=== block 1 ===
block_1/zoom.png
Window x 205 to 230, y 205 to 230 µm. Cells in gray, sequential cells in the stronger gray; small squares are vias.
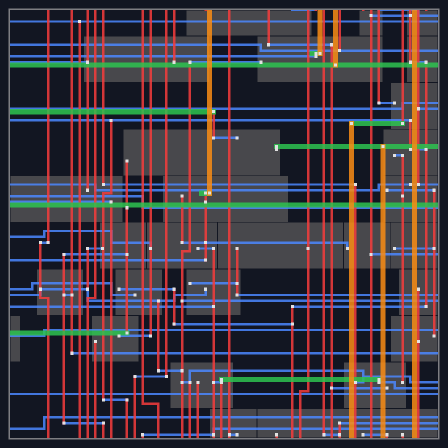
block_1/met2.png
(1 px per µm)
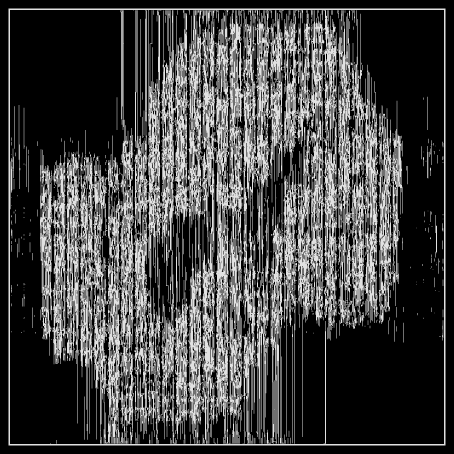
===== src/rtl/multi_issue_queue.sv =====
// Circular multi-issue queue between decode and issue: all-or-nothing bundle
// pushes of up to PUSH_W entries, in-order presentation and pop of up to POP_W.
module multi_issue_queue #(
  parameter int DEPTH  = 8,
  parameter int PUSH_W = 4,
  parameter int POP_W  = 2,
  parameter int DATA_W = 64
) (
  input  logic                            clk,
  input  logic                            rst_n,
  input  logic                            flash,
  input  logic                            stall,
  input  logic [PUSH_W*DATA_W-1:0]        in_data,
  input  logic [$clog2(PUSH_W+1)-1:0]     in_data_number,
  output logic                            push_accept,
  output logic [$clog2(DEPTH+1)-1:0]      iq_size_left,
  output logic [$clog2(DEPTH+1)-1:0]      iq_count,
  output logic [$clog2(POP_W+1)-1:0]      iq_size,
  output logic [POP_W*DATA_W-1:0]         out_data,
  input  logic [$clog2(POP_W+1)-1:0]      out_data_number,
  output logic                            overflow_err
);

  localparam int AW = $clog2(DEPTH);
  localparam int PW = AW + 1;
  localparam int CW = $clog2(DEPTH + 1);
  localparam int OW = $clog2(POP_W + 1);

  logic [DATA_W-1:0] mem [DEPTH];
  logic [PW-1:0]     head;
  logic [PW-1:0]     tail;
  logic [PW-1:0]     count;
  logic [OW-1:0]     pop_eff;
  logic              push_err;
  logic              pop_err;

  // The wrap bit in both pointers lets a full queue be told apart from an empty one.
  assign count        = tail - head;
  assign iq_count     = CW'(count);
  assign iq_size_left = CW'(DEPTH) - iq_count;
  assign iq_size      = (count >= PW'(POP_W)) ? OW'(POP_W) : OW'(count);

  // Capacity is judged on the pre-pop occupancy; no same-cycle pop credit.
  assign push_err    = CW'(in_data_number) > iq_size_left;
  assign pop_err     = !stall && (out_data_number > iq_size);
  assign push_accept = !flash && !push_err;

  always_comb begin
    pop_eff = '0;
    if (!stall && !flash)
      pop_eff = (out_data_number < iq_size) ? out_data_number : iq_size;
  end

  always_comb begin
    out_data = '0;
    for (int j = 0; j < POP_W; j++) begin
      if (OW'(j) < iq_size)
        out_data[j*DATA_W +: DATA_W] = mem[head[AW-1:0] + AW'(j)];
    end
  end

  always_ff @(posedge clk or negedge rst_n) begin
    if (!rst_n) begin
      head         <= '0;
      tail         <= '0;
      overflow_err <= 1'b0;
      for (int k = 0; k < DEPTH; k++)
        mem[k] <= '0;
    end else if (flash) begin
      // Flush drops pointers only; storage and the error flag survive.
      head <= '0;
      tail <= '0;
    end else begin
      if (push_accept) begin
        for (int i = 0; i < PUSH_W; i++) begin
          if (($clog2(PUSH_W+1))'(i) < in_data_number)
            mem[tail[AW-1:0] + AW'(i)] <= in_data[i*DATA_W +: DATA_W];
        end
        tail <= tail + PW'(in_data_number);
      end
      head <= head + PW'(pop_eff);
      if (push_err || pop_err)
        overflow_err <= 1'b1;
    end
  end

endmodule


===== config.mk =====
export PLATFORM = sky130hd
export DESIGN_NAME = multi_issue_queue
export DESIGN_NICKNAME = d
export VERILOG_FILES = /design/src/rtl/multi_issue_queue.sv
export SDC_FILE = /design/constraint.sdc
export NUM_CORES = 2
export LEC_CHECK = 0
export CAP_MARGIN = 25
export CORE_MARGIN = 1.5
export CORE_UTILIZATION = 25
export DETAILED_ROUTE_END_ITERATION = 8
export PLACE_DENSITY_LB_ADDON = 0.3
export SLEW_MARGIN = 20
export SYNTH_ARGS = -nofsm -noshare
export SYNTH_HDL_FRONTEND = slang
export SYNTH_SLANG_ARGS = --single-unit

===== constraint.sdc =====
create_clock -name clk -period 4.5 [get_ports clk]
set_input_delay 0.675 -clock clk [delete_from_list [all_inputs] [get_ports clk]]
set_output_delay 0.675 -clock clk [all_outputs]
set_load 0.005 [all_outputs]

==> metrics.cfg <==
[final_layout]
regMostFlops = mem
stdcell_count = 7571
reg.largest.list = mem (512), head (4), tail (4)

[yosys]
synthSimpleGateAreaFrac = 0.114
synth_warnings = 0
synthAoiAreaFrac = 0.370

[power]
ir_drop_uv = 2200
combPwrFrac = 0.718

[setup_path]
cp-endpoint = out_data[50]
r2r_slack_ps = 380

[timing]
hold_ws_ps = 3.21
fin_skew_ps = 30.7
timing.fmax_mhz = 223

[run_status]
status = complete, no violations

[clocking]
cts_setup_buffers = 15
postCtsResizedCells = 34

About block_1/zoom.png:
color	layer
orange	met4
blue	met1
red	met2
green	met3
most frequent	buf_4 (7), buf_12 (7), nor2_4 (3)
sequential cells in the window	0
cells with their middle in the window	24

About block_1/met2.png:
main direction	vertical
wire length on this layer	123 mm
share of all routed wire	44%
nets with wire on the layer	4317

==> logic make-up after synthesis <==
logic type / Yosys count
AOI/OAI and AO/OA: 2076
xor gates and xnor gates: 13
adders and majority gates: 22
buffers and inverters: 947
DFF: 521
muxes: 320
and+or+nand+nor: 1365
==> layout make-up <==
class                           count  share of cell area
Tap cell                         2480              0.0561
Multi-Input combinational cell   3797               0.538
Sequential cell                   521               0.236
Timing Repair Buffer              614               0.123
Clock inverter                     22             0.00548
Clock buffer                      106              0.0386
Antenna cell                       15            0.000679
Inverter                           16             0.00113

=== block 2 ===
block_2/registers.png
(4 px per µm)
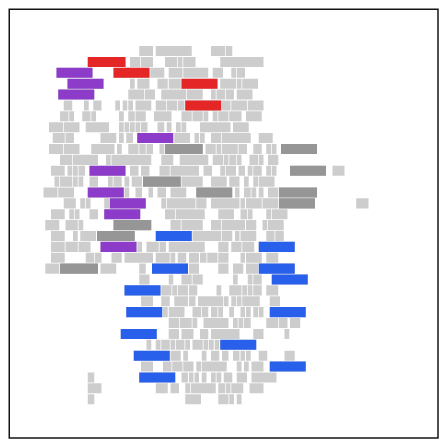
block_2/drive_strength.png
(4 px per µm)
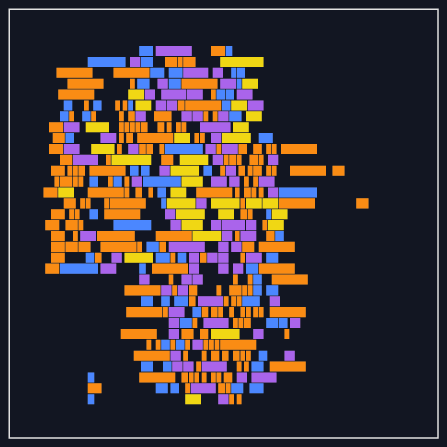
File: src/rtl/ps2_host_tx.sv
// PS/2 host-to-device transmitter: inhibit, start, 8 data bits LSB first, odd parity, stop, ack.
// Optional frame watchdog is compiled in when PS2_TX_TIMEOUT_EN is defined.
module ps2_host_tx #(
  parameter int unsigned INHIBIT_CYCLES = 6000,
  parameter int unsigned TIMEOUT_CYCLES = 1000000
) (
  input  logic       sys_clk,
  input  logic       rst_n,
  input  logic [7:0] tx_data,
  input  logic       tx_valid,
  output logic       tx_ready,
  input  logic       k_clock,
  input  logic       k_data,
  output logic       k_clock_oe,
  output logic       k_data_oe,
  output logic       tx_done,
  output logic       tx_err
);

  localparam int INH_W = (INHIBIT_CYCLES > 1) ? $clog2(INHIBIT_CYCLES) : 1;

  typedef enum logic [2:0] {
    IDLE,
    INHIBIT,
    START,
    BITS,
    STOP,
    ACK,
    RELEASE
  } state_t;

  state_t           state_reg, state_next;
  logic [1:0]       kclk_sync_reg, kdat_sync_reg;
  logic             kclk_prev_reg;
  logic [8:0]       frame_reg, frame_next;
  logic [3:0]       bit_cnt_reg, bit_cnt_next;
  logic [INH_W-1:0] inh_cnt_reg, inh_cnt_next;
  logic             tx_done_reg, tx_done_next;
  logic             tx_err_reg, tx_err_next;
  logic             kclk_s, kdat_s, kclk_fall, inh_last, timeout;

  if (INHIBIT_CYCLES < 1 || TIMEOUT_CYCLES < 1) begin : g_bad_params
    $error("ps2_host_tx: INHIBIT_CYCLES and TIMEOUT_CYCLES must be at least 1");
  end

  assign kclk_s    = kclk_sync_reg[1];
  assign kdat_s    = kdat_sync_reg[1];
  assign kclk_fall = kclk_prev_reg & ~kclk_s;
  assign inh_last  = (inh_cnt_reg == INH_W'(INHIBIT_CYCLES - 1));
  assign tx_done   = tx_done_reg;
  assign tx_err    = tx_err_reg;

  // Idle PS/2 lines are high, so the synchronizers reset to 1 to avoid a false edge.
  always_ff @(posedge sys_clk or negedge rst_n) begin
    if (!rst_n) begin
      kclk_sync_reg <= 2'b11;
      kdat_sync_reg <= 2'b11;
      kclk_prev_reg <= 1'b1;
    end else begin
      kclk_sync_reg <= {kclk_sync_reg[0], k_clock};
      kdat_sync_reg <= {kdat_sync_reg[0], k_data};
      kclk_prev_reg <= kclk_s;
    end
  end

`ifdef PS2_TX_TIMEOUT_EN
  localparam int WD_W = $clog2(TIMEOUT_CYCLES + 1);
  logic [WD_W-1:0] wd_cnt_reg;
  logic            wd_at_limit;

  assign wd_at_limit = (wd_cnt_reg == WD_W'(TIMEOUT_CYCLES - 1));
  // RELEASE is already the recovery state; firing there would give a second error pulse.
  assign timeout = wd_at_limit && (state_reg != IDLE) && (state_reg != RELEASE);

  always_ff @(posedge sys_clk or negedge rst_n) begin
    if (!rst_n) begin
      wd_cnt_reg <= '0;
    end else if (state_reg == IDLE) begin
      wd_cnt_reg <= '0;
    end else if (!wd_at_limit) begin
      wd_cnt_reg <= wd_cnt_reg + WD_W'(1);
    end
  end
`else
  assign timeout = 1'b0;
`endif

  always_ff @(posedge sys_clk or negedge rst_n) begin
    if (!rst_n) begin
      state_reg   <= IDLE;
      frame_reg   <= '0;
      bit_cnt_reg <= '0;
      inh_cnt_reg <= '0;
      tx_done_reg <= 1'b0;
      tx_err_reg  <= 1'b0;
    end else begin
      state_reg   <= state_next;
      frame_reg   <= frame_next;
      bit_cnt_reg <= bit_cnt_next;
      inh_cnt_reg <= inh_cnt_next;
      tx_done_reg <= tx_done_next;
      tx_err_reg  <= tx_err_next;
    end
  end

  always_comb begin
    state_next   = state_reg;
    frame_next   = frame_reg;
    bit_cnt_next = bit_cnt_reg;
    inh_cnt_next = inh_cnt_reg;
    tx_done_next = 1'b0;
    tx_err_next  = 1'b0;
    tx_ready     = 1'b0;
    k_clock_oe   = 1'b0;
    k_data_oe    = 1'b0;

    case (state_reg)
      IDLE: begin
        tx_ready = 1'b1;
        if (tx_valid) begin
          frame_next   = {~^tx_data, tx_data};
          bit_cnt_next = '0;
          inh_cnt_next = '0;
          state_next   = INHIBIT;
        end
      end

      INHIBIT: begin
        k_clock_oe = 1'b1;
        if (inh_last) begin
          k_data_oe  = 1'b1;
          state_next = START;
        end else begin
          inh_cnt_next = inh_cnt_reg + INH_W'(1);
        end
      end

      START: begin
        k_data_oe = 1'b1;
        if (kclk_fall) begin
          state_next = BITS;
        end
      end

      // Index 0..7 are data bits, index 8 is parity; open-drain drives the inverse.
      BITS: begin
        k_data_oe = ~frame_reg[bit_cnt_reg];
        if (kclk_fall) begin
          if (bit_cnt_reg == 4'd8) begin
            state_next = STOP;
          end else begin
            bit_cnt_next = bit_cnt_reg + 4'd1;
          end
        end
      end

      STOP: begin
        if (kclk_fall) begin
          if (!kdat_s) begin
            state_next = ACK;
          end else begin
            tx_err_next = 1'b1;
            state_next  = RELEASE;
          end
        end
      end

      ACK: begin
        if (kclk_s && kdat_s) begin
          tx_done_next = 1'b1;
          state_next   = IDLE;
        end
      end

      RELEASE: begin
        if (kclk_s && kdat_s) begin
          state_next = IDLE;
        end
      end

      default: state_next = IDLE;
    endcase

    // Watchdog overrides everything, including a done pulse from ACK in the same cycle.
    if (timeout) begin
      state_next   = RELEASE;
      tx_done_next = 1'b0;
      tx_err_next  = 1'b1;
      k_clock_oe   = 1'b0;
      k_data_oe    = 1'b0;
    end
  end

endmodule

File: config.mk
export PLATFORM = sky130hd
export DESIGN_NAME = ps2_host_tx
export DESIGN_NICKNAME = d
export VERILOG_FILES = /design/src/rtl/ps2_host_tx.sv
export SDC_FILE = /design/constraint.sdc
export NUM_CORES = 1
export LEC_CHECK = 0
export ABC_AREA = 1
export CORE_MARGIN = 8
export CORE_UTILIZATION = 26
export CTS_BUF_LIST = sky130_fd_sc_hd__clkbuf_4
export CTS_CLUSTER_SIZE = 8
export DETAILED_ROUTE_END_ITERATION = 8
export HOLD_SLACK_MARGIN = 0.15
export RECOVER_POWER = 100
export SYNTH_ARGS = -nofsm -noshare
export SYNTH_HDL_FRONTEND = slang
export SYNTH_SLANG_ARGS = --single-unit
File: constraint.sdc
create_clock -name sys_clk -period 1.4 [get_ports sys_clk]
set_input_delay 0.21 -clock sys_clk [delete_from_list [all_inputs] [get_ports sys_clk]]
set_output_delay 0.21 -clock sys_clk [all_outputs]
set_load 0.005 [all_outputs]
==> metrics.cfg <==
[run_status]
status = complete, but fails checks
violations = negative setup slack

[power]
p_seq_uw = 1460
combPwrFrac = 0.621

[timing]
final-setup-viol-count = 32
fin_ws_ps = -390
min_period_ps = 1790

[clocking]
cts.htree.levels = 2
numClockSinks = 36

[detailed_routing]
topRoutingLayerUsed = met4
post_drt_via_cell_ratio = 4.63
met1_length_um = 2540

[min_path]
hold_depth = 0
min_from = kdat_sync_reg[0]

[final_layout]
combAreaFraction = 0.426
antennaDiodeCount = 0
lay_top_count = nand2_1
stdcell_count = 478
clock_area_frac = 0.0224

[yosys]
netlist.area_leader.share = 0.362
yosysUniqueCellTypes = 29

[floorplan]
fp_util = 0.265
chipArea_um2 = 11400

[setup_path]
crit_cells = 7
cpPeakStageDelay_ps = 450
crit_buf_inv = 3
cp.required_ps = 1190

[place]
dp_cells = 448

[global_routing]
grt_use_met3 = 0.0252
grt_use_met1 = 0.125

Notes on block_2/registers.png above:
color	netlist name	flops
red	bit_cnt_reg	4
blue	inh_cnt_reg	13
purple	frame_reg	9

Notes on block_2/drive_strength.png above:
color	size	cells	share	most used
blue	drive 2	67	18%	nand2_2
orange	drive 1 or less	197	53%	nand2_1
yellow	drive 6 and up	30	8.0%	buf_6
purple	drive 3 to 4	79	21%	buf_4

## cell usage after synthesis
library cell / n
nand4_2: 1
o22ai_1: 1
inv_2: 3
buf_2: 1
buf_4: 1
nand2_1: 97
nand4_1: 7
dfstp_2: 5
nand2_2: 2
nand2_4: 1
nor3_4: 1
a21oi_2: 1
ha_1: 3
a21oi_1: 2
a41oi_1: 1
nor2_1: 26
clkbuf_1: 1
dfrtp_1: 31
nor3b_1: 1
xnor2_1: 5
nor2_2: 3
xor2_1: 7
o21ai_0: 10
nor4_1: 1
buf_6: 3
o21ai_2: 10
nor2_4: 1
nand3_1: 31
inv_1: 28

=== block 3 ===
block_3/zoom.png
Window x 39 to 64, y 39 to 64 µm. Cells in gray, sequential cells in the stronger gray; small squares are vias.
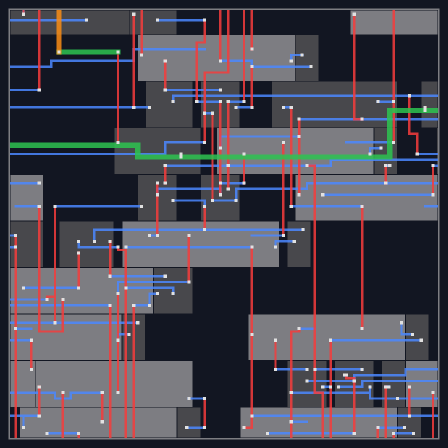
**config.mk**
```make
export PLATFORM = sky130hd
export DESIGN_NAME = sipo_frame_receiver
export DESIGN_NICKNAME = d
export VERILOG_FILES = /design/src/rtl/sipo_frame_receiver.sv
export SDC_FILE = /design/constraint.sdc
export NUM_CORES = 1
export LEC_CHECK = 0
export ABC_AREA = 1
export CAP_MARGIN = 20
export CORE_MARGIN = 8
export CORE_UTILIZATION = 40
export CTS_CLUSTER_DIAMETER = 120
export DETAILED_ROUTE_END_ITERATION = 8
export PLACE_DENSITY_LB_ADDON = 0.25
export SYNTH_ARGS = -nofsm -noshare
export SYNTH_HDL_FRONTEND = slang
export SYNTH_SLANG_ARGS = --single-unit
```
**constraint.sdc**
```tcl
create_clock -name clk -period 1.8 [get_ports clk]
set_clock_uncertainty 0.15 [all_clocks]
set_input_delay 0.36 -clock clk [delete_from_list [all_inputs] [get_ports clk]]
set_output_delay 0.36 -clock clk [all_outputs]
set_load 0.01 [all_outputs]
```
**src/rtl/sipo_frame_receiver.sv**
```systemverilog
// -----------------------------------------------------------------------------
// sipo_frame_receiver
//
// Serial-in / parallel-out frame receiver. Serial bits arrive LSB first,
// qualified by bit_en; a bit strobed together with sync starts a new frame.
// Once WIDTH data bits have been gathered, the word is placed in a single
// entry output buffer with a valid/ready handshake. A word that completes
// while the buffer is still held by the consumer is dropped and reported
// with a one-cycle overrun pulse.
//
// Build option:
//   SIPO_PARITY_CHECK_EN  - when defined, each frame carries one extra
//                           even-parity bit after the data bits, and
//                           parity_err reports the check result for the
//                           buffered word. When undefined, frames are
//                           WIDTH bits long and parity_err is tied low.
//
// Parameters:
//   WIDTH       data bits per frame (>= 2)
//
// Ports:
//   clk         clock, rising edge active
//   rst_b       asynchronous reset, active low
//   bit_en      serial strobe; inb/sync are sampled only when high
//   inb         serial data bit, LSB first
//   sync        frame start, qualified by bit_en
//   out_ready   consumer accepts out_data this cycle
//   out_valid   output buffer holds a complete word
//   out_data    received word, bit 0 = first serial bit
//   parity_err  parity status of the buffered word
//   overrun     one-cycle pulse when a completed word is dropped
//   busy        a frame is partially received
// -----------------------------------------------------------------------------
module sipo_frame_receiver #(
    parameter int WIDTH = 32
) (
    input  logic             clk,
    input  logic             rst_b,
    input  logic             bit_en,
    input  logic             inb,
    input  logic             sync,
    input  logic             out_ready,
    output logic             out_valid,
    output logic [WIDTH-1:0] out_data,
    output logic             parity_err,
    output logic             overrun,
    output logic             busy
);

    localparam int CW = $clog2(WIDTH + 1);
    localparam logic [CW-1:0] LAST_IDX = CW'(WIDTH - 1);

`ifdef SIPO_PARITY_CHECK_EN
    typedef enum logic [1:0] {IDLE, SHIFT, PARITY} state_t;
`else
    typedef enum logic {IDLE, SHIFT} state_t;
`endif

    state_t           state, next_state;
    logic [CW-1:0]    bit_count, next_count;
    logic [WIDTH-1:0] shift_reg, next_shift;

    // Completion strobe and the finished word, valid in the cycle whose
    // rising edge samples the final bit of a frame.
    logic             word_done;
    logic [WIDTH-1:0] word_data;
`ifdef SIPO_PARITY_CHECK_EN
    logic             word_perr;
`endif

    logic             load;

    // -------------------------------------------------------------------------
    // Receive FSM: state register
    // -------------------------------------------------------------------------
    // NOTE: sequential state uses non-blocking assignments so every register
    // samples pre-edge values, independent of process ordering.
    always_ff @(posedge clk or negedge rst_b) begin
        if (!rst_b) begin
            state     <= IDLE;
            bit_count <= '0;
            shift_reg <= '0;
        end else begin
            state     <= next_state;
            bit_count <= next_count;
            shift_reg <= next_shift;
        end
    end

    // -------------------------------------------------------------------------
    // Receive FSM: next state, count and shift datapath
    // -------------------------------------------------------------------------
    // Bits shift in at the MSB and move right, so the first bit of a frame
    // arrives at bit 0 after WIDTH strobes.
    always_comb begin
        // NOTE: every output of this block gets a default first, so no path
        // leaves a signal unassigned and no latch is inferred.
        next_state = state;
        next_count = bit_count;
        next_shift = shift_reg;
        word_done  = 1'b0;
        word_data  = shift_reg;
`ifdef SIPO_PARITY_CHECK_EN
        word_perr  = 1'b0;
`endif

        if (bit_en) begin
            if (sync) begin
                // Start (or restart) a frame from any state; a partial frame
                // is simply discarded.
                next_state = SHIFT;
                next_count = CW'(1);
                next_shift = {inb, {(WIDTH-1){1'b0}}};
            end else begin
                case (state)
                    IDLE: begin
                        // Strobes without sync are ignored while idle.
                    end

                    SHIFT: begin
                        next_shift = {inb, shift_reg[WIDTH-1:1]};
                        if (bit_count == LAST_IDX) begin
`ifdef SIPO_PARITY_CHECK_EN
                            next_state = PARITY;
                            next_count = CW'(WIDTH);
`else
                            next_state = IDLE;
                            next_count = '0;
                            word_done  = 1'b1;
                            word_data  = {inb, shift_reg[WIDTH-1:1]};
`endif
                        end else begin
                            next_count = bit_count + 1'b1;
                        end
                    end

`ifdef SIPO_PARITY_CHECK_EN
                    PARITY: begin
                        // Even parity: XOR over data and parity bit is 0
                        // for a good frame.
                        next_state = IDLE;
                        next_count = '0;
                        word_done  = 1'b1;
                        word_data  = shift_reg;
                        word_perr  = ^{shift_reg, inb};
                    end
`endif

                    default: begin
                        next_state = IDLE;
                        next_count = '0;
                    end
                endcase
            end
        end
    end

    assign busy = (state != IDLE);

    // -------------------------------------------------------------------------
    // Output buffer
    // -------------------------------------------------------------------------
    // A completed word is accepted when the buffer is empty or is being
    // emptied on the same edge; otherwise it is dropped.
    assign load = word_done && (!out_valid || out_ready);

    always_ff @(posedge clk or negedge rst_b) begin
        if (!rst_b) begin
            out_valid <= 1'b0;
            out_data  <= '0;
            overrun   <= 1'b0;
        end else begin
            overrun <= word_done && out_valid && !out_ready;
            if (load) begin
                out_valid <= 1'b1;
                out_data  <= word_data;
            end else if (out_valid && out_ready) begin
                out_valid <= 1'b0;
            end
        end
    end

`ifdef SIPO_PARITY_CHECK_EN
    always_ff @(posedge clk or negedge rst_b) begin
        if (!rst_b) begin
            parity_err <= 1'b0;
        end else if (load) begin
            parity_err <= word_perr;
        end
    end
`else
    assign parity_err = 1'b0;
`endif

endmodule

```
==> metrics.cfg <==
[run_status]
status = complete, no violations

[power]
powerClk_uw = 1300
netSwitchingFraction = 0.226
power_density_nw_per_um2 = 825

[setup_path]
crit_cells = 1
path_cells = clkdlybuf4s50_1
r2r_cells = 7
cp.required_ps = 1290
cp-end-kind = output port
r2r_slack_ps = 160
r2r-end = out_data[2]

[clocking]
cts.htree.levels = 3
cts_hold_buf = 1
numClockSinks = 72
postCtsResizedCells = 5
cts_tree = yes
clk_pin_slew_ps = 70

[detailed_routing]
ant_nets = 0
via_count = 1978
drt_first_pass_iters = 4
post_drt_via_cell_ratio = 4.67
topRoutingLayerUsed = met4

[yosys]
syn_area_um2 = 2970
synthCells = 269
ys_sh_adder = 0.00421
edf_count = 0
synth_flops = 72

[place]
place_hpwl_um = 3770
io_buffer_count = 40

[final_layout]
design_area_um2 = 3790
drive_gt1_frac = 0.283
largest_reg_flops = 32

[timing]
fin_crit_sh = 0.980
final-hold-violation-count = 0

[global_routing]
grt_use_met3 = 0.0300
top_usage_layer = met2
grt_pass1_vias = 2036
grt_usage = 0.118

About block_3/zoom.png:
color	layer
orange	met4
green	met3
red	met2
blue	met1
cells with their middle in the window	32
netlist names of flops here include	shift_reg (10), out_data (1)
sequential cells in the window	11
most frequent	dfrtp_1 (11), inv_1 (8), o22ai_1 (5)

[cells in the mapped netlist (3+ instances only)]
library cell  count  area share
nand2_1          26       0.033
nor2_1            3      0.0038
buf_2             4      0.0067
inv_1            43       0.054
o21ai_2          31       0.091
nand2_2          28       0.059
o22ai_1          30       0.063
dfrtp_1          72        0.61
a21oi_1           3      0.0051
nand3_1           6       0.010
buf_6             6       0.023
[area by class of cell]
class	count	share of cell area
Multi-Input combinational cell	140	0.237
Sequential cell	72	0.475
Clock buffer	12	0.0409
Tap cell	99	0.0326
Timing Repair Buffer	54	0.159
Inverter	43	0.0425
Clock inverter	4	0.0138

=== block 4 ===
### src/rtl/fifo_ctrl.sv
// FIFO controller: drives addresses, strobes and write data for an external dual-port
// memory, and tracks occupancy, threshold flags, read-data valid and a sticky error.
module fifo_ctrl #(
  parameter int unsigned MEM_WIDTH  = 10,
  parameter int unsigned MEM_LENGTH = 8,
  parameter int unsigned AF_TH      = 6,
  parameter int unsigned AE_TH      = 2
) (
  input  logic                 clk,
  input  logic                 reset_L,
  input  logic                 push,
  input  logic                 pop,
  input  logic [MEM_WIDTH-1:0] data_in,
  output logic [MEM_WIDTH-1:0] fifo_Data_in,
  output logic [3:0]           write_addr,
  output logic [3:0]           read_addr,
  output logic                 write_enable,
  output logic                 read_enable,
  output logic                 full,
  output logic                 empty,
  output logic                 almost_full,
  output logic                 almost_empty,
  output logic [3:0]           count,
  output logic                 data_valid,
  output logic                 error
);

  localparam int unsigned PtrW = (MEM_LENGTH > 1) ? $clog2(MEM_LENGTH) : 1;

  logic [PtrW-1:0] wr_ptr_q, wr_ptr_d;
  logic [PtrW-1:0] rd_ptr_q, rd_ptr_d;
  logic [3:0]      count_q, count_d;
  logic            error_q, error_d;
  logic            data_valid_q, data_valid_d;
  logic            push_ok, pop_ok;

  // Flags come from the registered count only, so they are reset values while reset_L is low.
  assign full         = (count_q == 4'(MEM_LENGTH));
  assign empty        = (count_q == 4'd0);
  assign almost_full  = (count_q >= 4'(AF_TH));
  assign almost_empty = (count_q <= 4'(AE_TH));

  // reset_L gates the strobes so the memory sees no access while reset is held.
  assign push_ok = push & ~full & reset_L;
  assign pop_ok  = pop & ~empty & reset_L;

  assign write_enable = push_ok;
  assign read_enable  = pop_ok;
  assign fifo_Data_in = data_in;
  assign write_addr   = 4'(wr_ptr_q);
  assign read_addr    = 4'(rd_ptr_q);
  assign count        = count_q;
  assign error        = error_q;
  assign data_valid   = data_valid_q;

  always_comb begin
    wr_ptr_d     = wr_ptr_q;
    rd_ptr_d     = rd_ptr_q;
    count_d      = count_q;
    data_valid_d = pop_ok;
    error_d      = error_q | (push & full) | (pop & empty);

    // Depth is a power of two, so pointer wrap is the natural overflow.
    if (push_ok) wr_ptr_d = wr_ptr_q + PtrW'(1);
    if (pop_ok)  rd_ptr_d = rd_ptr_q + PtrW'(1);

    unique case ({push_ok, pop_ok})
      2'b10:   count_d = count_q + 4'd1;
      2'b01:   count_d = count_q - 4'd1;
      default: count_d = count_q;
    endcase
  end

  always_ff @(posedge clk or negedge reset_L) begin
    if (!reset_L) begin
      wr_ptr_q     <= '0;
      rd_ptr_q     <= '0;
      count_q      <= '0;
      error_q      <= 1'b0;
      data_valid_q <= 1'b0;
    end else begin
      wr_ptr_q     <= wr_ptr_d;
      rd_ptr_q     <= rd_ptr_d;
      count_q      <= count_d;
      error_q      <= error_d;
      data_valid_q <= data_valid_d;
    end
  end

endmodule

### config.mk
export PLATFORM = sky130hd
export DESIGN_NAME = fifo_ctrl
export DESIGN_NICKNAME = d
export VERILOG_FILES = /design/src/rtl/fifo_ctrl.sv
export SDC_FILE = /design/constraint.sdc
export NUM_CORES = 1
export LEC_CHECK = 0
export CAP_MARGIN = 20
export CORE_AREA = 2 2 48 50
export CTS_CLUSTER_DIAMETER = 40
export DETAILED_ROUTE_END_ITERATION = 10
export DIE_AREA = 0 0 50 52
export PLACE_DENSITY = 0.8
export SETUP_SLACK_MARGIN = 0.1
export SYNTH_ARGS = -nofsm -noshare
export SYNTH_HDL_FRONTEND = slang
export SYNTH_SLANG_ARGS = --single-unit
### constraint.sdc
create_clock -name clk -period 3.6 [get_ports clk]
set_input_delay 0.36 -clock clk [delete_from_list [all_inputs] [get_ports clk]]
set_output_delay 0.36 -clock clk [all_outputs]
set_load 0.01 [all_outputs]
block_4/drive_strength.png
(10 px per µm)
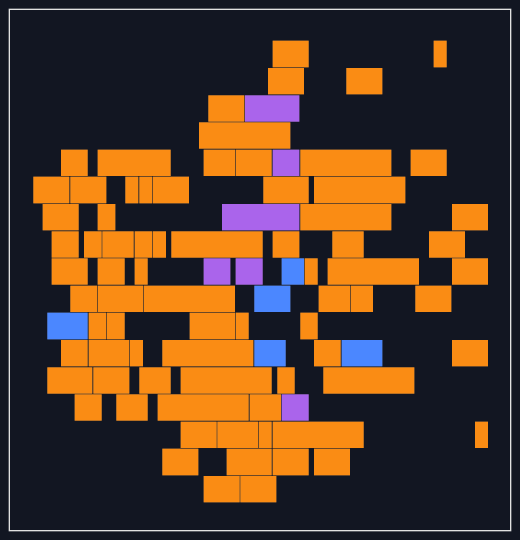
color	size	cells	share	most used
orange	drive 1 or less	76	87%	clkdlybuf4s50_1
blue	drive 2	5	5.7%	mux2_2
purple	drive 3 to 4	6	6.9%	clkbuf_4
Non-clk bufs: 22
Final WS setup: 900 ps
Syn-to-layout area delta: 20.5%
Post-Layout Inst Area: 985 µm²

block_4/registers.png
(8 px per µm)
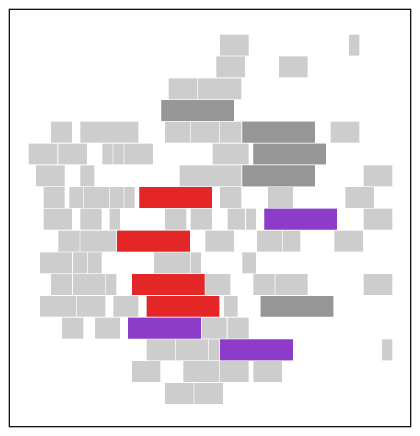
color	netlist name	flops
purple	wr_ptr_q	3
red	count	4
not colored	5

block_4/zoom.png
Window x 12 to 37, y 14 to 39 µm. Cells in gray, sequential cells in the stronger gray; small squares are vias.
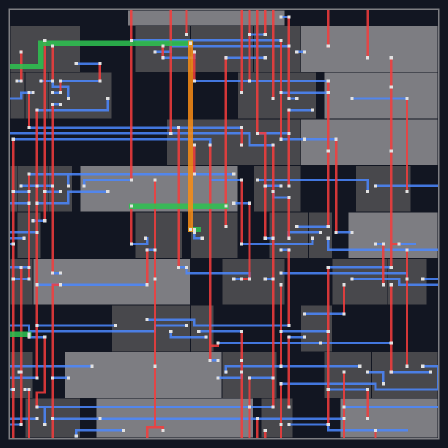
color	layer
orange	met4
red	met2
green	met3
blue	met1
most frequent	dfrtp_1 (9), inv_1 (5)
netlist names of flops here include	count (4), rd_ptr_q (2)
sequential cells in the window	9
cells with their middle in the window	39

==> metrics.cfg <==
[floorplan]
fp_util = 0.388
die_h_um = 52
coreArea_um2 = 2110
rows = 17

[setup_path]
path_cells = clkdlybuf4s50_1, nand2_1, nor2_2, ha_1, ha_1, or4b_1, o311ai_1, o211ai_1
r2r-end = count[3]
worstSetupPathType = in -> reg
r2r_cells = 7
cpPeakStageDelay_ps = 650
cp_data_arrival_time_ps = 2840
crit_buf_inv = 1

[global_routing]
grt_use_met3 = 0.0431
grt_pass1_wl_um = 2530
grt_use_met1 = 0.137

[detailed_routing]
topRoutingLayerUsed = met4
drt_iter0_markers = 2
via_count = 585
wl_per_cell_um = 13.3

[run_status]
status = complete, no violations

[timing]
timing.fmax_mhz = 370
final_max_slew_viol_count = 0
min_period_ps = 2700

[power]
total_power_uw = 819
ir_drop_uv = 398
powerClk_uw = 76.3
seq_power_share = 0.365

[clocking]
cts_root_buffer = clkbuf_4
clk_latency_ps = 260
postCtsResizedCells = 0
numCtsBuffers = 3

[yosys]
async_reset_ff_frac = 1.00
synthCells = 76
ys_sh_adder = 0.101
synthFlopType = dfrtp_1
synth_flops = 12
synthSimpleGateAreaFrac = 0.135

[min_path]
min_path_type = in -> async

[place]
io_buffer_count = 21

[flow_run]
warnings = 26

## layout by cell type, fill, tap and decap left out, drive strengths merged, types with 2 or more instances in the layout
master          n
a21oi           4
nand2           3
xor2            5
inv             5
clkbuf          3
clkdlybuf4s50  21
a21o            2
nand3           3
dfrtp          12
conb            2
mux2            4
ha              5
nor3b           4
## area by class of cell
| class | instances | area [µm²] |
|---|---|---|
| clock buffers | 3 | 22.5 |
| fillers | 190 | 1120 |
| inverters | 5 | 18.8 |
| multi-input cells | 45 | 390 |
| flip-flops and latches | 12 | 300 |
| well taps | 28 | 35.0 |
| repair buffers | 22 | 218 |

=== block 5 ===
===== src/rtl/mem_arb_pkg.sv =====
// Shared definitions for the two-port memory arbiter: FSM states, owner
// codes and memory-direction codes.
package mem_arb_pkg;

   typedef enum logic [1:0] {
      OCIOSO   = 2'd0,
      ACESSO   = 2'd1,
      ESPERA   = 2'd2,
      RESPOSTA = 2'd3
   } estado_arb_t;

   localparam logic DONO_I    = 1'b0;
   localparam logic DONO_D    = 1'b1;

   localparam logic MEM_READ  = 1'b0;
   localparam logic MEM_WRITE = 1'b1;

   // Wide enough for MEM_LAT - 1 with MEM_LAT up to 15.
   localparam int unsigned CONT_W = 4;

endpackage


===== src/rtl/mem_arb_lat_counter.sv =====
// Loadable down-counter that times the fixed memory latency; ZERO flags
// when the count has run out.
module mem_arb_lat_counter
   import mem_arb_pkg::*;
(
   input  logic              CLK,
   input  logic              RESET,
   input  logic              LOAD,
   input  logic [CONT_W-1:0] LOAD_VAL,
   input  logic              DEC,
   output logic              ZERO
);

   logic [CONT_W-1:0] contagem;

   // Load has priority over decrement; the count saturates at zero.
   always_ff @(posedge CLK or posedge RESET) begin
      if (RESET) begin
         contagem <= '0;
      end else if (LOAD) begin
         contagem <= LOAD_VAL;
      end else if (DEC && (contagem != '0)) begin
         contagem <= contagem - 1'b1;
      end
   end

   assign ZERO = (contagem == '0);

endmodule


===== src/rtl/arbitro_memoria.sv =====
// Arbiter and sequencer for the shared memory of the multicycle core.
// Grants the memory to the fetch (I) or data (D) requester, runs one
// fixed-latency transaction and returns a one-cycle VALID pulse.
// Optional macro MEM_ARB_FIXED_PRIO_EN: D always wins ties (no ULTIMO);
// default build uses round-robin on ties.
module arbitro_memoria
   import mem_arb_pkg::*;
#(
   parameter int unsigned ADDR_W  = 64,
   parameter int unsigned DATA_W  = 64,
   parameter int unsigned MEM_LAT = 2
) (
   input  logic              CLK,
   input  logic              RESET,
   input  logic              I_REQ,
   input  logic [ADDR_W-1:0] I_ADDR,
   output logic              I_GNT,
   output logic              I_VALID,
   output logic [DATA_W-1:0] I_RDATA,
   input  logic              D_REQ,
   input  logic              D_WE,
   input  logic [ADDR_W-1:0] D_ADDR,
   input  logic [DATA_W-1:0] D_WDATA,
   output logic              D_GNT,
   output logic              D_VALID,
   output logic [DATA_W-1:0] D_RDATA,
   output logic              MEM_EN,
   output logic              MEM_RW,
   output logic [ADDR_W-1:0] MEM_ADDR,
   output logic [DATA_W-1:0] MEM_WDATA,
   input  logic [DATA_W-1:0] MEM_RDATA,
   output logic              BUSY,
   output logic [1:0]        ESTADO_ATUAL
);

   localparam logic [CONT_W-1:0] CARGA_LAT = CONT_W'(MEM_LAT - 1);

   estado_arb_t       estado, prox_estado;
   logic              dono_r, we_r;
   logic [ADDR_W-1:0] addr_r;
   logic [DATA_W-1:0] wdata_r, i_rdata_r, d_rdata_r;
   logic              gnt_i, gnt_d, prefere_d;
   logic              carregar, decrementar, cont_zero;

`ifdef MEM_ARB_FIXED_PRIO_EN
   assign prefere_d = 1'b1;
`else
   logic ultimo;

   // Remember who was served last so the other side wins the next tie.
   always_ff @(posedge CLK or posedge RESET) begin
      if (RESET) begin
         ultimo <= DONO_I;
      end else if (estado == RESPOSTA) begin
         ultimo <= dono_r;
      end
   end

   assign prefere_d = (ultimo == DONO_I);
`endif

   // Arbitration: only in OCIOSO; a lone requester always wins.
   always_comb begin
      gnt_i = 1'b0;
      gnt_d = 1'b0;
      if (estado == OCIOSO) begin
         gnt_d = D_REQ && (!I_REQ || prefere_d);
         gnt_i = I_REQ && !gnt_d;
      end
   end

   // State register.
   always_ff @(posedge CLK or posedge RESET) begin
      if (RESET) begin
         estado <= OCIOSO;
      end else begin
         estado <= prox_estado;
      end
   end

   // Next-state logic and latency-counter control.
   always_comb begin
      prox_estado = estado;
      carregar    = 1'b0;
      decrementar = 1'b0;
      case (estado)
         OCIOSO:   if (gnt_i || gnt_d) prox_estado = ACESSO;
         ACESSO: begin
            carregar    = 1'b1;
            prox_estado = ESPERA;
         end
         ESPERA: begin
            if (cont_zero) prox_estado = RESPOSTA;
            else           decrementar = 1'b1;
         end
         RESPOSTA: prox_estado = OCIOSO;
         default:  prox_estado = OCIOSO;
      endcase
   end

   mem_arb_lat_counter u_lat_counter (
      .CLK      (CLK),
      .RESET    (RESET),
      .LOAD     (carregar),
      .LOAD_VAL (CARGA_LAT),
      .DEC      (decrementar),
      .ZERO     (cont_zero)
   );

   // Latch owner and request fields at grant; held until the next grant.
   always_ff @(posedge CLK or posedge RESET) begin
      if (RESET) begin
         dono_r  <= DONO_I;
         we_r    <= MEM_READ;
         addr_r  <= '0;
         wdata_r <= '0;
      end else if (gnt_i || gnt_d) begin
         dono_r  <= gnt_d ? DONO_D : DONO_I;
         we_r    <= gnt_d ? D_WE : MEM_READ;
         addr_r  <= gnt_d ? D_ADDR : I_ADDR;
         wdata_r <= gnt_d ? D_WDATA : '0;
      end
   end

   // Capture read data into the owner's register as ESPERA ends.
   always_ff @(posedge CLK or posedge RESET) begin
      if (RESET) begin
         i_rdata_r <= '0;
         d_rdata_r <= '0;
      end else if ((estado == ESPERA) && cont_zero && (we_r == MEM_READ)) begin
         if (dono_r == DONO_I) i_rdata_r <= MEM_RDATA;
         else                  d_rdata_r <= MEM_RDATA;
      end
   end

   assign I_GNT        = gnt_i;
   assign D_GNT        = gnt_d;
   assign I_VALID      = (estado == RESPOSTA) && (dono_r == DONO_I);
   assign D_VALID      = (estado == RESPOSTA) && (dono_r == DONO_D);
   assign I_RDATA      = i_rdata_r;
   assign D_RDATA      = d_rdata_r;
   assign MEM_EN       = (estado == ACESSO);
   assign MEM_RW       = (estado == ACESSO) && we_r;
   assign MEM_ADDR     = addr_r;
   assign MEM_WDATA    = wdata_r;
   assign BUSY         = (estado != OCIOSO);
   assign ESTADO_ATUAL = estado;

endmodule


===== config.mk =====
export PLATFORM = sky130hd
export DESIGN_NAME = arbitro_memoria
export DESIGN_NICKNAME = d
export VERILOG_FILES = /design/src/rtl/mem_arb_pkg.sv /design/src/rtl/mem_arb_lat_counter.sv /design/src/rtl/arbitro_memoria.sv
export SDC_FILE = /design/constraint.sdc
export NUM_CORES = 1
export LEC_CHECK = 0
export CORE_AREA = 2 2 203 205
export DETAILED_ROUTE_END_ITERATION = 16
export DIE_AREA = 0 0 205 207
export GPL_TIMING_DRIVEN = 0
export PLACE_DENSITY = 0.55
export SLEW_MARGIN = 20
export SYNTH_ARGS = -nofsm -noshare
export SYNTH_HDL_FRONTEND = slang
export SYNTH_SLANG_ARGS = --single-unit

===== constraint.sdc =====
create_clock -name CLK -period 29.1 [get_ports CLK]
set_input_delay 5.82 -clock CLK [delete_from_list [all_inputs] [get_ports CLK]]
set_output_delay 5.82 -clock CLK [all_outputs]
set_load 0.02 [all_outputs]

block_5/drive_strength.png
(2 px per µm)
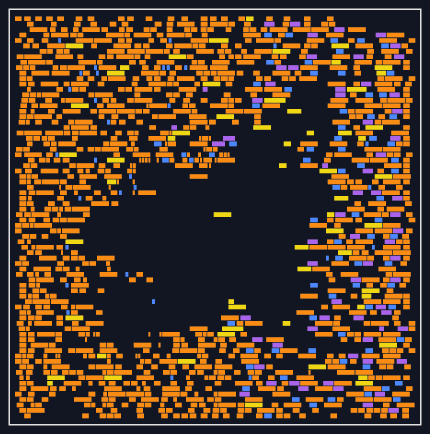
color	size	cells	share	most used
blue	drive 2	104	8.2%	mux2_2
orange	drive 1 or less	1038	82%	clkdlybuf4s50_1
yellow	drive 6 and up	59	4.7%	clkbuf_16
purple	drive 3 to 4	66	5.2%	mux2_4
Non-clk bufs: 576
Syn-to-layout area delta: 66.2%
Post-Layout Inst Area: 17600 µm²
Final WS setup: 15110 ps

block_5/met2.png
(2 px per µm)
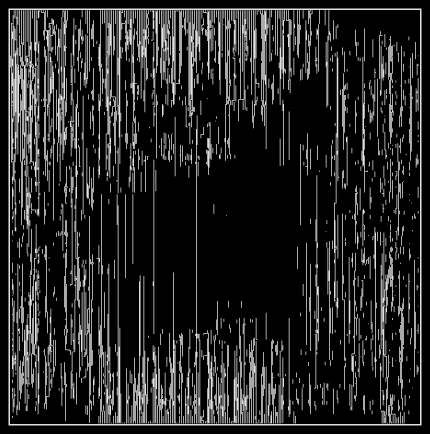
share of all routed wire	50%
longest straight run	147 µm
wire length on this layer	18800 µm
main direction	vertical
total wire length: 37700 µm
met2 Use GR: 0.301

==> metrics.cfg <==
[global_routing]
grt_start_max_net_pins = 96
overflow = 0
grt_pass1_wl_um = 56300
top_usage_layer = met2
grt_use_met1 = 0.203
grt_usage = 0.173

[final_layout]
antennaDiodeCount = 0
stdcell_count = 1799
final_nets = 1509

[min_path]
min_path_type = reg -> reg
hold_depth = 1

[timing]
fin_crit_sh = 0.481
min_period_ps = 13990
timing.fmax_mhz = 71.5
rsz0062_at_grt = false
fin_skew_ps = 15.6
final-setup-viol-count = 0

[yosys]
postSynthSeqShare = 0.625
synthAoiAreaFrac = 0.121
netlist.area_leader.share = 0.625
syn_area_per_cell_um2 = 15.6
ys_sh_mux = 0.159
topCellsByArea = dfrtp_1 (62%), mux2_4 (8.5%), mux2_2 (7.3%)
yosysUniqueCellTypes = 35
yosys_cells = 682

[clocking]
cts_setup_buffers = 0
clk_latency_ps = 570

[power]
clkPwrFrac = 0.188
combPwrFrac = 0.500
power_density_nw_per_um2 = 119
cellLeakagePower_uw = 0.00769

[setup_path]
worstSetupPathType = in -> out
reg2reg_from = ESTADO_ATUAL[0]
cp-end-kind = output port

[place]
dp_slack_ps = 14980
io_buffer_count = 525

[flow_run]
warnings = 30
cap_violations = 0

[detailed_routing]
topRoutingLayerUsed = met5
wl_met3_um = 3420
post_drt_via_cell_ratio = 4.47
ant_nets = 0

[floorplan]
fp_util = 0.263

[run_status]
status = complete, no violations

block_5/registers.png
(2 px per µm)
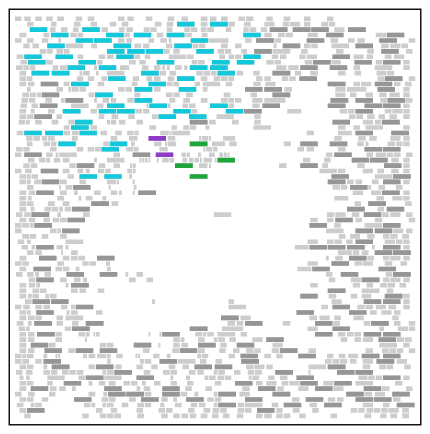
color	netlist name	flops
cyan	MEM_WDATA	64
green	u_lat_counter.contagem	4
purple	ESTADO_ATUAL	2

final cells by class:
type	count	area (µm²)	share of cell area
repair buffers	527	5310	0.301
multi-input cells	361	3590	0.204
clock buffers	39	876	0.0496
clock inverters	19	165	0.00936
well taps	532	666	0.0377
plain buffers	49	365	0.0207
flip-flops and latches	265	6630	0.376
inverters	7	33.8	0.00192
critical path, stage by stage:
cell             delay (ps)
clkdlybuf4s50_1         520
nand2_1                  60
a21oi_1                 390
buf_2                   370
buf_2                   290
clkdlybuf4s50_1         710

=== block 6 ===
block_6/registers.png
(3 px per µm)
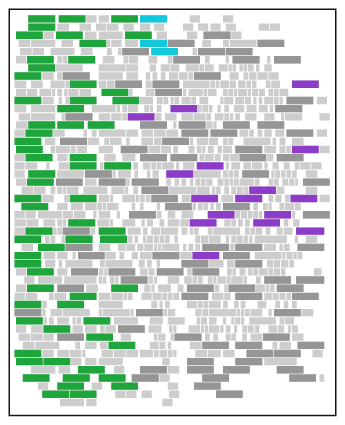
block_6/drive_strength.png
(4 px per µm)
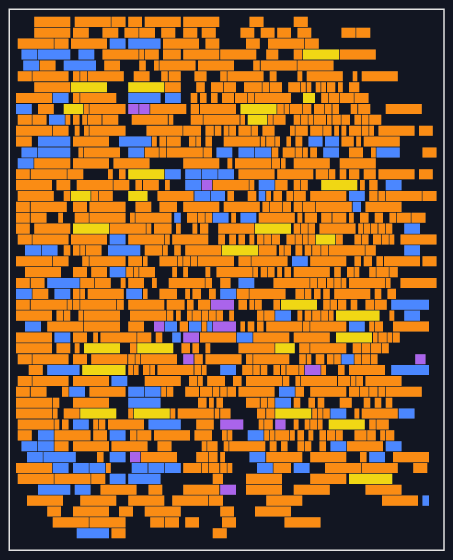
<file path="config.mk">
export PLATFORM = sky130hd
export DESIGN_NAME = wb_burst_copy_master
export DESIGN_NICKNAME = d
export VERILOG_FILES = /design/src/rtl/wb_burst_copy_master.sv
export SDC_FILE = /design/constraint.sdc
export NUM_CORES = 1
export LEC_CHECK = 0
export CAP_MARGIN = 10
export CORE_ASPECT_RATIO = 1.25
export CORE_MARGIN = 1
export CORE_UTILIZATION = 64
export DETAILED_ROUTE_END_ITERATION = 12
export GPL_ROUTABILITY_DRIVEN = 0
export HOLD_SLACK_MARGIN = 0.15
export PLACE_DENSITY = 0.91
export RECOVER_POWER = 100
export SLEW_MARGIN = 10
export SYNTH_ARGS = -nofsm -noshare
export SYNTH_HDL_FRONTEND = slang
export SYNTH_SLANG_ARGS = --single-unit
</file>
<file path="constraint.sdc">
create_clock -name clk_i -period 4.8 [get_ports clk_i]
set_input_delay 0.48 -clock clk_i [delete_from_list [all_inputs] [get_ports clk_i]]
set_output_delay 0.48 -clock clk_i [all_outputs]
set_load 0.05 [all_outputs]
</file>
<file path="src/rtl/wb_burst_copy_master.sv">
// Pipelined Wishbone B4 copy master. Each accepted request reads BURST_LEN words from an
// auto-incrementing read window into a local buffer, then writes them to an auto-incrementing
// write window. A slave error aborts the burst and rewinds both windows so a retry repeats it.
//
// Ports:
//   clk_i, reset_i          clock (rising edge), asynchronous active-low reset
//   dreq_i                  transfer request level, sampled only while idle
//   dack_o, done_o, err_o   one-cycle pulses: accepted, completed, aborted
//   adr_o, dat_o, dat_i     word address, write data, read data
//   cyc_o, stb_o, we_o      Wishbone cycle, strobe, write enable
//   ack_i, err_i, stall_i   Wishbone acknowledge, error, pipelined stall
module wb_burst_copy_master #(
    parameter int unsigned ADDR_WIDTH = 16,
    parameter int unsigned DATA_WIDTH = 16,
    parameter int unsigned BURST_LEN = 4,
    parameter logic [ADDR_WIDTH-1:0] RD_BASE = 16'h0000,
    parameter logic [ADDR_WIDTH-1:0] WR_BASE = 16'h8000
) (
    input  logic                  clk_i,
    input  logic                  reset_i,
    input  logic                  dreq_i,
    output logic                  dack_o,
    output logic                  done_o,
    output logic                  err_o,
    output logic [ADDR_WIDTH-1:0] adr_o,
    output logic [DATA_WIDTH-1:0] dat_o,
    input  logic [DATA_WIDTH-1:0] dat_i,
    output logic                  cyc_o,
    output logic                  stb_o,
    output logic                  we_o,
    input  logic                  ack_i,
    input  logic                  err_i,
    input  logic                  stall_i
);

    localparam int unsigned CW = $clog2(BURST_LEN + 1);
    localparam int unsigned IW = (BURST_LEN > 1) ? $clog2(BURST_LEN) : 1;
    localparam logic [CW-1:0] LenC = CW'(BURST_LEN);
    localparam logic [ADDR_WIDTH-1:0] LenA = ADDR_WIDTH'(BURST_LEN);

    typedef enum logic [1:0] {StIdle, StRead, StWrite} state_e;

    state_e                  state_q;
    logic [ADDR_WIDTH-1:0]   rd_ptr_q, wr_ptr_q;
    logic [ADDR_WIDTH-1:0]   rd_start_q, wr_start_q;
    logic [CW-1:0]           issued_q, ack_cnt_q;
    logic [DATA_WIDTH-1:0]   mem_q [BURST_LEN];

    logic          accept, ack_ok, last_issue, last_ack;
    logic [CW-1:0] issued_inc, ack_inc;

    always_comb begin
        accept     = stb_o & ~stall_i;
        // Acks past the burst length are dropped
        ack_ok     = ack_i & (ack_cnt_q != LenC);
        issued_inc = issued_q + CW'(1);
        ack_inc    = ack_cnt_q + CW'(1);
        last_issue = (issued_inc == LenC);
        last_ack   = (ack_inc == LenC);
    end

    always_ff @(posedge clk_i or negedge reset_i) begin
        if (!reset_i) begin
            state_q    <= StIdle;
            rd_ptr_q   <= RD_BASE;
            wr_ptr_q   <= WR_BASE;
            rd_start_q <= RD_BASE;
            wr_start_q <= WR_BASE;
            issued_q   <= '0;
            ack_cnt_q  <= '0;
            for (int i = 0; i < int'(BURST_LEN); i++) begin
                mem_q[i] <= '0;
            end
            dack_o     <= 1'b0;
            done_o     <= 1'b0;
            err_o      <= 1'b0;
            adr_o      <= '0;
            dat_o      <= '0;
            cyc_o      <= 1'b0;
            stb_o      <= 1'b0;
            we_o       <= 1'b0;
        end else begin
            dack_o <= 1'b0;
            done_o <= 1'b0;
            err_o  <= 1'b0;
            if (state_q != StIdle && err_i) begin
                // Abort wins over any same-cycle ack; rewind so a retry repeats the window
                cyc_o    <= 1'b0;
                stb_o    <= 1'b0;
                we_o     <= 1'b0;
                err_o    <= 1'b1;
                rd_ptr_q <= rd_start_q;
                wr_ptr_q <= wr_start_q;
                state_q  <= StIdle;
            end else begin
                case (state_q)
                    StIdle: begin
                        if (dreq_i) begin
                            dack_o     <= 1'b1;
                            cyc_o      <= 1'b1;
                            stb_o      <= 1'b1;
                            we_o       <= 1'b0;
                            adr_o      <= rd_ptr_q;
                            rd_start_q <= rd_ptr_q;
                            wr_start_q <= wr_ptr_q;
                            issued_q   <= '0;
                            ack_cnt_q  <= '0;
                            state_q    <= StRead;
                        end
                    end
                    StRead: begin
                        if (accept) begin
                            issued_q <= issued_inc;
                            adr_o    <= adr_o + ADDR_WIDTH'(1);
                            if (last_issue) stb_o <= 1'b0;
                        end
                        if (ack_ok) begin
                            mem_q[ack_cnt_q[IW-1:0]] <= dat_i;
                            ack_cnt_q                <= ack_inc;
                            if (last_ack) begin
                                state_q   <= StWrite;
                                we_o      <= 1'b1;
                                stb_o     <= 1'b1;
                                adr_o     <= wr_ptr_q;
                                // With a one-word burst the buffer is filled on this very edge
                                dat_o     <= (ack_cnt_q == '0) ? dat_i : mem_q[0];
                                issued_q  <= '0;
                                ack_cnt_q <= '0;
                                rd_ptr_q  <= rd_ptr_q + LenA;
                            end
                        end
                    end
                    StWrite: begin
                        if (accept) begin
                            issued_q <= issued_inc;
                            adr_o    <= adr_o + ADDR_WIDTH'(1);
                            if (last_issue) stb_o <= 1'b0;
                            else dat_o <= mem_q[issued_inc[IW-1:0]];
                        end
                        if (ack_ok) begin
                            ack_cnt_q <= ack_inc;
                            if (last_ack) begin
                                cyc_o    <= 1'b0;
                                stb_o    <= 1'b0;
                                we_o     <= 1'b0;
                                done_o   <= 1'b1;
                                wr_ptr_q <= wr_ptr_q + LenA;
                                state_q  <= StIdle;
                            end
                        end
                    end
                    default: state_q <= StIdle;
                endcase
            end
        end
    end

endmodule

</file>
==> metrics.cfg <==
[run_status]
status = complete, but fails checks
violations = max-capacitance violations, max-slew violations

[global_routing]
grt_usage = 0.340
grt_pass1_wl_um = 37000
antenna_found_initial = 0

[floorplan]
rows = 48
die_h_um = 135

[detailed_routing]
ant_nets = 0
met1_length_um = 8050
via_count = 7066

[yosys]
topCellsByArea = dfrtp_1 (48%), mux2_2 (9.5%), mux2_4 (4.0%)
async_reset_ff_frac = 1.00
edf_count = 0
syn_area_per_cell_um2 = 11.3
yosys_cells = 801

[setup_path]
cpPeakStageDelay_ps = 1050

[final_layout]
comb_cells = 567
design.seq.count = 174

[timing]
fin_skew_ps = 12.4
final_max_slew_viol_count = 124
setup_tns_ps = 0

[flow_run]
cap_violations = 2

[power]
p_comb_uw = 2730
clkPwrFrac = 0.217
total_power_uw = 6840

## Picture notes: block_6/registers.png
color	netlist name	flops
green	mem_q	64
cyan	issued_q	3
purple	wr_ptr_q	16
post-layout util: 0.732
register area: 4360 µm²
flop share of the area: 0.431
seq pwr: 2620 µW

## Picture notes: block_6/drive_strength.png
color	size	cells	share	most used
yellow	drive 6 and up	27	3.2%	clkbuf_16
blue	drive 2	106	12%	mux2_2
purple	drive 3 to 4	14	1.6%	buf_4
orange	drive 1 or less	709	83%	dfrtp_1
Non-clk bufs: 67
Post-Layout Inst Area: 10100 µm²
Syn-to-layout area delta: 11.8%
Final WS setup: 1060 ps

[worst paths after layout]
check | start | end | slack (ps) | cells past startpoint
setup / recovery | state_q[0] | dat_o[3] | 1060 | 8
hold / removal | rd_start_q[8] | rd_start_q[8] | 490 | 2
setup reg to reg | state_q[0] | dat_o[3] | 1060 | 8
hold reg to reg | rd_start_q[8] | rd_start_q[8] | 490 | 2
max in group asynchronous | reset_i | state_q[1] | 1820 | 2
min in group asynchronous | reset_i | rd_start_q[4] | 840 | 1

=== block 7 ===
block_7/registers.png
(3 px per µm)
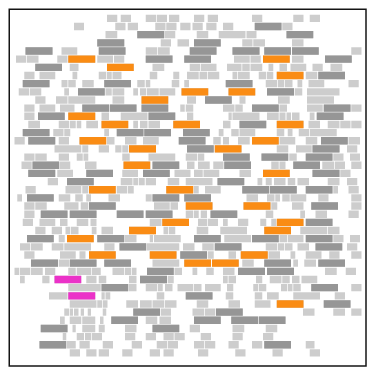
--- config.mk ---
export PLATFORM = sky130hd
export DESIGN_NAME = jtag_debug_bridge
export DESIGN_NICKNAME = d
export VERILOG_FILES = /design/src/rtl/jtag_debug_bridge.sv
export SDC_FILE = /design/constraint.sdc
export NUM_CORES = 1
export LEC_CHECK = 0
export CAP_MARGIN = 10
export CORE_MARGIN = 1
export CORE_UTILIZATION = 45
export DETAILED_ROUTE_END_ITERATION = 8
export MAX_ROUTING_LAYER = met4
export PLACE_DENSITY_LB_ADDON = 0.12
export SETUP_SLACK_MARGIN = 0.15
export SLEW_MARGIN = 10
export SYNTH_ARGS = -nofsm -noshare
export SYNTH_HDL_FRONTEND = slang
export SYNTH_SLANG_ARGS = --single-unit
export TNS_END_PERCENT = 30
--- constraint.sdc ---
create_clock -name clk -period 10.1 [get_ports clk]
set_input_delay 2.02 -clock clk [delete_from_list [all_inputs] [get_ports clk]]
set_output_delay 2.02 -clock clk [all_outputs]
set_load 0.05 [all_outputs]
--- src/rtl/jtag_debug_bridge.sv ---
// Virtual-JTAG to 32-bit bus bridge: IDCODE/ADDR/WRITE/READ data registers feeding a single-outstanding bus master.
// Optional feature: define JTAG_ADDR_AUTOINC_EN to post-increment addr by 4 on each completed bus access.
module jtag_debug_bridge #(
  parameter logic [31:0] IDCODE = 32'h2573_0001
) (
  input  logic        clk,
  input  logic        rst,
  input  logic        tdi,
  output logic        tdo,
  input  logic [1:0]  ir_in,
  output logic [1:0]  ir_out,
  input  logic        virtual_state_cdr,
  input  logic        virtual_state_sdr,
  input  logic        virtual_state_udr,
  input  logic        virtual_state_uir,
  output logic [31:0] bus_addr,
  output logic [31:0] bus_wdata,
  output logic        bus_we,
  output logic        bus_re,
  input  logic [31:0] bus_rdata,
  input  logic        bus_ack
);

  localparam logic [1:0] IR_IDCODE = 2'd0;
  localparam logic [1:0] IR_ADDR   = 2'd1;
  localparam logic [1:0] IR_WRITE  = 2'd2;
  localparam logic [1:0] IR_READ   = 2'd3;

  typedef enum logic [1:0] {
    IDLE = 2'd0,
    WR   = 2'd1,
    RD   = 2'd2
  } state_e;

  state_e      state_q;
  logic [31:0] sr_q;
  logic [31:0] addr_q;
  logic [31:0] wdata_q;
  logic [31:0] rdata_q;
  logic        overrun_q;
  logic        we_q;
  logic        re_q;

  logic        idle;
  logic        wr_issue;
  logic        rd_issue;
  logic        addr_upd;
  logic [31:0] capture_d;
  logic [31:0] sr_d;
  logic [31:0] addr_inc_d;

  assign idle     = (state_q == IDLE);
  assign wr_issue = virtual_state_udr && (ir_in == IR_WRITE);
  assign rd_issue = (virtual_state_udr || virtual_state_uir) && (ir_in == IR_READ);
  assign addr_upd = virtual_state_udr && (ir_in == IR_ADDR);

  assign addr_inc_d = addr_q + 32'd4;

  always_comb begin
    capture_d = IDCODE;
    case (ir_in)
      IR_IDCODE: capture_d = IDCODE;
      IR_ADDR:   capture_d = addr_q;
      IR_WRITE:  capture_d = wdata_q;
      IR_READ:   capture_d = rdata_q;
      default:   capture_d = IDCODE;
    endcase
  end

  always_comb begin
    sr_d = sr_q;
    if (virtual_state_cdr)      sr_d = capture_d;
    else if (virtual_state_sdr) sr_d = {tdi, sr_q[31:1]};
  end

  always_ff @(posedge clk or posedge rst) begin
    if (rst) begin
      state_q   <= IDLE;
      sr_q      <= '0;
      addr_q    <= '0;
      wdata_q   <= '0;
      rdata_q   <= '0;
      overrun_q <= 1'b0;
      we_q      <= 1'b0;
      re_q      <= 1'b0;
    end else begin
      sr_q <= sr_d;

      case (state_q)
        IDLE: begin
          if (wr_issue) begin
            wdata_q <= sr_q;
            state_q <= WR;
            we_q    <= 1'b1;
          end else if (rd_issue) begin
            state_q <= RD;
            re_q    <= 1'b1;
          end
        end
        WR, RD: begin
          if (bus_ack) begin
            if (state_q == RD) rdata_q <= bus_rdata;
`ifdef JTAG_ADDR_AUTOINC_EN
            addr_q <= addr_inc_d;
`endif
            state_q <= IDLE;
            we_q    <= 1'b0;
            re_q    <= 1'b0;
          end
        end
        default: begin
          state_q <= IDLE;
          we_q    <= 1'b0;
          re_q    <= 1'b0;
        end
      endcase

      // Issues arriving while a request is pending (ack cycle included) are dropped.
      if ((wr_issue || rd_issue) && !idle) overrun_q <= 1'b1;

      // addr is frozen while a request is pending so bus_addr stays stable.
      if (addr_upd) begin
        overrun_q <= 1'b0;
        if (idle) addr_q <= sr_q;
      end
    end
  end

`ifndef JTAG_ADDR_AUTOINC_EN
  logic unused_inc;
  assign unused_inc = ^addr_inc_d;
`endif

  assign tdo       = sr_q[0];
  assign ir_out    = {overrun_q, ~idle};
  assign bus_addr  = addr_q;
  assign bus_wdata = wdata_q;
  assign bus_we    = we_q;
  assign bus_re    = re_q;

endmodule

==> metrics.cfg <==
[setup_path]
crit_top_cell = inv_1
path_cells = inv_1, ha_1, inv_1, clkdlybuf4s50_1
cp.required_ps = 8080
r2r-end = bus_addr[15]

[global_routing]
antenna_found_initial = 0

[final_layout]
regArea_um2 = 3330
syn_to_final_growth_pct = 28.7
dominant-cell-class = sequential cells
comb_cells = 279

[detailed_routing]
wl_met3_um = 483
drt_first_pass_iters = 4
topRoutingLayerUsed = met4
ant_nets = 0

[timing]
final-setup-viol-count = 0
setup_tns_ps = 0
fin_skew_ps = 5.27

[clocking]
clk_latency_ps = 420
cts_hold_buf = 0
cts.htree.levels = 4
cts_tree = yes

[yosys]
most_common_cell = dfrtp_1
yosysUniqueCellTypes = 30
synth_flops = 133
yosys_area_um2 = 6100
postSynthSeqShare = 0.546
edf_count = 0
synth_warnings = 0

[run_status]
status = complete, no violations

[power]
netSwitchingFraction = 0.397
cellLeakagePower_uw = 0.00338

[floorplan]
chipArea_um2 = 14000
coreArea_um2 = 13200

About block_7/registers.png:
color	netlist name	flops
magenta	state_q	2
orange	sr_q	32
not colored	99

[kinds of logic (layout without fill, tap and decap cells)]
group,Yosys count,in the layout,share of synthesized area
adders and majority gates,2,2,0.00410
and+or+nand+nor,44,44,0.0470
DFF,133,133,0.546
muxes,132,132,0.260
AOI/OAI and AO/OA,101,101,0.110
buffers and inverters,40,150,0.0335
[through the flow]
step,setup slack (ps),cell area (µm²),total power (µW),std cells,util
floorplan,4530,6100,1790,452,-
global placement,5700,7240,2170,706,0.547
detailed placement,5670,7240,2190,706,0.547
CTS,6020,7850,2830,738,0.592
global route,5960,7850,2950,738,0.592
finish,6050,7850,2810,738,0.592

=== block 8 ===
### src/rtl/pc_ctrl_pkg.sv
// pc_ctrl_pkg: fetch controller state encoding and default PC parameters
package pc_ctrl_pkg;
    typedef enum logic [1:0] {
        BOOT,
        FETCH,
        HOLD,
        ERR
    } state_t;
    localparam logic [31:0] DEF_RESET_ADDR     = 32'h0000_0000;
    localparam logic [31:0] DEF_PC_INC         = 32'd4;
    localparam int          DEF_TIMEOUT_CYCLES = 16;
endpackage

### src/rtl/fetch_watchdog.sv
// fetch_watchdog: counts unanswered fetch cycles and raises a sticky error at the limit
module fetch_watchdog #(
    parameter int TIMEOUT_CYCLES = 16
) (
    input  logic clk,
    input  logic rst,
    input  logic wait_cyc,
    input  logic ack,
    output logic timeout,
    output logic err
);
    localparam int CW = $clog2(TIMEOUT_CYCLES + 1);
    logic [CW-1:0] cnt_q, cnt_d;
    logic          err_q, err_d;
    always_comb begin
        timeout = wait_cyc && (cnt_q == CW'(TIMEOUT_CYCLES - 1));
        cnt_d   = ack ? '0 : wait_cyc ? cnt_q + CW'(1) : cnt_q;
        err_d   = err_q | timeout;
    end
    always_ff @(posedge clk) begin
        if (rst) begin
            cnt_q <= '0;
            err_q <= 1'b0;
        end else begin
            cnt_q <= cnt_d;
            err_q <= err_d;
        end
    end
    assign err = err_q;
endmodule

### src/rtl/pc_fetch_ctrl.sv
// pc_fetch_ctrl: PC sequencing and instruction fetch handshake; FETCH_TIMEOUT_EN adds a fetch watchdog and ERR state
module pc_fetch_ctrl
    import pc_ctrl_pkg::*;
#(
    parameter logic [31:0] RESET_ADDR = DEF_RESET_ADDR,
    parameter logic [31:0] PC_INC     = DEF_PC_INC
`ifdef FETCH_TIMEOUT_EN
    ,
    parameter int          TIMEOUT_CYCLES = DEF_TIMEOUT_CYCLES
`endif
) (
    input  logic        Clk,
    input  logic        Reset,
    input  logic [31:0] PCResult,
    input  logic        Stall,
    input  logic        BranchTaken,
    input  logic [31:0] BranchTarget,
    input  logic        Jump,
    input  logic [31:0] JumpTarget,
    input  logic        IMemAck,
    output logic        IMemReq,
    output logic [31:0] Address,
    output logic        PCWrite,
    output logic        InstrValid,
    output logic        Flush,
    output logic        FetchErr
);
    state_t      state_q, state_d;
    logic        pending_q, pending_d;
    logic [31:0] redir_addr_q, redir_addr_d;
    logic        redir;
    logic [31:0] target;
    logic [31:0] seq_addr;
    logic        timeout;
    assign redir    = BranchTaken | Jump;
    assign target   = BranchTaken ? BranchTarget : JumpTarget;
    assign seq_addr = PCResult + PC_INC;
`ifdef FETCH_TIMEOUT_EN
    logic wd_err;
    fetch_watchdog #(
        .TIMEOUT_CYCLES(TIMEOUT_CYCLES)
    ) u_watchdog (
        .clk     (Clk),
        .rst     (Reset),
        .wait_cyc(state_q == FETCH && !IMemAck),
        .ack     (state_q == FETCH && IMemAck),
        .timeout (timeout),
        .err     (wd_err)
    );
    assign FetchErr = wd_err & ~Reset;
`else
    assign timeout  = 1'b0;
    assign FetchErr = 1'b0;
`endif
    always_comb begin
        state_d      = state_q;
        pending_d    = pending_q;
        redir_addr_d = redir_addr_q;
        IMemReq      = 1'b0;
        PCWrite      = 1'b0;
        Address      = PCResult;
        InstrValid   = 1'b0;
        Flush        = 1'b0;
        if (Reset) begin
            Address = RESET_ADDR;
        end else begin
            case (state_q)
                BOOT: begin
                    PCWrite = 1'b1;
                    Address = RESET_ADDR;
                    state_d = FETCH;
                end
                FETCH: begin
                    IMemReq = 1'b1;
                    if (IMemAck) begin
                        if (redir || pending_q) begin
                            Flush     = 1'b1;
                            PCWrite   = 1'b1;
                            Address   = redir ? target : redir_addr_q;
                            pending_d = 1'b0;
                        end else begin
                            InstrValid = 1'b1;
                            PCWrite    = !Stall;
                            Address    = Stall ? PCResult : seq_addr;
                            state_d    = Stall ? HOLD : FETCH;
                        end
                    end else begin
                        // latest redirect wins; it is applied when the outstanding fetch returns
                        pending_d    = pending_q | redir;
                        redir_addr_d = redir ? target : redir_addr_q;
                        state_d      = timeout ? ERR : FETCH;
                    end
                end
                HOLD: begin
                    PCWrite = redir || !Stall;
                    Address = redir ? target : !Stall ? seq_addr : PCResult;
                    state_d = Stall ? HOLD : FETCH;
                end
                default: begin
                    Address = '0;
                end
            endcase
        end
    end
    always_ff @(posedge Clk) begin
        if (Reset) begin
            state_q      <= BOOT;
            pending_q    <= 1'b0;
            redir_addr_q <= '0;
        end else begin
            state_q      <= state_d;
            pending_q    <= pending_d;
            redir_addr_q <= redir_addr_d;
        end
    end
endmodule

### config.mk
export PLATFORM = sky130hd
export DESIGN_NAME = pc_fetch_ctrl
export DESIGN_NICKNAME = d
export VERILOG_FILES = /design/src/rtl/pc_ctrl_pkg.sv /design/src/rtl/fetch_watchdog.sv /design/src/rtl/pc_fetch_ctrl.sv
export SDC_FILE = /design/constraint.sdc
export NUM_CORES = 1
export LEC_CHECK = 0
export ABC_AREA = 1
export CAP_MARGIN = 10
export CORE_MARGIN = 2
export CORE_UTILIZATION = 40
export DETAILED_ROUTE_END_ITERATION = 6
export MAX_ROUTING_LAYER = met4
export PLACE_DENSITY = 0.75
export SYNTH_ARGS = -nofsm -noshare
export SYNTH_HDL_FRONTEND = slang
export SYNTH_SLANG_ARGS = --single-unit
export TNS_END_PERCENT = 1
### constraint.sdc
create_clock -name Clk -period 1.9 [get_ports Clk]
set_clock_uncertainty 0.2 [all_clocks]
set_input_delay 0.38 -clock Clk [delete_from_list [all_inputs] [get_ports Clk]]
set_output_delay 0.38 -clock Clk [all_outputs]
set_load 0.02 [all_outputs]
block_8/drive_strength.png
(4 px per µm)
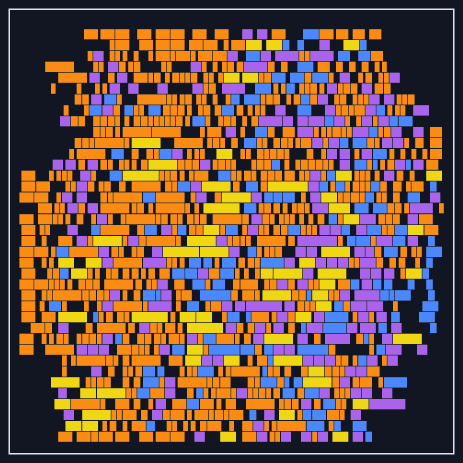
color	size	cells	share	most used
purple	drive 3 to 4	186	17%	buf_4
blue	drive 2	147	13%	a21oi_2
orange	drive 1 or less	716	64%	nand2_1
yellow	drive 6 and up	62	5.6%	buf_6

==> metrics.cfg <==
[final_layout]
nFillCells = 871
final_nets = 1217
utilization = 0.728
regMostFlops = redir_addr_q
stdcell_count = 1251

[timing]
hold_ws_ps = 353
fin_ws_ps = -577
final_max_slew_viol_count = 0
final-setup-viol-count = 36

[yosys]
topCellsByArea = nand2_1 (18%), dfxtp_1 (15%), nand3_1 (9.2%)
postSynthSeqShare = 0.154
logic_family = simple AND/OR/NAND/NOR gates
synthSimpleGateAreaFrac = 0.430
most_common_cell = nand2_1
ys_sh_mux = 0

[place]
io_buffer_count = 137
dp_cells = 1221

[setup_path]
cp.required_ps = 1320
r2r_slack_ps = 160
reg2reg_from = pending_q
critical_path.top_delay_family = simple AND/OR/NAND/NOR gates
r2r_cells = 10

[power]
total_power_uw = 4520
clkPwrFrac = 0.185
power_density_nw_per_um2 = 565

[floorplan]
die_h_um = 111
pin_count = 139

[clocking]
cts_setup_buffers = 16

[detailed_routing]
post_drt_via_cell_ratio = 5.40
drc_errors = 1
drt_iter0_markers = 664

[global_routing]
grt_pass1_wl_um = 30200

[run_status]
status = complete, but fails checks
violations = design-rule violations, negative setup slack

block_8/final_congestion.png
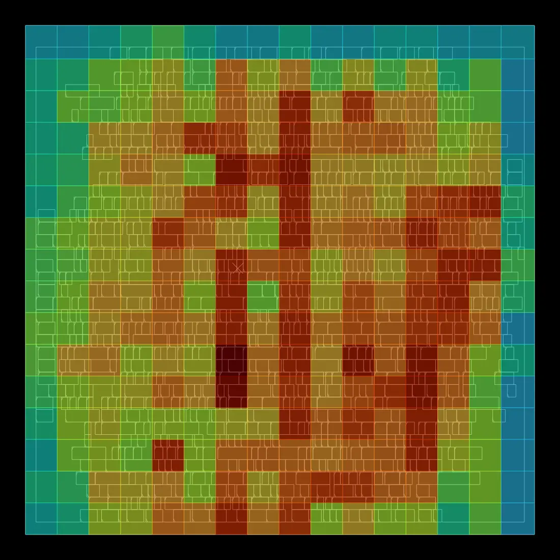
All-Layer GR Usage: 0.306
routed len/inst: 15.8 µm
M3 GR Usage: 0.0536
Most Crowded Layer GR: met2

-- metal layers --
metal | GRT usage | part of all wire | up-vias
met2 | 0.467 | 0.45 | 409
met3 | 0.0536 | 0.10 | 52
met4 | 0.0942 | 0.028 | 0
li1 | - | - | 3258
met1 | 0.412 | 0.42 | 3031
met5 | - | 0 | -
-- cell type report --
cell class	count	area [µm²]	share of cell area
Clock buffer	5	125	0.0157
Clock inverter	3	20.0	0.00250
Tap cell	140	175	0.0219
Inverter	103	397	0.0496
Multi-Input combinational cell	655	3740	0.468
Sequential cell	35	704	0.0881
Timing Repair Buffer	310	2830	0.355

=== block 9 ===
### src/rtl/cordic_pkg.sv
// Shared CORDIC constants: arctangent table, gain ratio, pi terms
// and the vectoring FSM state encoding.
package cordic_pkg;

  localparam int FRAC_BITS = 20;
  localparam int ATAN_N    = 18;

  localparam logic signed [23:0] CORDIC_RATIO = 24'h09B74E;
  localparam logic signed [23:0] PI           = 24'h3243F7;
  localparam logic signed [23:0] PI_HALF      = 24'h1921FB;

  // atan(2^-i) in Q4.20, rounded
  localparam logic signed [23:0] ATAN [ATAN_N] = '{
    24'h0C90FE, 24'h076B1B, 24'h03EB6E, 24'h01FD5D,
    24'h00FFAB, 24'h007FF5, 24'h003FFF, 24'h002000,
    24'h001000, 24'h000800, 24'h000400, 24'h000200,
    24'h000100, 24'h000080, 24'h000040, 24'h000020,
    24'h000010, 24'h000008
  };

  typedef enum logic [2:0] {
    S_IDLE  = 3'd0,
    S_PRE   = 3'd1,
    S_ITER  = 3'd2,
    S_SCALE = 3'd3,
    S_DONE  = 3'd4
  } state_e;

endpackage

### src/rtl/cordic_vector_iter_if.sv
// Handshake bundle for the iterative CORDIC vectoring block:
// vector in on one valid/ready pair, magnitude/angle out on another.
interface cordic_vector_iter_if #(
  parameter int ARG_WIDTH = 24
);

  logic                        in_valid;
  logic                        in_ready;
  logic signed [ARG_WIDTH-1:0] x_in;
  logic signed [ARG_WIDTH-1:0] y_in;
  logic                        out_valid;
  logic                        out_ready;
  logic signed [ARG_WIDTH-1:0] magnitude;
  logic signed [ARG_WIDTH-1:0] angle;

  modport master (
    output in_valid, x_in, y_in, out_ready,
    input  in_ready, out_valid, magnitude, angle
  );

  modport slave (
    input  in_valid, x_in, y_in, out_ready,
    output in_ready, out_valid, magnitude, angle
  );

endinterface

### src/rtl/cordic_vector_iter.sv
// Iterative CORDIC in vectoring mode: one micro-rotation per cycle,
// producing gain-compensated magnitude and atan2 angle in Q4.20.
module cordic_vector_iter #(
  parameter int          ARG_WIDTH    = 24,
  parameter int          ITER_WIDTH   = 5,
  parameter int          ITER_CNT     = 18,
  parameter logic [23:0] CORDIC_RATIO = 24'h09B74E
) (
  input logic           clk,
  input logic           rst,
  cordic_vector_iter_if.slave bus
);

  import cordic_pkg::*;

  localparam int W2  = 2 * ARG_WIDTH;
  localparam int MSB = ARG_WIDTH - 1;

  state_e                      state;
  logic [ITER_WIDTH-1:0]       cnt;
  logic signed [ARG_WIDTH-1:0] x;
  logic signed [ARG_WIDTH-1:0] y;
  logic signed [ARG_WIDTH-1:0] z;
  logic signed [ARG_WIDTH-1:0] xs;
  logic signed [ARG_WIDTH-1:0] ys;
  logic signed [ARG_WIDTH-1:0] mag;
  logic signed [ARG_WIDTH-1:0] ang;
  logic signed [ARG_WIDTH-1:0] scaled;
  logic                        zero;

  assign xs = x >>> cnt;
  assign ys = y >>> cnt;

  // keep bits [FRAC+W-1:FRAC] of the full-width signed product
  assign scaled = ARG_WIDTH'(
    (W2'(x) * W2'($signed(CORDIC_RATIO))) >>> FRAC_BITS);

  always_ff @(posedge clk or posedge rst) begin
    if (rst) begin
      state <= S_IDLE;
      cnt   <= '0;
      x     <= '0;
      y     <= '0;
      z     <= '0;
      zero  <= 1'b0;
      mag   <= '0;
      ang   <= '0;
    end else begin
      unique case (state)
        S_IDLE: begin
          if (bus.in_valid) begin
            x     <= bus.x_in;
            y     <= bus.y_in;
            state <= S_PRE;
          end
        end
        S_PRE: begin
          cnt   <= '0;
          zero  <= (x == '0) && (y == '0);
          state <= S_ITER;
          // fold left half-plane into the right by +-90 degrees
          if (!x[MSB]) begin
            z <= '0;
          end else if (!y[MSB]) begin
            x <= y;
            y <= -x;
            z <= PI_HALF;
          end else begin
            x <= -y;
            y <= x;
            z <= -PI_HALF;
          end
        end
        S_ITER: begin
          if (!y[MSB]) begin
            x <= x + ys;
            y <= y - xs;
            z <= z + ATAN[cnt];
          end else begin
            x <= x - ys;
            y <= y + xs;
            z <= z - ATAN[cnt];
          end
          cnt <= cnt + 1'b1;
          if (cnt == ITER_WIDTH'(ITER_CNT - 1))
            state <= S_SCALE;
        end
        S_SCALE: begin
          mag   <= zero ? '0 : scaled;
          ang   <= zero ? '0 : z;
          state <= S_DONE;
        end
        S_DONE: begin
          if (bus.out_ready)
            state <= S_IDLE;
        end
        default: state <= S_IDLE;
      endcase
    end
  end

  assign bus.in_ready  = (state == S_IDLE);
  assign bus.out_valid = (state == S_DONE);
  assign bus.magnitude = mag;
  assign bus.angle     = ang;

endmodule

### src/flat_wrapper.sv
// flat-port wrapper written by rule: the top's interface ports become plain ports
module cordic_vector_iter_flat import cordic_pkg::*;
#(
  parameter int          ARG_WIDTH    = 24,
  parameter int          ITER_WIDTH   = 5,
  parameter int          ITER_CNT     = 18,
  parameter logic [23:0] CORDIC_RATIO = 24'h09B74E
)
  (clk, rst, bus_in_valid, bus_x_in, bus_y_in, bus_out_ready, bus_in_ready, bus_out_valid, bus_magnitude, bus_angle);
  cordic_vector_iter_if #(.ARG_WIDTH(ARG_WIDTH)) bus_i ();
  input logic clk;
  input logic rst;
  input wire logic [$bits(bus_i.in_valid)-1:0] bus_in_valid;
  input wire logic [$bits(bus_i.x_in)-1:0] bus_x_in;
  input wire logic [$bits(bus_i.y_in)-1:0] bus_y_in;
  input wire logic [$bits(bus_i.out_ready)-1:0] bus_out_ready;
  output wire logic [$bits(bus_i.in_ready)-1:0] bus_in_ready;
  output wire logic [$bits(bus_i.out_valid)-1:0] bus_out_valid;
  output wire logic [$bits(bus_i.magnitude)-1:0] bus_magnitude;
  output wire logic [$bits(bus_i.angle)-1:0] bus_angle;
  assign bus_i.in_valid = bus_in_valid;
  assign bus_i.x_in = bus_x_in;
  assign bus_i.y_in = bus_y_in;
  assign bus_i.out_ready = bus_out_ready;
  assign bus_in_ready = bus_i.in_ready;
  assign bus_out_valid = bus_i.out_valid;
  assign bus_magnitude = bus_i.magnitude;
  assign bus_angle = bus_i.angle;
  cordic_vector_iter #(.ARG_WIDTH(ARG_WIDTH), .ITER_WIDTH(ITER_WIDTH), .ITER_CNT(ITER_CNT), .CORDIC_RATIO(CORDIC_RATIO)) u_core (.clk(clk), .rst(rst), .bus(bus_i));
endmodule
### config.mk
export PLATFORM = sky130hd
export DESIGN_NAME = cordic_vector_iter_flat
export DESIGN_NICKNAME = d
export VERILOG_FILES = /design/src/rtl/cordic_pkg.sv /design/src/rtl/cordic_vector_iter_if.sv /design/src/rtl/cordic_vector_iter.sv /design/src/flat_wrapper.sv
export SDC_FILE = /design/constraint.sdc
export NUM_CORES = 1
export LEC_CHECK = 0
export ABC_AREA = 1
export CAP_MARGIN = 20
export CORE_ASPECT_RATIO = 1.1
export CORE_MARGIN = 5
export CORE_UTILIZATION = 50
export DETAILED_ROUTE_END_ITERATION = 10
export GPL_ROUTABILITY_DRIVEN = 0
export GPL_TIMING_DRIVEN = 0
export HOLD_SLACK_MARGIN = 0.05
export PLACE_DENSITY = 0.68
export SYNTH_ARGS = -nofsm -noshare
export SYNTH_HDL_FRONTEND = slang
export SYNTH_SLANG_ARGS = --single-unit
### constraint.sdc
create_clock -name clk -period 10.9 [get_ports clk]
set_clock_uncertainty 0.15 [all_clocks]
set_input_delay 2.18 -clock clk [delete_from_list [all_inputs] [get_ports clk]]
set_output_delay 2.18 -clock clk [all_outputs]
set_load 0.005 [all_outputs]
block_9/zoom.png
Window x 100 to 125, y 110 to 135 µm. Cells in gray, sequential cells in the stronger gray; small squares are vias.
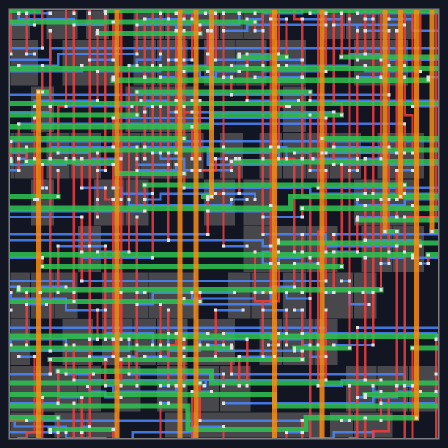
color	layer
green	met3
blue	met1
orange	met4
red	met2
sequential cells in the window	0
cells with their middle in the window	81
most frequent	o21ai_0 (17), a21oi_1 (16)

block_9/density.png
(1.5 px per µm) 22 x 25 tiles, from black (low) to pale yellow (high), 0 to 100% covered.
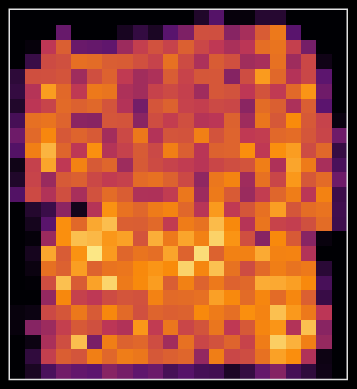
mean over tiles	49%
tiles over 75% full	10%
nearly empty tiles	11%

## logic make-up after synthesis
family | Yosys count | share of synthesized area
XOR/XNOR | 107 | 0.0371
flip-flops | 129 | 0.128
AND/OR/NAND/NOR | 1360 | 0.239
adder cells (fa/ha/maj) | 531 | 0.330
AND-OR/OR-AND | 670 | 0.150
buffers and inverters | 746 | 0.116
## layer usage
| layer | up-vias | global-route usage |
|---|---|---|
| li1 | 11800 | - |
| met1 | 11900 | 0.431 |
| met2 | 1479 | 0.484 |
| met3 | 344 | 0.0874 |
| met4 | 2 | 0.178 |
| met5 | - | 0 |
==> metrics.cfg <==
[detailed_routing]
met2_length_um = 38300
wl_met3_um = 10800
routed_wl_um = 91100
post_drt_via_cell_ratio = 5.87

[run_status]
status = complete, no violations

[global_routing]
grt_start_max_net_pins = 92

[final_layout]
sh_seq_area = 0.116
clock_area_frac = 0.0217
combAreaFraction = 0.689

[yosys]
synth_warnings = 0

[setup_path]
startpoint = u_core.x[23]

[clocking]
cts_tree = yes

[floorplan]
pin_count = 102

[timing]
setup_tns_ps = 0


=== block 10 ===
==> src/rtl/apb_pkg.sv <==
// ============================================================================
// apb_pkg : shared types and constants for the APB requester
// Revision: 1.0
// ============================================================================
`default_nettype none

package apb_pkg;

  typedef enum logic [1:0] {
    IDLE   = 2'd0,
    SETUP  = 2'd1,
    ACCESS = 2'd2,
    RESP   = 2'd3
  } apb_state_t;

  localparam int DEF_ADDR_W = 32;
  localparam int DEF_DATA_W = 32;

  // Register map of the sin peripheral this requester usually talks to
  localparam logic [31:0] CTRL_ADDR = 32'h0000_0000;
  localparam logic [31:0] OUT_ADDR  = 32'h0000_0004;

  function automatic logic state_selects(input apb_state_t s);
    return (s == SETUP) || (s == ACCESS);
  endfunction

endpackage

`default_nettype wire

==> src/rtl/apb_timeout_cnt.sv <==
// ============================================================================
// apb_timeout_cnt : counts ACCESS wait cycles, flags the last allowed one
// Revision: 1.0
// ============================================================================
`default_nettype none

module apb_timeout_cnt #(
  parameter int TIMEOUT_CYCLES = 16
) (
  input  logic clk,
  input  logic rst,
  input  logic clear,
  input  logic enable,
  output logic expired
);

  localparam int CW = (TIMEOUT_CYCLES < 2) ? 1 : $clog2(TIMEOUT_CYCLES + 1);

  logic [CW-1:0] count;

  always_ff @(posedge clk) begin
    if (rst || clear) begin
      count <= '0;
    end else if (enable && !expired) begin
      count <= count + 1'b1;
    end
  end

  // Count holds k-1 during the k-th ACCESS cycle, so this marks the final one
  assign expired = (count == CW'(TIMEOUT_CYCLES - 1));

endmodule

`default_nettype wire

==> src/rtl/apb_master.sv <==
// ============================================================================
// apb_master : single-outstanding command interface to APB SETUP/ACCESS
// Optional ACCESS timeout enabled by defining APB_TIMEOUT_EN.
// Revision: 1.0
// ============================================================================
`default_nettype none

module apb_master
  import apb_pkg::*;
#(
  parameter int ADDR_W         = DEF_ADDR_W,
  parameter int DATA_W         = DEF_DATA_W,
  parameter int TIMEOUT_CYCLES = 16
) (
  input  logic              PCLK,
  input  logic              PRESET,
  input  logic              cmd_valid,
  output logic              cmd_ready,
  input  logic              cmd_write,
  input  logic [ADDR_W-1:0] cmd_addr,
  input  logic [DATA_W-1:0] cmd_wdata,
  output logic              rsp_valid,
  output logic [DATA_W-1:0] rsp_rdata,
  output logic              rsp_err,
  output logic              PSEL,
  output logic              PENABLE,
  output logic              PWRITE,
  output logic [ADDR_W-1:0] PADDR,
  output logic [DATA_W-1:0] PWDATA,
  input  logic [DATA_W-1:0] PRDATA,
  input  logic              PREADY
);

  apb_state_t state;
  apb_state_t next_state;
  logic       timeout_hit;
  logic       access_done;

`ifdef APB_TIMEOUT_EN
  logic err_q;

  apb_timeout_cnt #(
    .TIMEOUT_CYCLES(TIMEOUT_CYCLES)
  ) u_timeout (
    .clk    (PCLK),
    .rst    (PRESET),
    .clear  (next_state == SETUP),
    .enable ((state == ACCESS) && !PREADY),
    .expired(timeout_hit)
  );

  always_ff @(posedge PCLK) begin
    if (PRESET) begin
      err_q <= 1'b0;
    end else if (access_done) begin
      err_q <= !PREADY;
    end
  end

  assign rsp_err = err_q;
`else
  assign timeout_hit = 1'b0;
  assign rsp_err     = 1'b0;
`endif

  assign access_done = (state == ACCESS) && (PREADY || timeout_hit);
  assign cmd_ready   = (state == IDLE) && !PRESET;

  always_ff @(posedge PCLK) begin
    if (PRESET) begin
      state <= IDLE;
    end else begin
      state <= next_state;
    end
  end

  always_comb begin
    next_state = state;
    case (state)
      IDLE:    if (cmd_valid)   next_state = SETUP;
      SETUP:                    next_state = ACCESS;
      ACCESS:  if (access_done) next_state = RESP;
      RESP:                     next_state = IDLE;
      default:                  next_state = IDLE;
    endcase
  end

  // Control outputs are registered from next_state so they line up with state
  always_ff @(posedge PCLK) begin
    if (PRESET) begin
      PSEL      <= 1'b0;
      PENABLE   <= 1'b0;
      rsp_valid <= 1'b0;
    end else begin
      PSEL      <= state_selects(next_state);
      PENABLE   <= (next_state == ACCESS);
      rsp_valid <= (next_state == RESP);
    end
  end

  always_ff @(posedge PCLK) begin
    if (PRESET) begin
      PWRITE    <= 1'b0;
      PADDR     <= '0;
      PWDATA    <= '0;
      rsp_rdata <= '0;
    end else begin
      if ((state == IDLE) && cmd_valid) begin
        PWRITE <= cmd_write;
        PADDR  <= cmd_addr;
        PWDATA <= cmd_wdata;
      end
      // Writes and timed-out transfers report zero data
      if (access_done) begin
        rsp_rdata <= (PREADY && !PWRITE) ? PRDATA : '0;
      end
    end
  end

endmodule

`default_nettype wire

==> config.mk <==
export PLATFORM = sky130hd
export DESIGN_NAME = apb_master
export DESIGN_NICKNAME = d
export VERILOG_FILES = /design/src/rtl/apb_pkg.sv /design/src/rtl/apb_timeout_cnt.sv /design/src/rtl/apb_master.sv
export SDC_FILE = /design/constraint.sdc
export NUM_CORES = 1
export LEC_CHECK = 0
export ABC_AREA = 1
export CAP_MARGIN = 10
export CORE_UTILIZATION = 42
export DETAILED_ROUTE_END_ITERATION = 8
export GPL_ROUTABILITY_DRIVEN = 0
export HOLD_SLACK_MARGIN = 0.03
export PLACE_DENSITY = 0.88
export SLEW_MARGIN = 10
export SYNTH_ARGS = -nofsm -noshare
export SYNTH_HDL_FRONTEND = slang
export SYNTH_SLANG_ARGS = --single-unit
==> constraint.sdc <==
create_clock -name PCLK -period 2.39 [get_ports PCLK]
set_input_delay 0.239 -clock PCLK [delete_from_list [all_inputs] [get_ports PCLK]]
set_output_delay 0.239 -clock PCLK [all_outputs]
set_load 0.05 [all_outputs]
block_10/final_congestion.png
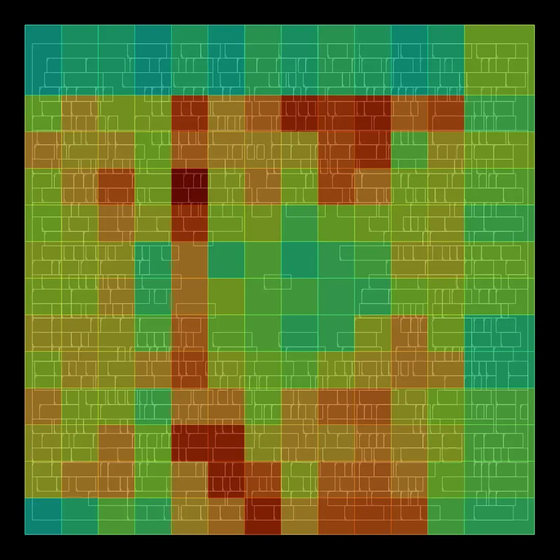
post-layout util: 0.705
met2 Use GR: 0.415
GRT met1 Usage: 0.253

==> metrics.cfg <==
[setup_path]
cp_slowest_cell = clkdlybuf4s50_1
r2r-end = PADDR[22]
crit_cells = 1
cp-endpoint = PWDATA[8]
crit_buf_inv = 1

[final_layout]
syn_to_final_growth_pct = 59.2
lay_top_count = clkdlybuf4s50_1

[detailed_routing]
wl_per_cell_um = 14.2
ant_nets = 0
wl_met3_um = 933
drt_iter0_markers = 119

[timing]
final_max_slew_viol_count = 0
slew_headroom = 0.603

[place]
dp_cells = 735

[run_status]
status = complete, no violations

[clocking]
clk_pin_slew_ps = 100

[yosys]
yosys_cells = 457
async_reset_ff_frac = 0

[min_path]
min_path_type = in -> reg

[power]
p_comb_uw = 1950
largestPowerGroup = sequential cells

block_10/density.png
(4 px per µm) 10 x 10 tiles, from black (low) to pale yellow (high), 0 to 100% covered.
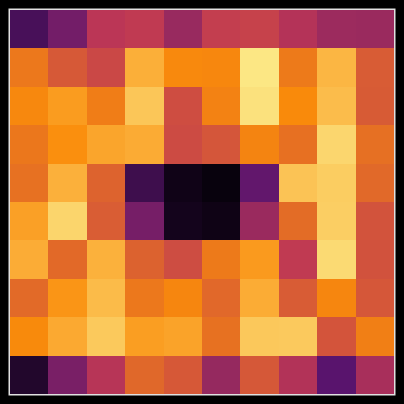
tiles over 75% full	30%
emptiest ninth of the die	center
mean over tiles	63%
fullest tile	95%

## stage by stage
step,power [µW],hold WS [ps]
CTS,5220,447
finish,5190,464
detailed placement,4040,460
global route,5450,475
global placement,3990,459
floorplan,3360,308
## cell families after synthesis
family / after synthesis / synth area share
compound gates: 126 / 0.170
fa+ha+maj: 5 / 0.0169
buf+inv: 47 / 0.0772
flops: 102 / 0.550
other cells: 1 / 0.00101
simple gates: 176 / 0.185
## layout make-up
class	count	area, µm²
multi-input combinational	308	1380
clock inverter	7	97.6
tap	105	131
clock buffer	9	124
fill	643	2470
inverter	13	51.3
timing repair buffer	207	2080
sequential	102	2040

=== block 11 ===
block_11/registers.png
(4 px per µm)
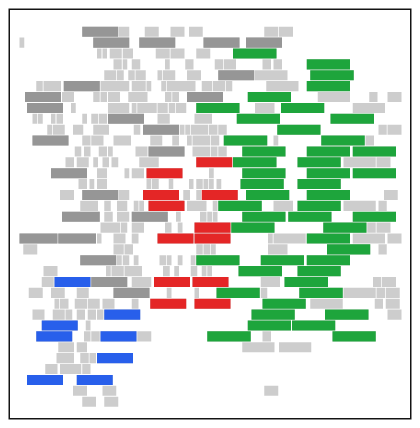
block_11/drive_strength.png
(4 px per µm)
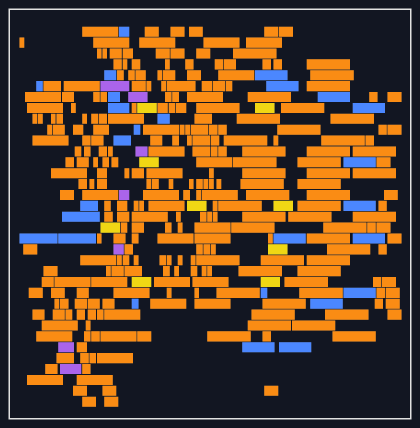
[config.mk]
export PLATFORM = sky130hd
export DESIGN_NAME = fsk_frame_rx_flat
export DESIGN_NICKNAME = d
export VERILOG_FILES = /design/src/rtl/fsk_frame_rx_if.sv /design/src/rtl/fsk_frame_rx.sv /design/src/flat_wrapper.sv
export SDC_FILE = /design/constraint.sdc
export NUM_CORES = 1
export LEC_CHECK = 0
export CORE_AREA = 2 2 98 100
export DETAILED_ROUTE_END_ITERATION = 8
export DIE_AREA = 0 0 100 102
export MAX_ROUTING_LAYER = met4
export PLACE_DENSITY = 0.72
export SLEW_MARGIN = 10
export SYNTH_ARGS = -nofsm -noshare
export SYNTH_HDL_FRONTEND = slang
export SYNTH_SLANG_ARGS = --single-unit
[constraint.sdc]
create_clock -name sysclk -period 4.4 [get_ports sysclk]
set_input_delay 0.66 -clock sysclk [delete_from_list [all_inputs] [get_ports sysclk]]
set_output_delay 0.66 -clock sysclk [all_outputs]
set_load 0.02 [all_outputs]
[src/rtl/fsk_frame_rx_if.sv]
// rtl/fsk_frame_rx_if.sv - receive-word stream handshake between the FSK receiver and its consumer
// Signals: rx_data (FIFO head word), rx_valid (head present), rx_ready (consumer takes head).
// Modports: master = receiver side, slave = consumer side.
`timescale 1ns/1ps
interface fsk_frame_rx_if #(
    parameter int DATA_W = 12
) ();
    logic [DATA_W-1:0] rx_data;
    logic              rx_valid;
    logic              rx_ready;

    modport master (output rx_data, output rx_valid, input rx_ready);
    modport slave  (input rx_data, input rx_valid, output rx_ready);
endinterface

[src/rtl/fsk_frame_rx.sv]
// rtl/fsk_frame_rx.sv - oversampling FSK serial frame receiver with output FIFO and error reporting
// Ports: sysclk, rst_n (async active-low), signal_in (serial line, idle high),
//   rx (master modport: rx_data/rx_valid/rx_ready), busy, frame_err/parity_err/overflow
//   (one-cycle pulses), err_cnt (saturating event count), fifo_count (FIFO occupancy).
// Optional feature: define FSK_RX_PARITY_EN to add an even-parity bit after the data bits.
`timescale 1ns/1ps
module fsk_frame_rx #(
    parameter int DATA_W     = 12,
    parameter int OVS        = 16,
    parameter int FIFO_DEPTH = 4
) (
    input  logic                        sysclk,
    input  logic                        rst_n,
    input  logic                        signal_in,
    fsk_frame_rx_if.master              rx,
    output logic                        busy,
    output logic                        frame_err,
    output logic                        parity_err,
    output logic                        overflow,
    output logic [7:0]                  err_cnt,
    output logic [$clog2(FIFO_DEPTH):0] fifo_count
);
    localparam int CW   = $clog2(OVS);
    localparam int BW   = $clog2(DATA_W + 1);
    localparam int AW   = $clog2(FIFO_DEPTH);
    localparam int CNTW = AW + 1;

    typedef enum logic [2:0] {S_IDLE, S_START, S_DATA, S_PARITY, S_STOP} state_t;

    state_t            state, state_next;
    logic              s_meta, s, s_d, fall;
    logic [CW-1:0]     cnt;
    logic [BW-1:0]     bit_cnt;
    logic [DATA_W-1:0] shreg;
    logic              mid_half, mid_full;
    logic              cnt_clr, frame_start, shift_en, good_frame, ferr_set, ovf_set, evt;
    logic              push, pop, full;
    logic [AW-1:0]     wr_ptr, rd_ptr;
    logic [DATA_W-1:0] mem [FIFO_DEPTH];
`ifdef FSK_RX_PARITY_EN
    logic              perr_set, par_bad;
`endif

    // Two synchroniser flops plus one history flop for falling-edge detection.
    always_ff @(posedge sysclk or negedge rst_n) begin
        if (!rst_n) begin
            s_meta <= 1'b1;
            s      <= 1'b1;
            s_d    <= 1'b1;
        end else begin
            s_meta <= signal_in;
            s      <= s_meta;
            s_d    <= s;
        end
    end
    assign fall = s_d & ~s;

    // cnt is cleared on every sampling event, so START samples after OVS/2
    // cycles and every later state samples one full bit period later.
    assign mid_half = (cnt == CW'(OVS / 2 - 1));
    assign mid_full = (cnt == CW'(OVS - 1));

    always_ff @(posedge sysclk or negedge rst_n) begin
        if (!rst_n) state <= S_IDLE;
        else        state <= state_next;
    end

    always_comb begin
        state_next  = state;
        cnt_clr     = 1'b0;
        frame_start = 1'b0;
        shift_en    = 1'b0;
        good_frame  = 1'b0;
        ferr_set    = 1'b0;
`ifdef FSK_RX_PARITY_EN
        perr_set    = 1'b0;
`endif
        case (state)
            S_IDLE: begin
                if (fall) begin
                    state_next  = S_START;
                    cnt_clr     = 1'b1;
                    frame_start = 1'b1;
                end
            end
            S_START: begin
                if (mid_half) begin
                    cnt_clr    = 1'b1;
                    state_next = s ? S_IDLE : S_DATA;
                end
            end
            S_DATA: begin
                if (mid_full) begin
                    cnt_clr  = 1'b1;
                    shift_en = 1'b1;
                    if (bit_cnt == BW'(DATA_W - 1)) begin
`ifdef FSK_RX_PARITY_EN
                        state_next = S_PARITY;
`else
                        state_next = S_STOP;
`endif
                    end
                end
            end
`ifdef FSK_RX_PARITY_EN
            S_PARITY: begin
                if (mid_full) begin
                    cnt_clr    = 1'b1;
                    state_next = S_STOP;
                    perr_set   = ^{shreg, s};
                end
            end
`endif
            S_STOP: begin
                if (mid_full) begin
                    cnt_clr    = 1'b1;
                    state_next = S_IDLE;
                    // A parity failure already reported the frame; the stop bit is then ignored.
`ifdef FSK_RX_PARITY_EN
                    if (!par_bad) begin
`else
                    begin
`endif
                        if (!s) ferr_set   = 1'b1;
                        else    good_frame = 1'b1;
                    end
                end
            end
            default: state_next = S_IDLE;
        endcase
    end

    assign busy = (state != S_IDLE);

    // A pop in the same cycle frees the slot, so a full FIFO only overflows without one.
    assign full    = (fifo_count == CNTW'(FIFO_DEPTH));
    assign pop     = rx.rx_valid & rx.rx_ready;
    assign push    = good_frame & (~full | pop);
    assign ovf_set = good_frame & full & ~pop;
`ifdef FSK_RX_PARITY_EN
    assign evt     = ferr_set | ovf_set | perr_set;
`else
    assign evt     = ferr_set | ovf_set;
`endif

    always_ff @(posedge sysclk or negedge rst_n) begin
        if (!rst_n) begin
            cnt       <= '0;
            bit_cnt   <= '0;
            shreg     <= '0;
            frame_err <= 1'b0;
            overflow  <= 1'b0;
            err_cnt   <= '0;
        end else begin
            cnt       <= cnt_clr ? '0 : cnt + 1'b1;
            frame_err <= ferr_set;
            overflow  <= ovf_set;
            if (frame_start) begin
                bit_cnt <= '0;
                shreg   <= '0;
            end else if (shift_en) begin
                bit_cnt <= bit_cnt + 1'b1;
                shreg   <= (shreg << 1) | DATA_W'(s);
            end
            if (evt && err_cnt != 8'hFF) err_cnt <= err_cnt + 1'b1;
        end
    end

`ifdef FSK_RX_PARITY_EN
    always_ff @(posedge sysclk or negedge rst_n) begin
        if (!rst_n) begin
            par_bad    <= 1'b0;
            parity_err <= 1'b0;
        end else begin
            parity_err <= perr_set;
            if (frame_start)   par_bad <= 1'b0;
            else if (perr_set) par_bad <= 1'b1;
        end
    end
`else
    assign parity_err = 1'b0;
`endif

    // Storage has no reset; rx_data is masked while the FIFO is empty.
    always_ff @(posedge sysclk) begin
        if (push) mem[wr_ptr] <= shreg;
    end

    always_ff @(posedge sysclk or negedge rst_n) begin
        if (!rst_n) begin
            wr_ptr     <= '0;
            rd_ptr     <= '0;
            fifo_count <= '0;
        end else begin
            if (push) wr_ptr <= wr_ptr + 1'b1;
            if (pop)  rd_ptr <= rd_ptr + 1'b1;
            case ({push, pop})
                2'b10:   fifo_count <= fifo_count + 1'b1;
                2'b01:   fifo_count <= fifo_count - 1'b1;
                default: fifo_count <= fifo_count;
            endcase
        end
    end

    assign rx.rx_valid = (fifo_count != '0);
    assign rx.rx_data  = rx.rx_valid ? mem[rd_ptr] : '0;
endmodule

[src/flat_wrapper.sv]
// flat-port wrapper written by rule: the top's interface ports become plain ports
module fsk_frame_rx_flat 
#(
    parameter int DATA_W     = 12,
    parameter int OVS        = 16,
    parameter int FIFO_DEPTH = 4
)
  (sysclk, rst_n, signal_in, busy, frame_err, parity_err, overflow, err_cnt, fifo_count, rx_rx_data, rx_rx_valid, rx_rx_ready);
  fsk_frame_rx_if #(.DATA_W(DATA_W)) rx_i ();
  input  logic sysclk;
  input  logic rst_n;
  input  logic signal_in;
  output logic busy;
  output logic frame_err;
  output logic parity_err;
  output logic overflow;
  output logic [7:0] err_cnt;
  output logic [$clog2(FIFO_DEPTH):0] fifo_count;
  output wire logic [$bits(rx_i.rx_data)-1:0] rx_rx_data;
  output wire logic [$bits(rx_i.rx_valid)-1:0] rx_rx_valid;
  input wire logic [$bits(rx_i.rx_ready)-1:0] rx_rx_ready;
  assign rx_rx_data = rx_i.rx_data;
  assign rx_rx_valid = rx_i.rx_valid;
  assign rx_i.rx_ready = rx_rx_ready;
  fsk_frame_rx #(.DATA_W(DATA_W), .OVS(OVS), .FIFO_DEPTH(FIFO_DEPTH)) u_core (.sysclk(sysclk), .rst_n(rst_n), .signal_in(signal_in), .rx(rx_i), .busy(busy), .frame_err(frame_err), .parity_err(parity_err), .overflow(overflow), .err_cnt(err_cnt), .fifo_count(fifo_count));
endmodule
==> metrics.cfg <==
[setup_path]
reg2reg_from = u_core.state[1]
r2r_slack_ps = 1760
cp-endpoint = rx_rx_data[10]
cp.required_ps = 3740
worstSetupPathType = reg -> out

[final_layout]
antennaDiodeCount = 0
drive_gt1_frac = 0.130
regArea_um2 = 2520
n_all_inverters = 7
mi_logic_area_um2 = 1360

[global_routing]
antenna_found_initial = 0
grt_pass1_vias = 2257
grt_usage = 0.149

[run_status]
status = complete, no violations

[yosys]
netlist.area_leader.share = 0.361
synth-xor-area-share = 0.0351
yosys_cells = 292
most_common_cell = edfxtp_1
ys_top_cells_by_count = edfxtp_1 (48), dfrtp_1 (40), nand2_1 (31), and2_1 (17), a21oi_1 (16)
synthFlopType = edfxtp_1

[floorplan]
fp_util = 0.438
die_w_um = 100

[clocking]
cts_setup_buffers = 0
numClockSinks = 91

[detailed_routing]
met2_length_um = 3330
routed_wl_um = 6720

[timing]
final_max_slew_viol_count = 0

Notes on block_11/registers.png above:
color	netlist name	flops
green	u_core.mem	48
red	u_core.shreg	12
blue	u_core.err_cnt	8
not colored	23
flop share of the area: 0.559
post-layout util: 0.495
seq pwr: 1070 µW

Notes on block_11/drive_strength.png above:
color	size	cells	share
purple	drive 3 to 4	7	2.2%
blue	drive 2	26	8.0%
yellow	drive 6 and up	9	2.8%
orange	drive 1 or less	281	87%
Non-clk bufs: 31
Post-Layout Inst Area: 4510 µm²

worst max-delay path, cell delays in order (launching register included):
cell,delay [ps]
dfrtp_1,900
mux4_2,600
and2_1,170
clkdlybuf4s50_1,530
flip-flops by register name, indices dropped and copies added (netlist names):
register,count
u_core.bit_cnt,4
u_core.cnt,4
u_core.err_cnt,8
u_core.fifo_count,3
u_core.frame_err,1
u_core.mem,48
u_core.overflow,1
u_core.rd_ptr,2
u_core.s,1
u_core.s_d,1
u_core.s_meta,1
u_core.shreg,12
u_core.state,3
u_core.wr_ptr,2

=== block 12 ===
$ cat config.mk
export PLATFORM = sky130hd
export DESIGN_NAME = pipeline_combine
export DESIGN_NICKNAME = d
export VERILOG_FILES = /design/src/rtl/pipeline_combine_pkg.sv /design/src/rtl/pipeline_combine_capture_lane.sv /design/src/rtl/pipeline_combine.sv
export SDC_FILE = /design/constraint.sdc
export NUM_CORES = 1
export LEC_CHECK = 0
export CAP_MARGIN = 20
export CORE_MARGIN = 5
export CORE_UTILIZATION = 32
export CTS_CLUSTER_DIAMETER = 30
export DETAILED_ROUTE_END_ITERATION = 16
export MAX_ROUTING_LAYER = met4
export PLACE_DENSITY = 0.82
export RECOVER_POWER = 100
export SETUP_SLACK_MARGIN = 0.4
export SYNTH_ARGS = -nofsm -noshare
export SYNTH_HDL_FRONTEND = slang
export SYNTH_SLANG_ARGS = --single-unit
$ cat constraint.sdc
create_clock -name clk -period 2.22 [get_ports clk]
set_input_delay 0.444 -clock clk [delete_from_list [all_inputs] [get_ports clk]]
set_output_delay 0.444 -clock clk [all_outputs]
set_load 0.02 [all_outputs]
$ cat src/rtl/pipeline_combine_pkg.sv
// Shared constants for the lane-combining join stage.
// Holds default geometry for pipeline_combine and the RSA datapath lane count.
// Pure declarations; no logic, no latency, no flow control.
package pipeline_combine_pkg;

  // Default join geometry: two lanes of 32-bit payload, full-throughput ready.
  localparam int PC_DEFAULT_N          = 2;
  localparam int PC_DEFAULT_W          = 32;
  localparam int PC_DEFAULT_PASS_READY = 1;

  // Number of parallel Montgomery multipliers feeding the RSA combine stage.
  localparam int RSA_MONT_LANES = 4;

  // Width of the concatenated output bus for N lanes of W bits.
  function automatic int pc_out_width(input int n, input int w);
    return n * w;
  endfunction

endpackage

$ cat src/rtl/pipeline_combine_capture_lane.sv
// One-beat capture register for a single lane of the join stage.
// Latency: data visible on 'data' / 'full' one cycle after the accept edge.
// Backpressure: i_ready low while holding a beat, unless the combined output fires this cycle and PASS_READY=1.
//
// Ports:
//   clk      in   clock, rising edge
//   rst      in   asynchronous reset, active low (clears full; data is not reset)
//   i_valid  in   producer offers a beat
//   i_ready  out  lane accepts a beat this cycle
//   i_data   in   W-bit payload
//   fire     in   combined output is being consumed this cycle
//   full     out  lane holds a beat for the current transaction
//   data     out  captured payload (meaningful only while full=1)
module pipeline_capture_lane
  import pipeline_combine_pkg::*;
#(
  parameter int W          = PC_DEFAULT_W,
  parameter int PASS_READY = PC_DEFAULT_PASS_READY
) (
  input  logic         clk,
  input  logic         rst,
  input  logic         i_valid,
  output logic         i_ready,
  input  logic [W-1:0] i_data,
  input  logic         fire,
  output logic         full,
  output logic [W-1:0] data
);

  localparam logic LP_PASS = (PASS_READY != 0);

  logic         r_full;
  logic [W-1:0] r_data;
  logic         w_accept;

  // With pass-through ready the slot being vacated by 'fire' can be refilled
  // in the same cycle; this is the only combinational path from o_ready.
  assign i_ready  = !r_full || (LP_PASS && fire);
  assign w_accept = i_valid && i_ready;

  always_ff @(posedge clk or negedge rst) begin
    if (!rst) begin
      r_full <= 1'b0;
    end else if (w_accept) begin
      r_full <= 1'b1;
    end else if (fire) begin
      r_full <= 1'b0;
    end
  end

  // Payload register is deliberately not reset: it is only observed while full.
  always_ff @(posedge clk) begin
    if (w_accept) begin
      r_data <= i_data;
    end
  end

  assign full = r_full;
  assign data = r_data;

endmodule

$ cat src/rtl/pipeline_combine.sv
// Joins N valid/ready lanes into one combined beat once every lane has delivered one beat.
// Latency: o_valid rises one cycle after the last lane's accept edge; o_valid/o_data come from registers only.
// Backpressure: o_data held stable until o_ready; full lanes stall their producers until the combined beat fires.
//
// Ports:
//   clk      in   clock, rising edge
//   rst      in   asynchronous reset, active low; discards any partial transaction
//   i_valid  in   [N]      lane i offers a beat
//   i_ready  out  [N]      lane i accepts a beat this cycle
//   i_data   in   [N][W]   lane i payload
//   o_valid  out           combined beat available
//   o_ready  in            downstream accepts combined beat
//   o_data   out  [N*W]    {lane N-1 .. lane 0}, lane i at bits [i*W +: W]
module pipeline_combine
  import pipeline_combine_pkg::*;
#(
  parameter int N          = PC_DEFAULT_N,
  parameter int W          = PC_DEFAULT_W,
  parameter int PASS_READY = PC_DEFAULT_PASS_READY
) (
  input  logic                              clk,
  input  logic                              rst,
  input  logic [N-1:0]                      i_valid,
  output logic [N-1:0]                      i_ready,
  input  logic [N-1:0][W-1:0]               i_data,
  output logic                              o_valid,
  input  logic                              o_ready,
  output logic [pc_out_width(N, W)-1:0]     o_data
);

  logic [N-1:0]        w_full;
  logic [N-1:0][W-1:0] w_lane_data;
  logic                w_fire;

  // Combined beat exists only when every lane holds its beat for this transaction.
  assign o_valid = &w_full;
  assign w_fire  = o_valid && o_ready;

  for (genvar g = 0; g < N; g++) begin : g_lane
    pipeline_capture_lane #(
      .W          (W),
      .PASS_READY (PASS_READY)
    ) u_lane (
      .clk     (clk),
      .rst     (rst),
      .i_valid (i_valid[g]),
      .i_ready (i_ready[g]),
      .i_data  (i_data[g]),
      .fire    (w_fire),
      .full    (w_full[g]),
      .data    (w_lane_data[g])
    );
  end

  // Packed lane array already has lane N-1 in the MSBs, matching the output layout.
  assign o_data = w_lane_data;

endmodule

block_12/final_congestion.png
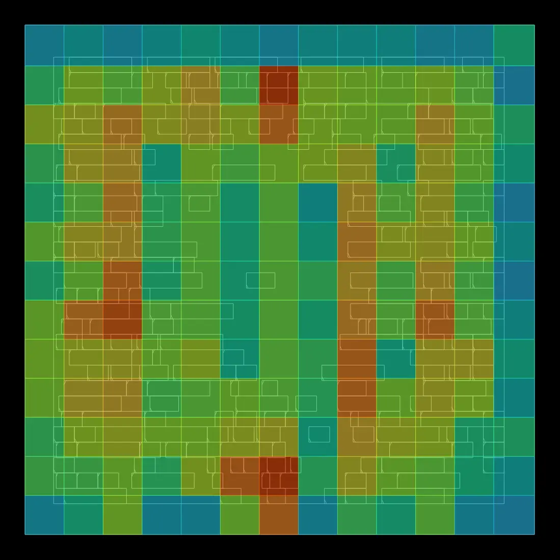
GRT met1 Usage: 0.136
Most Crowded Layer GR: met2
met2 Use GR: 0.180
routed len/inst: 16.3 µm
post-layout util: 0.584

block_12/met2.png
(4 px per µm)
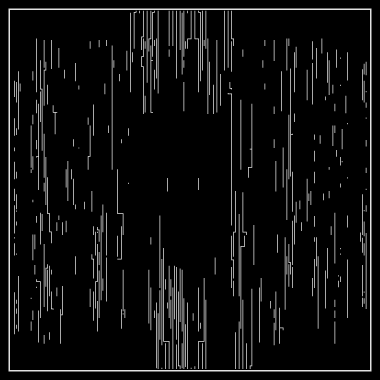
share of all routed wire	46%
main direction	vertical
nets with wire on the layer	271
wire length on this layer	2290 µm
longest straight run	32.8 µm
Via Count: 1310
total wire length: 4990 µm

## final cells by class
| class | count | area [µm²] | area share |
|---|---|---|---|
| sequential | 66 | 1970 | 0.538 |
| timing repair buffer | 138 | 1360 | 0.372 |
| clock buffer | 12 | 135 | 0.0368 |
| tap | 77 | 96.3 | 0.0263 |
| multi-input combinational | 7 | 51.3 | 0.0140 |
| clock inverter | 4 | 42.5 | 0.0116 |
| inverter | 2 | 7.51 | 0.00205 |
## state kept, by name (all words and copies together), names as in the netlist
name                cells
g_lane.u_lane.data     64
g_lane.u_lane.full      2
==> metrics.cfg <==
[setup_path]
crit_buf_inv = 2
critical_path.top_delay_family = flip-flops
cp_data_arrival_time_ps = 1440
crit_cells = 3

[yosys]
synth_flops = 66
yosys_area_um2 = 2050
yosys_cells = 77
ys_sh_mux = 0
synthCells = 77
postSynthSeqShare = 0.963
ys_sh_adder = 0
synthFlopType = edfxtp_1
synth-xor-area-share = 0

[clocking]
clock_path_buffers = 2
cts_root_buffer = clkbuf_8
numCtsBuffers = 9

[floorplan]
die_w_um = 90.0
pin_count = 136
chipArea_um2 = 8100
die_h_um = 90.0

[final_layout]
layout_top_cells = dlygate4sd3_1 (129), edfxtp_1 (64), clkbuf_8 (9)
syn_to_final_growth_pct = 79.1
stdcell_count = 306

[min_path]
min_path_type = in -> async

[power]
p_sw_uw = 605
intPower_uw = 2150
p_comb_uw = 358
netSwitchingFraction = 0.220
combPwrFrac = 0.130
largestPowerGroup = sequential cells
power_density_nw_per_um2 = 750
total_power_uw = 2750

[timing]
fin_skew_ps = 8.68
setup_tns_ps = 0
worstMarginPinSlew_ps = 785

[flow_run]
warnings = 26
cap_violations = 0

[detailed_routing]
drc_errors = 0
met1_length_um = 1990

[place]
place_area_um2 = 3530
dp_slack_ps = 21.7

[global_routing]
antenna_found_initial = 0
overflow = 0

[run_status]
status = complete, no violations


=== block 13 ===
==> src/rtl/csa_add_sequencer.sv <==
// Multi-cycle WIDTH-bit add/subtract engine: one 8-bit slice is reused LSB byte first,
// with the carry held in a register between bytes.

// 8-bit slice adder. All cin bits carry weight 1 at bit 0; cout is bit 8 of the total.
module csa_adder_8bit (
  input  logic [7:0] a,
  input  logic [7:0] b,
  input  logic [4:0] cin,
  output logic [7:0] sum,
  output logic       cout
);
  logic [2:0] cin_count;
  logic [8:0] total;

  always_comb begin
    cin_count = {2'b00, cin[0]} + {2'b00, cin[1]} + {2'b00, cin[2]}
              + {2'b00, cin[3]} + {2'b00, cin[4]};
    total     = {1'b0, a} + {1'b0, b} + {6'b0, cin_count};
  end

  assign sum  = total[7:0];
  assign cout = total[8];
endmodule

// Handshakes: a transfer happens on a rising edge where valid and ready are both high.
// in_ready is high only in IDLE and out_valid only in DONE; they are never high together.
module csa_add_sequencer #(
  parameter int WIDTH = 32
) (
  input  logic             clock,
  input  logic             reset,
  input  logic             in_valid,
  output logic             in_ready,
  input  logic [WIDTH-1:0] data_operandA,
  input  logic [WIDTH-1:0] data_operandB,
  input  logic             ctrl_sub,
  output logic             out_valid,
  input  logic             out_ready,
  output logic [WIDTH-1:0] data_result,
  output logic             carry_out,
  output logic             overflow,
  output logic             busy,
  output logic [1:0]       dbg_state
);
  localparam int NSLICE = WIDTH / 8;
  localparam int IDXW   = $clog2(NSLICE);
  localparam logic [IDXW-1:0] LAST_IDX = IDXW'(NSLICE - 1);

  typedef enum logic [1:0] {
    IDLE = 2'd0,
    RUN  = 2'd1,
    DONE = 2'd2
  } state_t;

  state_t           state;
  logic [WIDTH-1:0] opa_reg;
  logic [WIDTH-1:0] opb_reg;
  logic             carry_reg;
  logic [IDXW-1:0]  idx;
  logic [7:0]       slice_a;
  logic [7:0]       slice_b;
  logic [7:0]       slice_sum;
  logic             slice_cout;

  assign slice_a   = opa_reg[idx*8 +: 8];
  assign slice_b   = opb_reg[idx*8 +: 8];
  assign dbg_state = state;

  csa_adder_8bit u_slice (
    .a    (slice_a),
    .b    (slice_b),
    .cin  ({4'b0000, carry_reg}),
    .sum  (slice_sum),
    .cout (slice_cout)
  );

  always_ff @(posedge clock or posedge reset) begin
    if (reset) begin
      state       <= IDLE;
      in_ready    <= 1'b1;
      out_valid   <= 1'b0;
      busy        <= 1'b0;
      data_result <= '0;
      carry_out   <= 1'b0;
      overflow    <= 1'b0;
      opa_reg     <= '0;
      opb_reg     <= '0;
      carry_reg   <= 1'b0;
      idx         <= '0;
    end else begin
      case (state)
        IDLE: begin
          if (in_valid) begin
            // Subtract is A + ~B + 1: the +1 enters as the initial carry.
            opa_reg     <= data_operandA;
            opb_reg     <= ctrl_sub ? ~data_operandB : data_operandB;
            carry_reg   <= ctrl_sub;
            idx         <= '0;
            data_result <= '0;
            in_ready    <= 1'b0;
            busy        <= 1'b1;
            state       <= RUN;
          end
        end
        RUN: begin
          data_result[idx*8 +: 8] <= slice_sum;
          carry_reg               <= slice_cout;
          if (idx == LAST_IDX) begin
            idx       <= '0;
            carry_out <= slice_cout;
            overflow  <= (opa_reg[WIDTH-1] == opb_reg[WIDTH-1]) &&
                         (slice_sum[7] != opa_reg[WIDTH-1]);
            out_valid <= 1'b1;
            state     <= DONE;
          end else begin
            idx <= idx + 1'b1;
          end
        end
        DONE: begin
          if (out_ready) begin
            out_valid <= 1'b0;
            in_ready  <= 1'b1;
            busy      <= 1'b0;
            state     <= IDLE;
          end
        end
        default: begin
          state     <= IDLE;
          in_ready  <= 1'b1;
          out_valid <= 1'b0;
          busy      <= 1'b0;
        end
      endcase
    end
  end
endmodule

==> config.mk <==
export PLATFORM = sky130hd
export DESIGN_NAME = csa_add_sequencer
export DESIGN_NICKNAME = d
export VERILOG_FILES = /design/src/rtl/csa_add_sequencer.sv
export SDC_FILE = /design/constraint.sdc
export NUM_CORES = 1
export LEC_CHECK = 0
export ABC_AREA = 1
export ABC_CLOCK_PERIOD_IN_PS = 7200
export CORE_ASPECT_RATIO = 1.1
export CORE_UTILIZATION = 35
export DETAILED_ROUTE_END_ITERATION = 8
export SLEW_MARGIN = 20
export SYNTH_ARGS = -nofsm -noshare
export SYNTH_HDL_FRONTEND = slang
export SYNTH_SLANG_ARGS = --single-unit
==> constraint.sdc <==
create_clock -name clock -period 7.2 [get_ports clock]
set_input_delay 0.72 -clock clock [delete_from_list [all_inputs] [get_ports clock]]
set_output_delay 0.72 -clock clock [all_outputs]
set_load 0.02 [all_outputs]
block_13/registers.png
(3 px per µm)
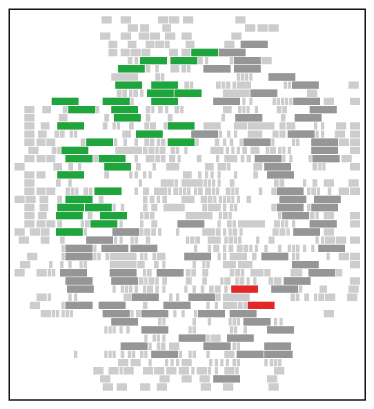
color	netlist name	flops
green	opb_reg	32
red	idx	2
not colored	72

==> metrics.cfg <==
[run_status]
status = complete, no violations

[timing]
hold_ws_ps = 468
final-hold-violation-count = 0

[floorplan]
fp_util = 0.360
coreArea_um2 = 14400

[final_layout]
design_area_um2 = 6690
antennaDiodeCount = 0
lay_top_count = nand2_1
regArea_um2 = 2650
layout.nonclk_buf_frac = 0.163
utilization = 0.463
sh_seq_area = 0.396
comb_cells = 452
clock_area_frac = 0.0450
stdcell_count = 912

[yosys]
yosys_cells = 624
synth_warnings = 0
synthFlopType = dfrtp_1
fp_nets = 706
syn_area_um2 = 5190

[clocking]
cts_hold_buf = 0
cts_tree = yes
cts_root_buffer = clkbuf_16

[detailed_routing]
via_count = 4362
met2_length_um = 6220
drt_iter0_markers = 295

[global_routing]
grtUsageMet2 = 0.301

[setup_path]
cp_data_arrival_time_ps = 3350
r2r_cells = 12
start_kind = flip-flop
cp.required_ps = 7470
r2r-end = data_result[12]

[power]
cellLeakagePower_uw = 0.00316
combPwrFrac = 0.541

[min_path]
min_from = in_ready
hold_depth = 2

[place]
dp_slack_ps = 4150
place_area_um2 = 6390

## cell families (layout without fill, tap and decap cells)
group,Yosys count,after routing,synth area share
simple gates,298,298,0.232
compound gates,106,106,0.111
flops,106,106,0.511
buf+inv,66,162,0.0520
xor+xnor,35,35,0.0590
fa+ha+maj,13,13,0.0342
## worst max-delay path, stage by stage, from the launching register on
cell and delay [ps]:
dfrtp_1 570, inv_1 530, o21ai_0 180, o22ai_1 210, fa_1 240, inv_1 60
fa_1 400, inv_1 90, nand3_1 70, nand3_1 90, xor2_1 260, nand3_1 150
o21ai_1 150

=== block 14 ===
block_14/density.png
(8 px per µm) 8 x 9 tiles, from black (low) to pale yellow (high), 0 to 100% covered.
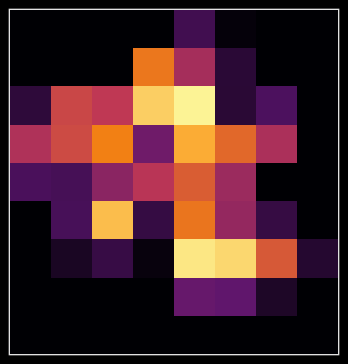
block_14/drive_strength.png
(12 px per µm)
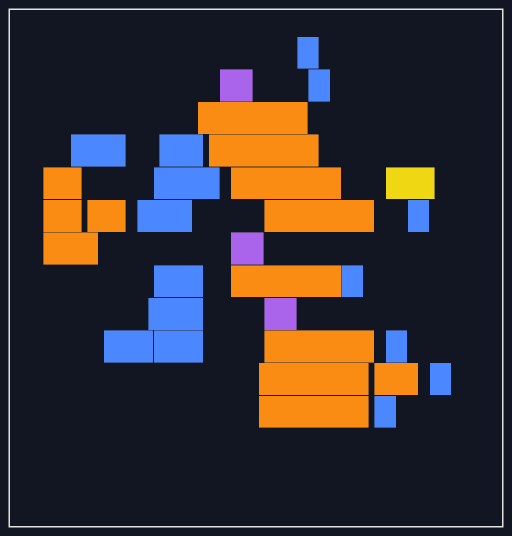
block_14/met2.png
(8 px per µm)
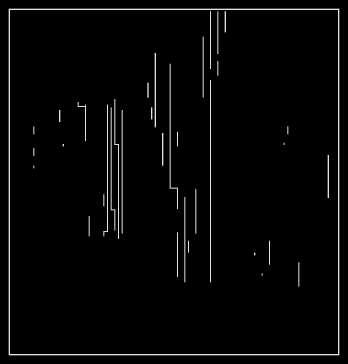
$ cat src/rtl/decoder_3x8.sv
// Registered 3-to-8 line decoder with active-high enable.
// The output is a one-hot strobe for the sampled select, or all zeros when disabled or held in reset.
`timescale 1ns/1ps

module decoder_3x8 (
  input  logic [2:0] a,
  input  logic       e,
  output logic [7:0] d,
  input  logic       clk,
  input  logic       rst_n
);

  logic [7:0] w_dNext;
  logic [7:0] r_d;

  always_comb begin
    w_dNext = 8'h00;
    if (e) begin
      w_dNext = 8'b0000_0001 << a;
    end
  end

  // Reset clears the strobe at once, without waiting for a clock edge
  always_ff @(posedge clk or negedge rst_n) begin
    if (!rst_n) begin
      r_d <= 8'h00;
    end else begin
      r_d <= w_dNext;
    end
  end

  assign d = r_d;

endmodule

$ cat config.mk
export PLATFORM = sky130hd
export DESIGN_NAME = decoder_3x8
export DESIGN_NICKNAME = d
export VERILOG_FILES = /design/src/rtl/decoder_3x8.sv
export SDC_FILE = /design/constraint.sdc
export NUM_CORES = 1
export LEC_CHECK = 0
export ABC_CLOCK_PERIOD_IN_PS = 800
export CAP_MARGIN = 20
export CORE_AREA = 2 2 39 41
export CTS_BUF_LIST = sky130_fd_sc_hd__clkbuf_4 sky130_fd_sc_hd__clkbuf_8
export CTS_CLUSTER_SIZE = 30
export DETAILED_ROUTE_END_ITERATION = 8
export DIE_AREA = 0 0 41 43
export GPL_ROUTABILITY_DRIVEN = 0
export GPL_TIMING_DRIVEN = 0
export PLACE_DENSITY_LB_ADDON = 0.12
export SYNTH_ARGS = -nofsm -noshare
export SYNTH_HDL_FRONTEND = slang
export SYNTH_SLANG_ARGS = --single-unit
$ cat constraint.sdc
create_clock -name clk -period 0.8 [get_ports clk]
set_input_delay 0.12 -clock clk [delete_from_list [all_inputs] [get_ports clk]]
set_output_delay 0.12 -clock clk [all_outputs]
set_load 0.01 [all_outputs]
==> metrics.cfg <==
[floorplan]
coreArea_um2 = 1380

[setup_path]
cpPeakStageDelay_ps = 350
start_kind = flip-flop

[yosys]
syn_area_per_cell_um2 = 18.5
synthSimpleGateAreaFrac = 0.325

[timing]
fin_ws_ps = -44.4
final-setup-viol-count = 8
hold_ws_ps = 141

[global_routing]
grt_use_met1 = 0.0903

[run_status]
status = complete, but fails checks
violations = negative setup slack

[final_layout]
mi_logic_area_um2 = 96.3
clkbuf_count = 3
stdcell_count = 48

[place]
place_area_um2 = 447

[power]
power_density_nw_per_um2 = 1770

[flow_run]
cap_violations = 0

About block_14/density.png:
nearly empty tiles	44%
densest ninth of the die	center
emptiest ninth of the die	south-west
fullest tile	97%
tiles over 75% full	8.3%
mean over tiles	24%

About block_14/drive_strength.png:
color	size	cells	share	most used
purple	drive 3 to 4	3	9.4%	clkbuf_4
yellow	drive 6 and up	1	3.1%	buf_6
blue	drive 2	15	47%	buf_2
orange	drive 1 or less	13	41%	dfrtp_1

About block_14/met2.png:
nets with wire on the layer	30
share of all routed wire	41%
longest straight run	25.2 µm
met2 Use GR: 0.0719
Via Count: 194
total wire length: 489 µm

[what timing repair did]
item                                    in CTS  in global routing
endpoints found under the setup margin      14                 13
buffers inserted                             0                  0
gates resized                               35                  2
[worst min-delay path by stage]
stage / cells after the start / startpoint / endpoint
floorplan: 0 / rst_n / d[0]
detailed placement: 1 / rst_n / d[6]
finish: 1 / rst_n / d[4]
global placement: 1 / rst_n / d[3]
CTS: 1 / rst_n / d[4]
global route: 1 / rst_n / d[4]
[power by group]
part	leakage, µW	switching (µW)	internal [µW]
Combinational	0.000110	36.2	37.5
Clock	0.0000138	109	170
Sequential	0.000110	2.16	416
Total	0.000234	147	623


==> layout pictures side by side <==
Register map, names as in the netlist.
shot_01.png
(3 px per µm)
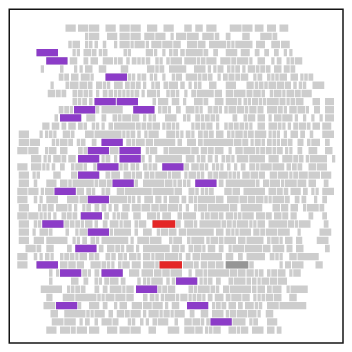
shot_02.png
(4 px per µm)
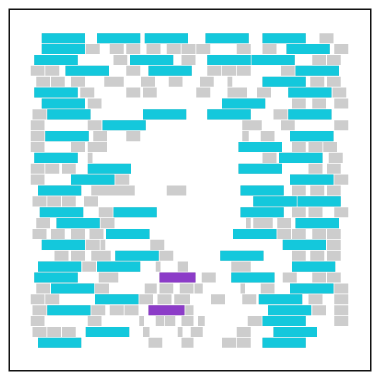
shot_03.png
(4 px per µm)
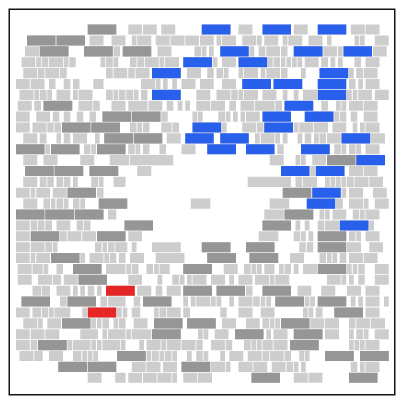
shot_04.png
(1 px per µm)
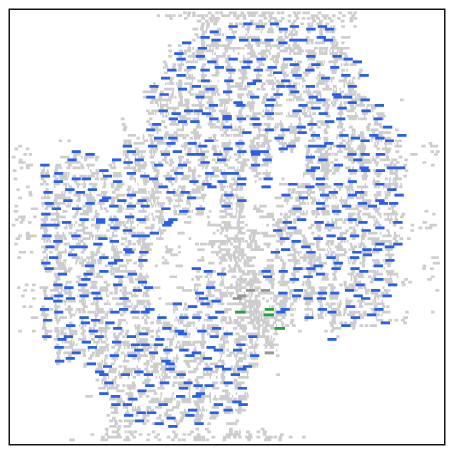
shot_05.png
(4 px per µm)
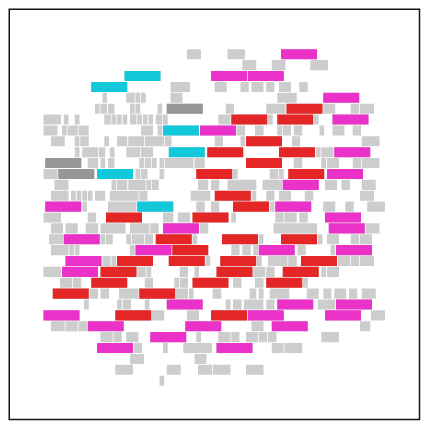
- most sequential cells: shot_04.png
- fewest cells: shot_02.png
- shot_02.png = block 12
- shot_04.png = block 1
- shot_05.png = block 3
- shot_01.png = block 8
- shot_03.png = block 10

Key to shot_01.png:
color	netlist name	flops
purple	redir_addr_q	32
red	state_q	2
not colored	1


==> screenshots <==
Routing congestion.
image #1
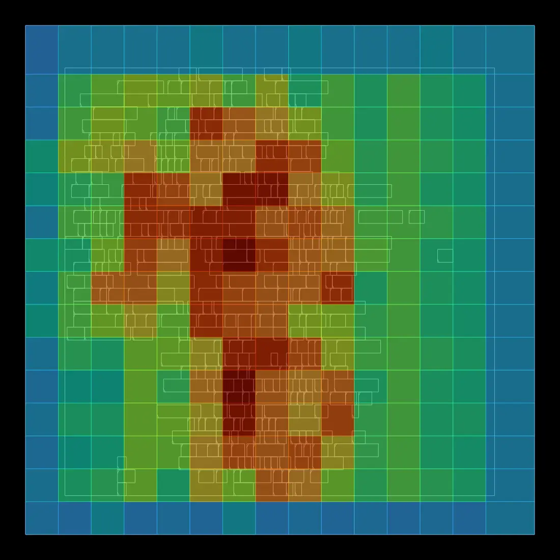
image #2
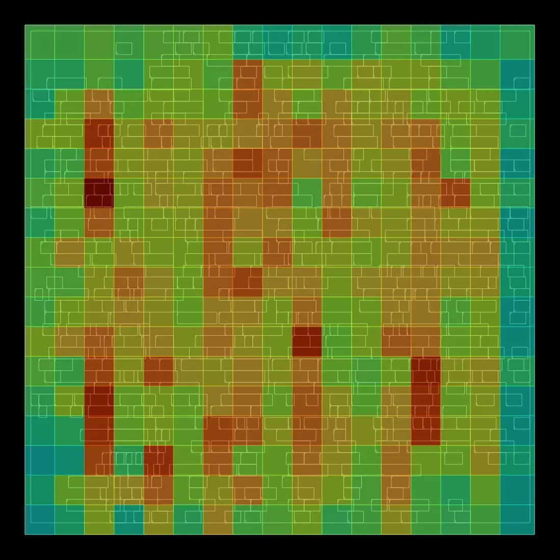
image #3
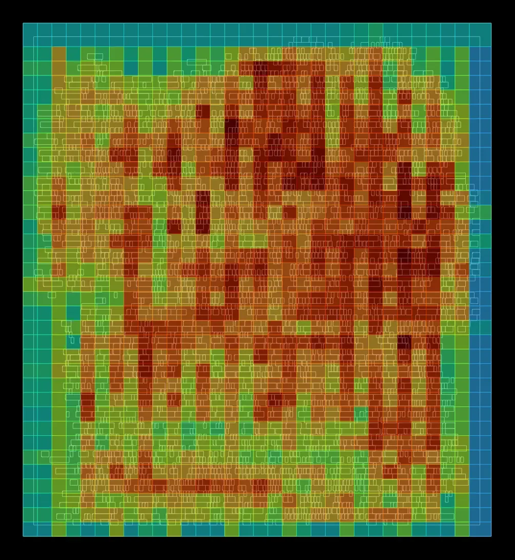
image #4
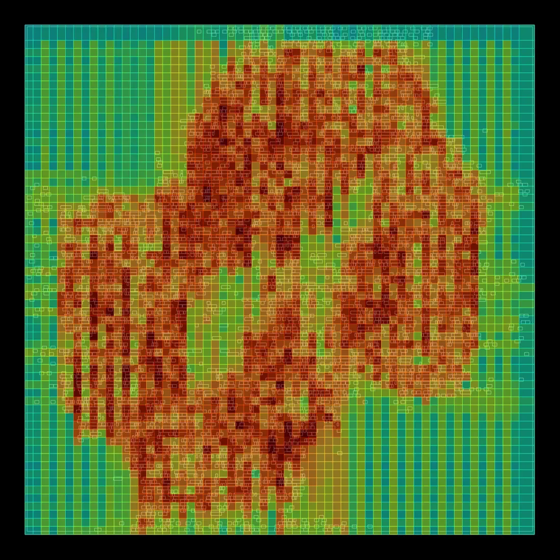
image #5
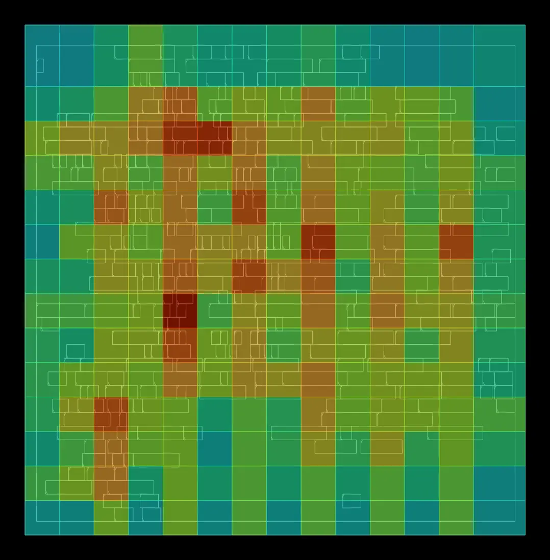
image #6
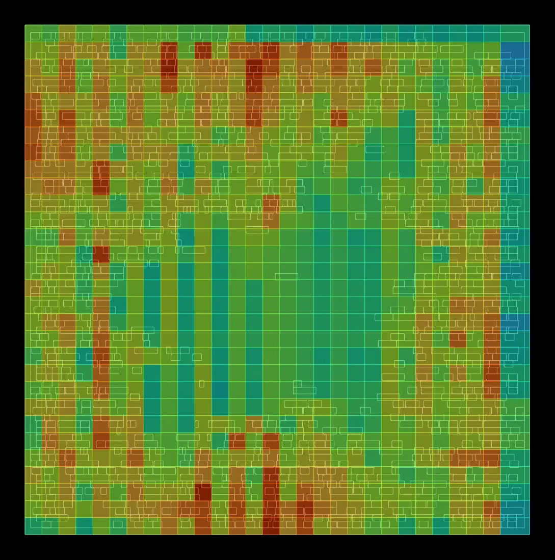
- block 5 = image #6
- block 1 = image #4
- block 7 = image #2
- block 11 = image #5
- block 2 = image #1
- block 9 = image #3
The one with the most wire per cell is image #4.
The one with the lowest utilization is image #4.

Power and IR drop assume default switching activity.
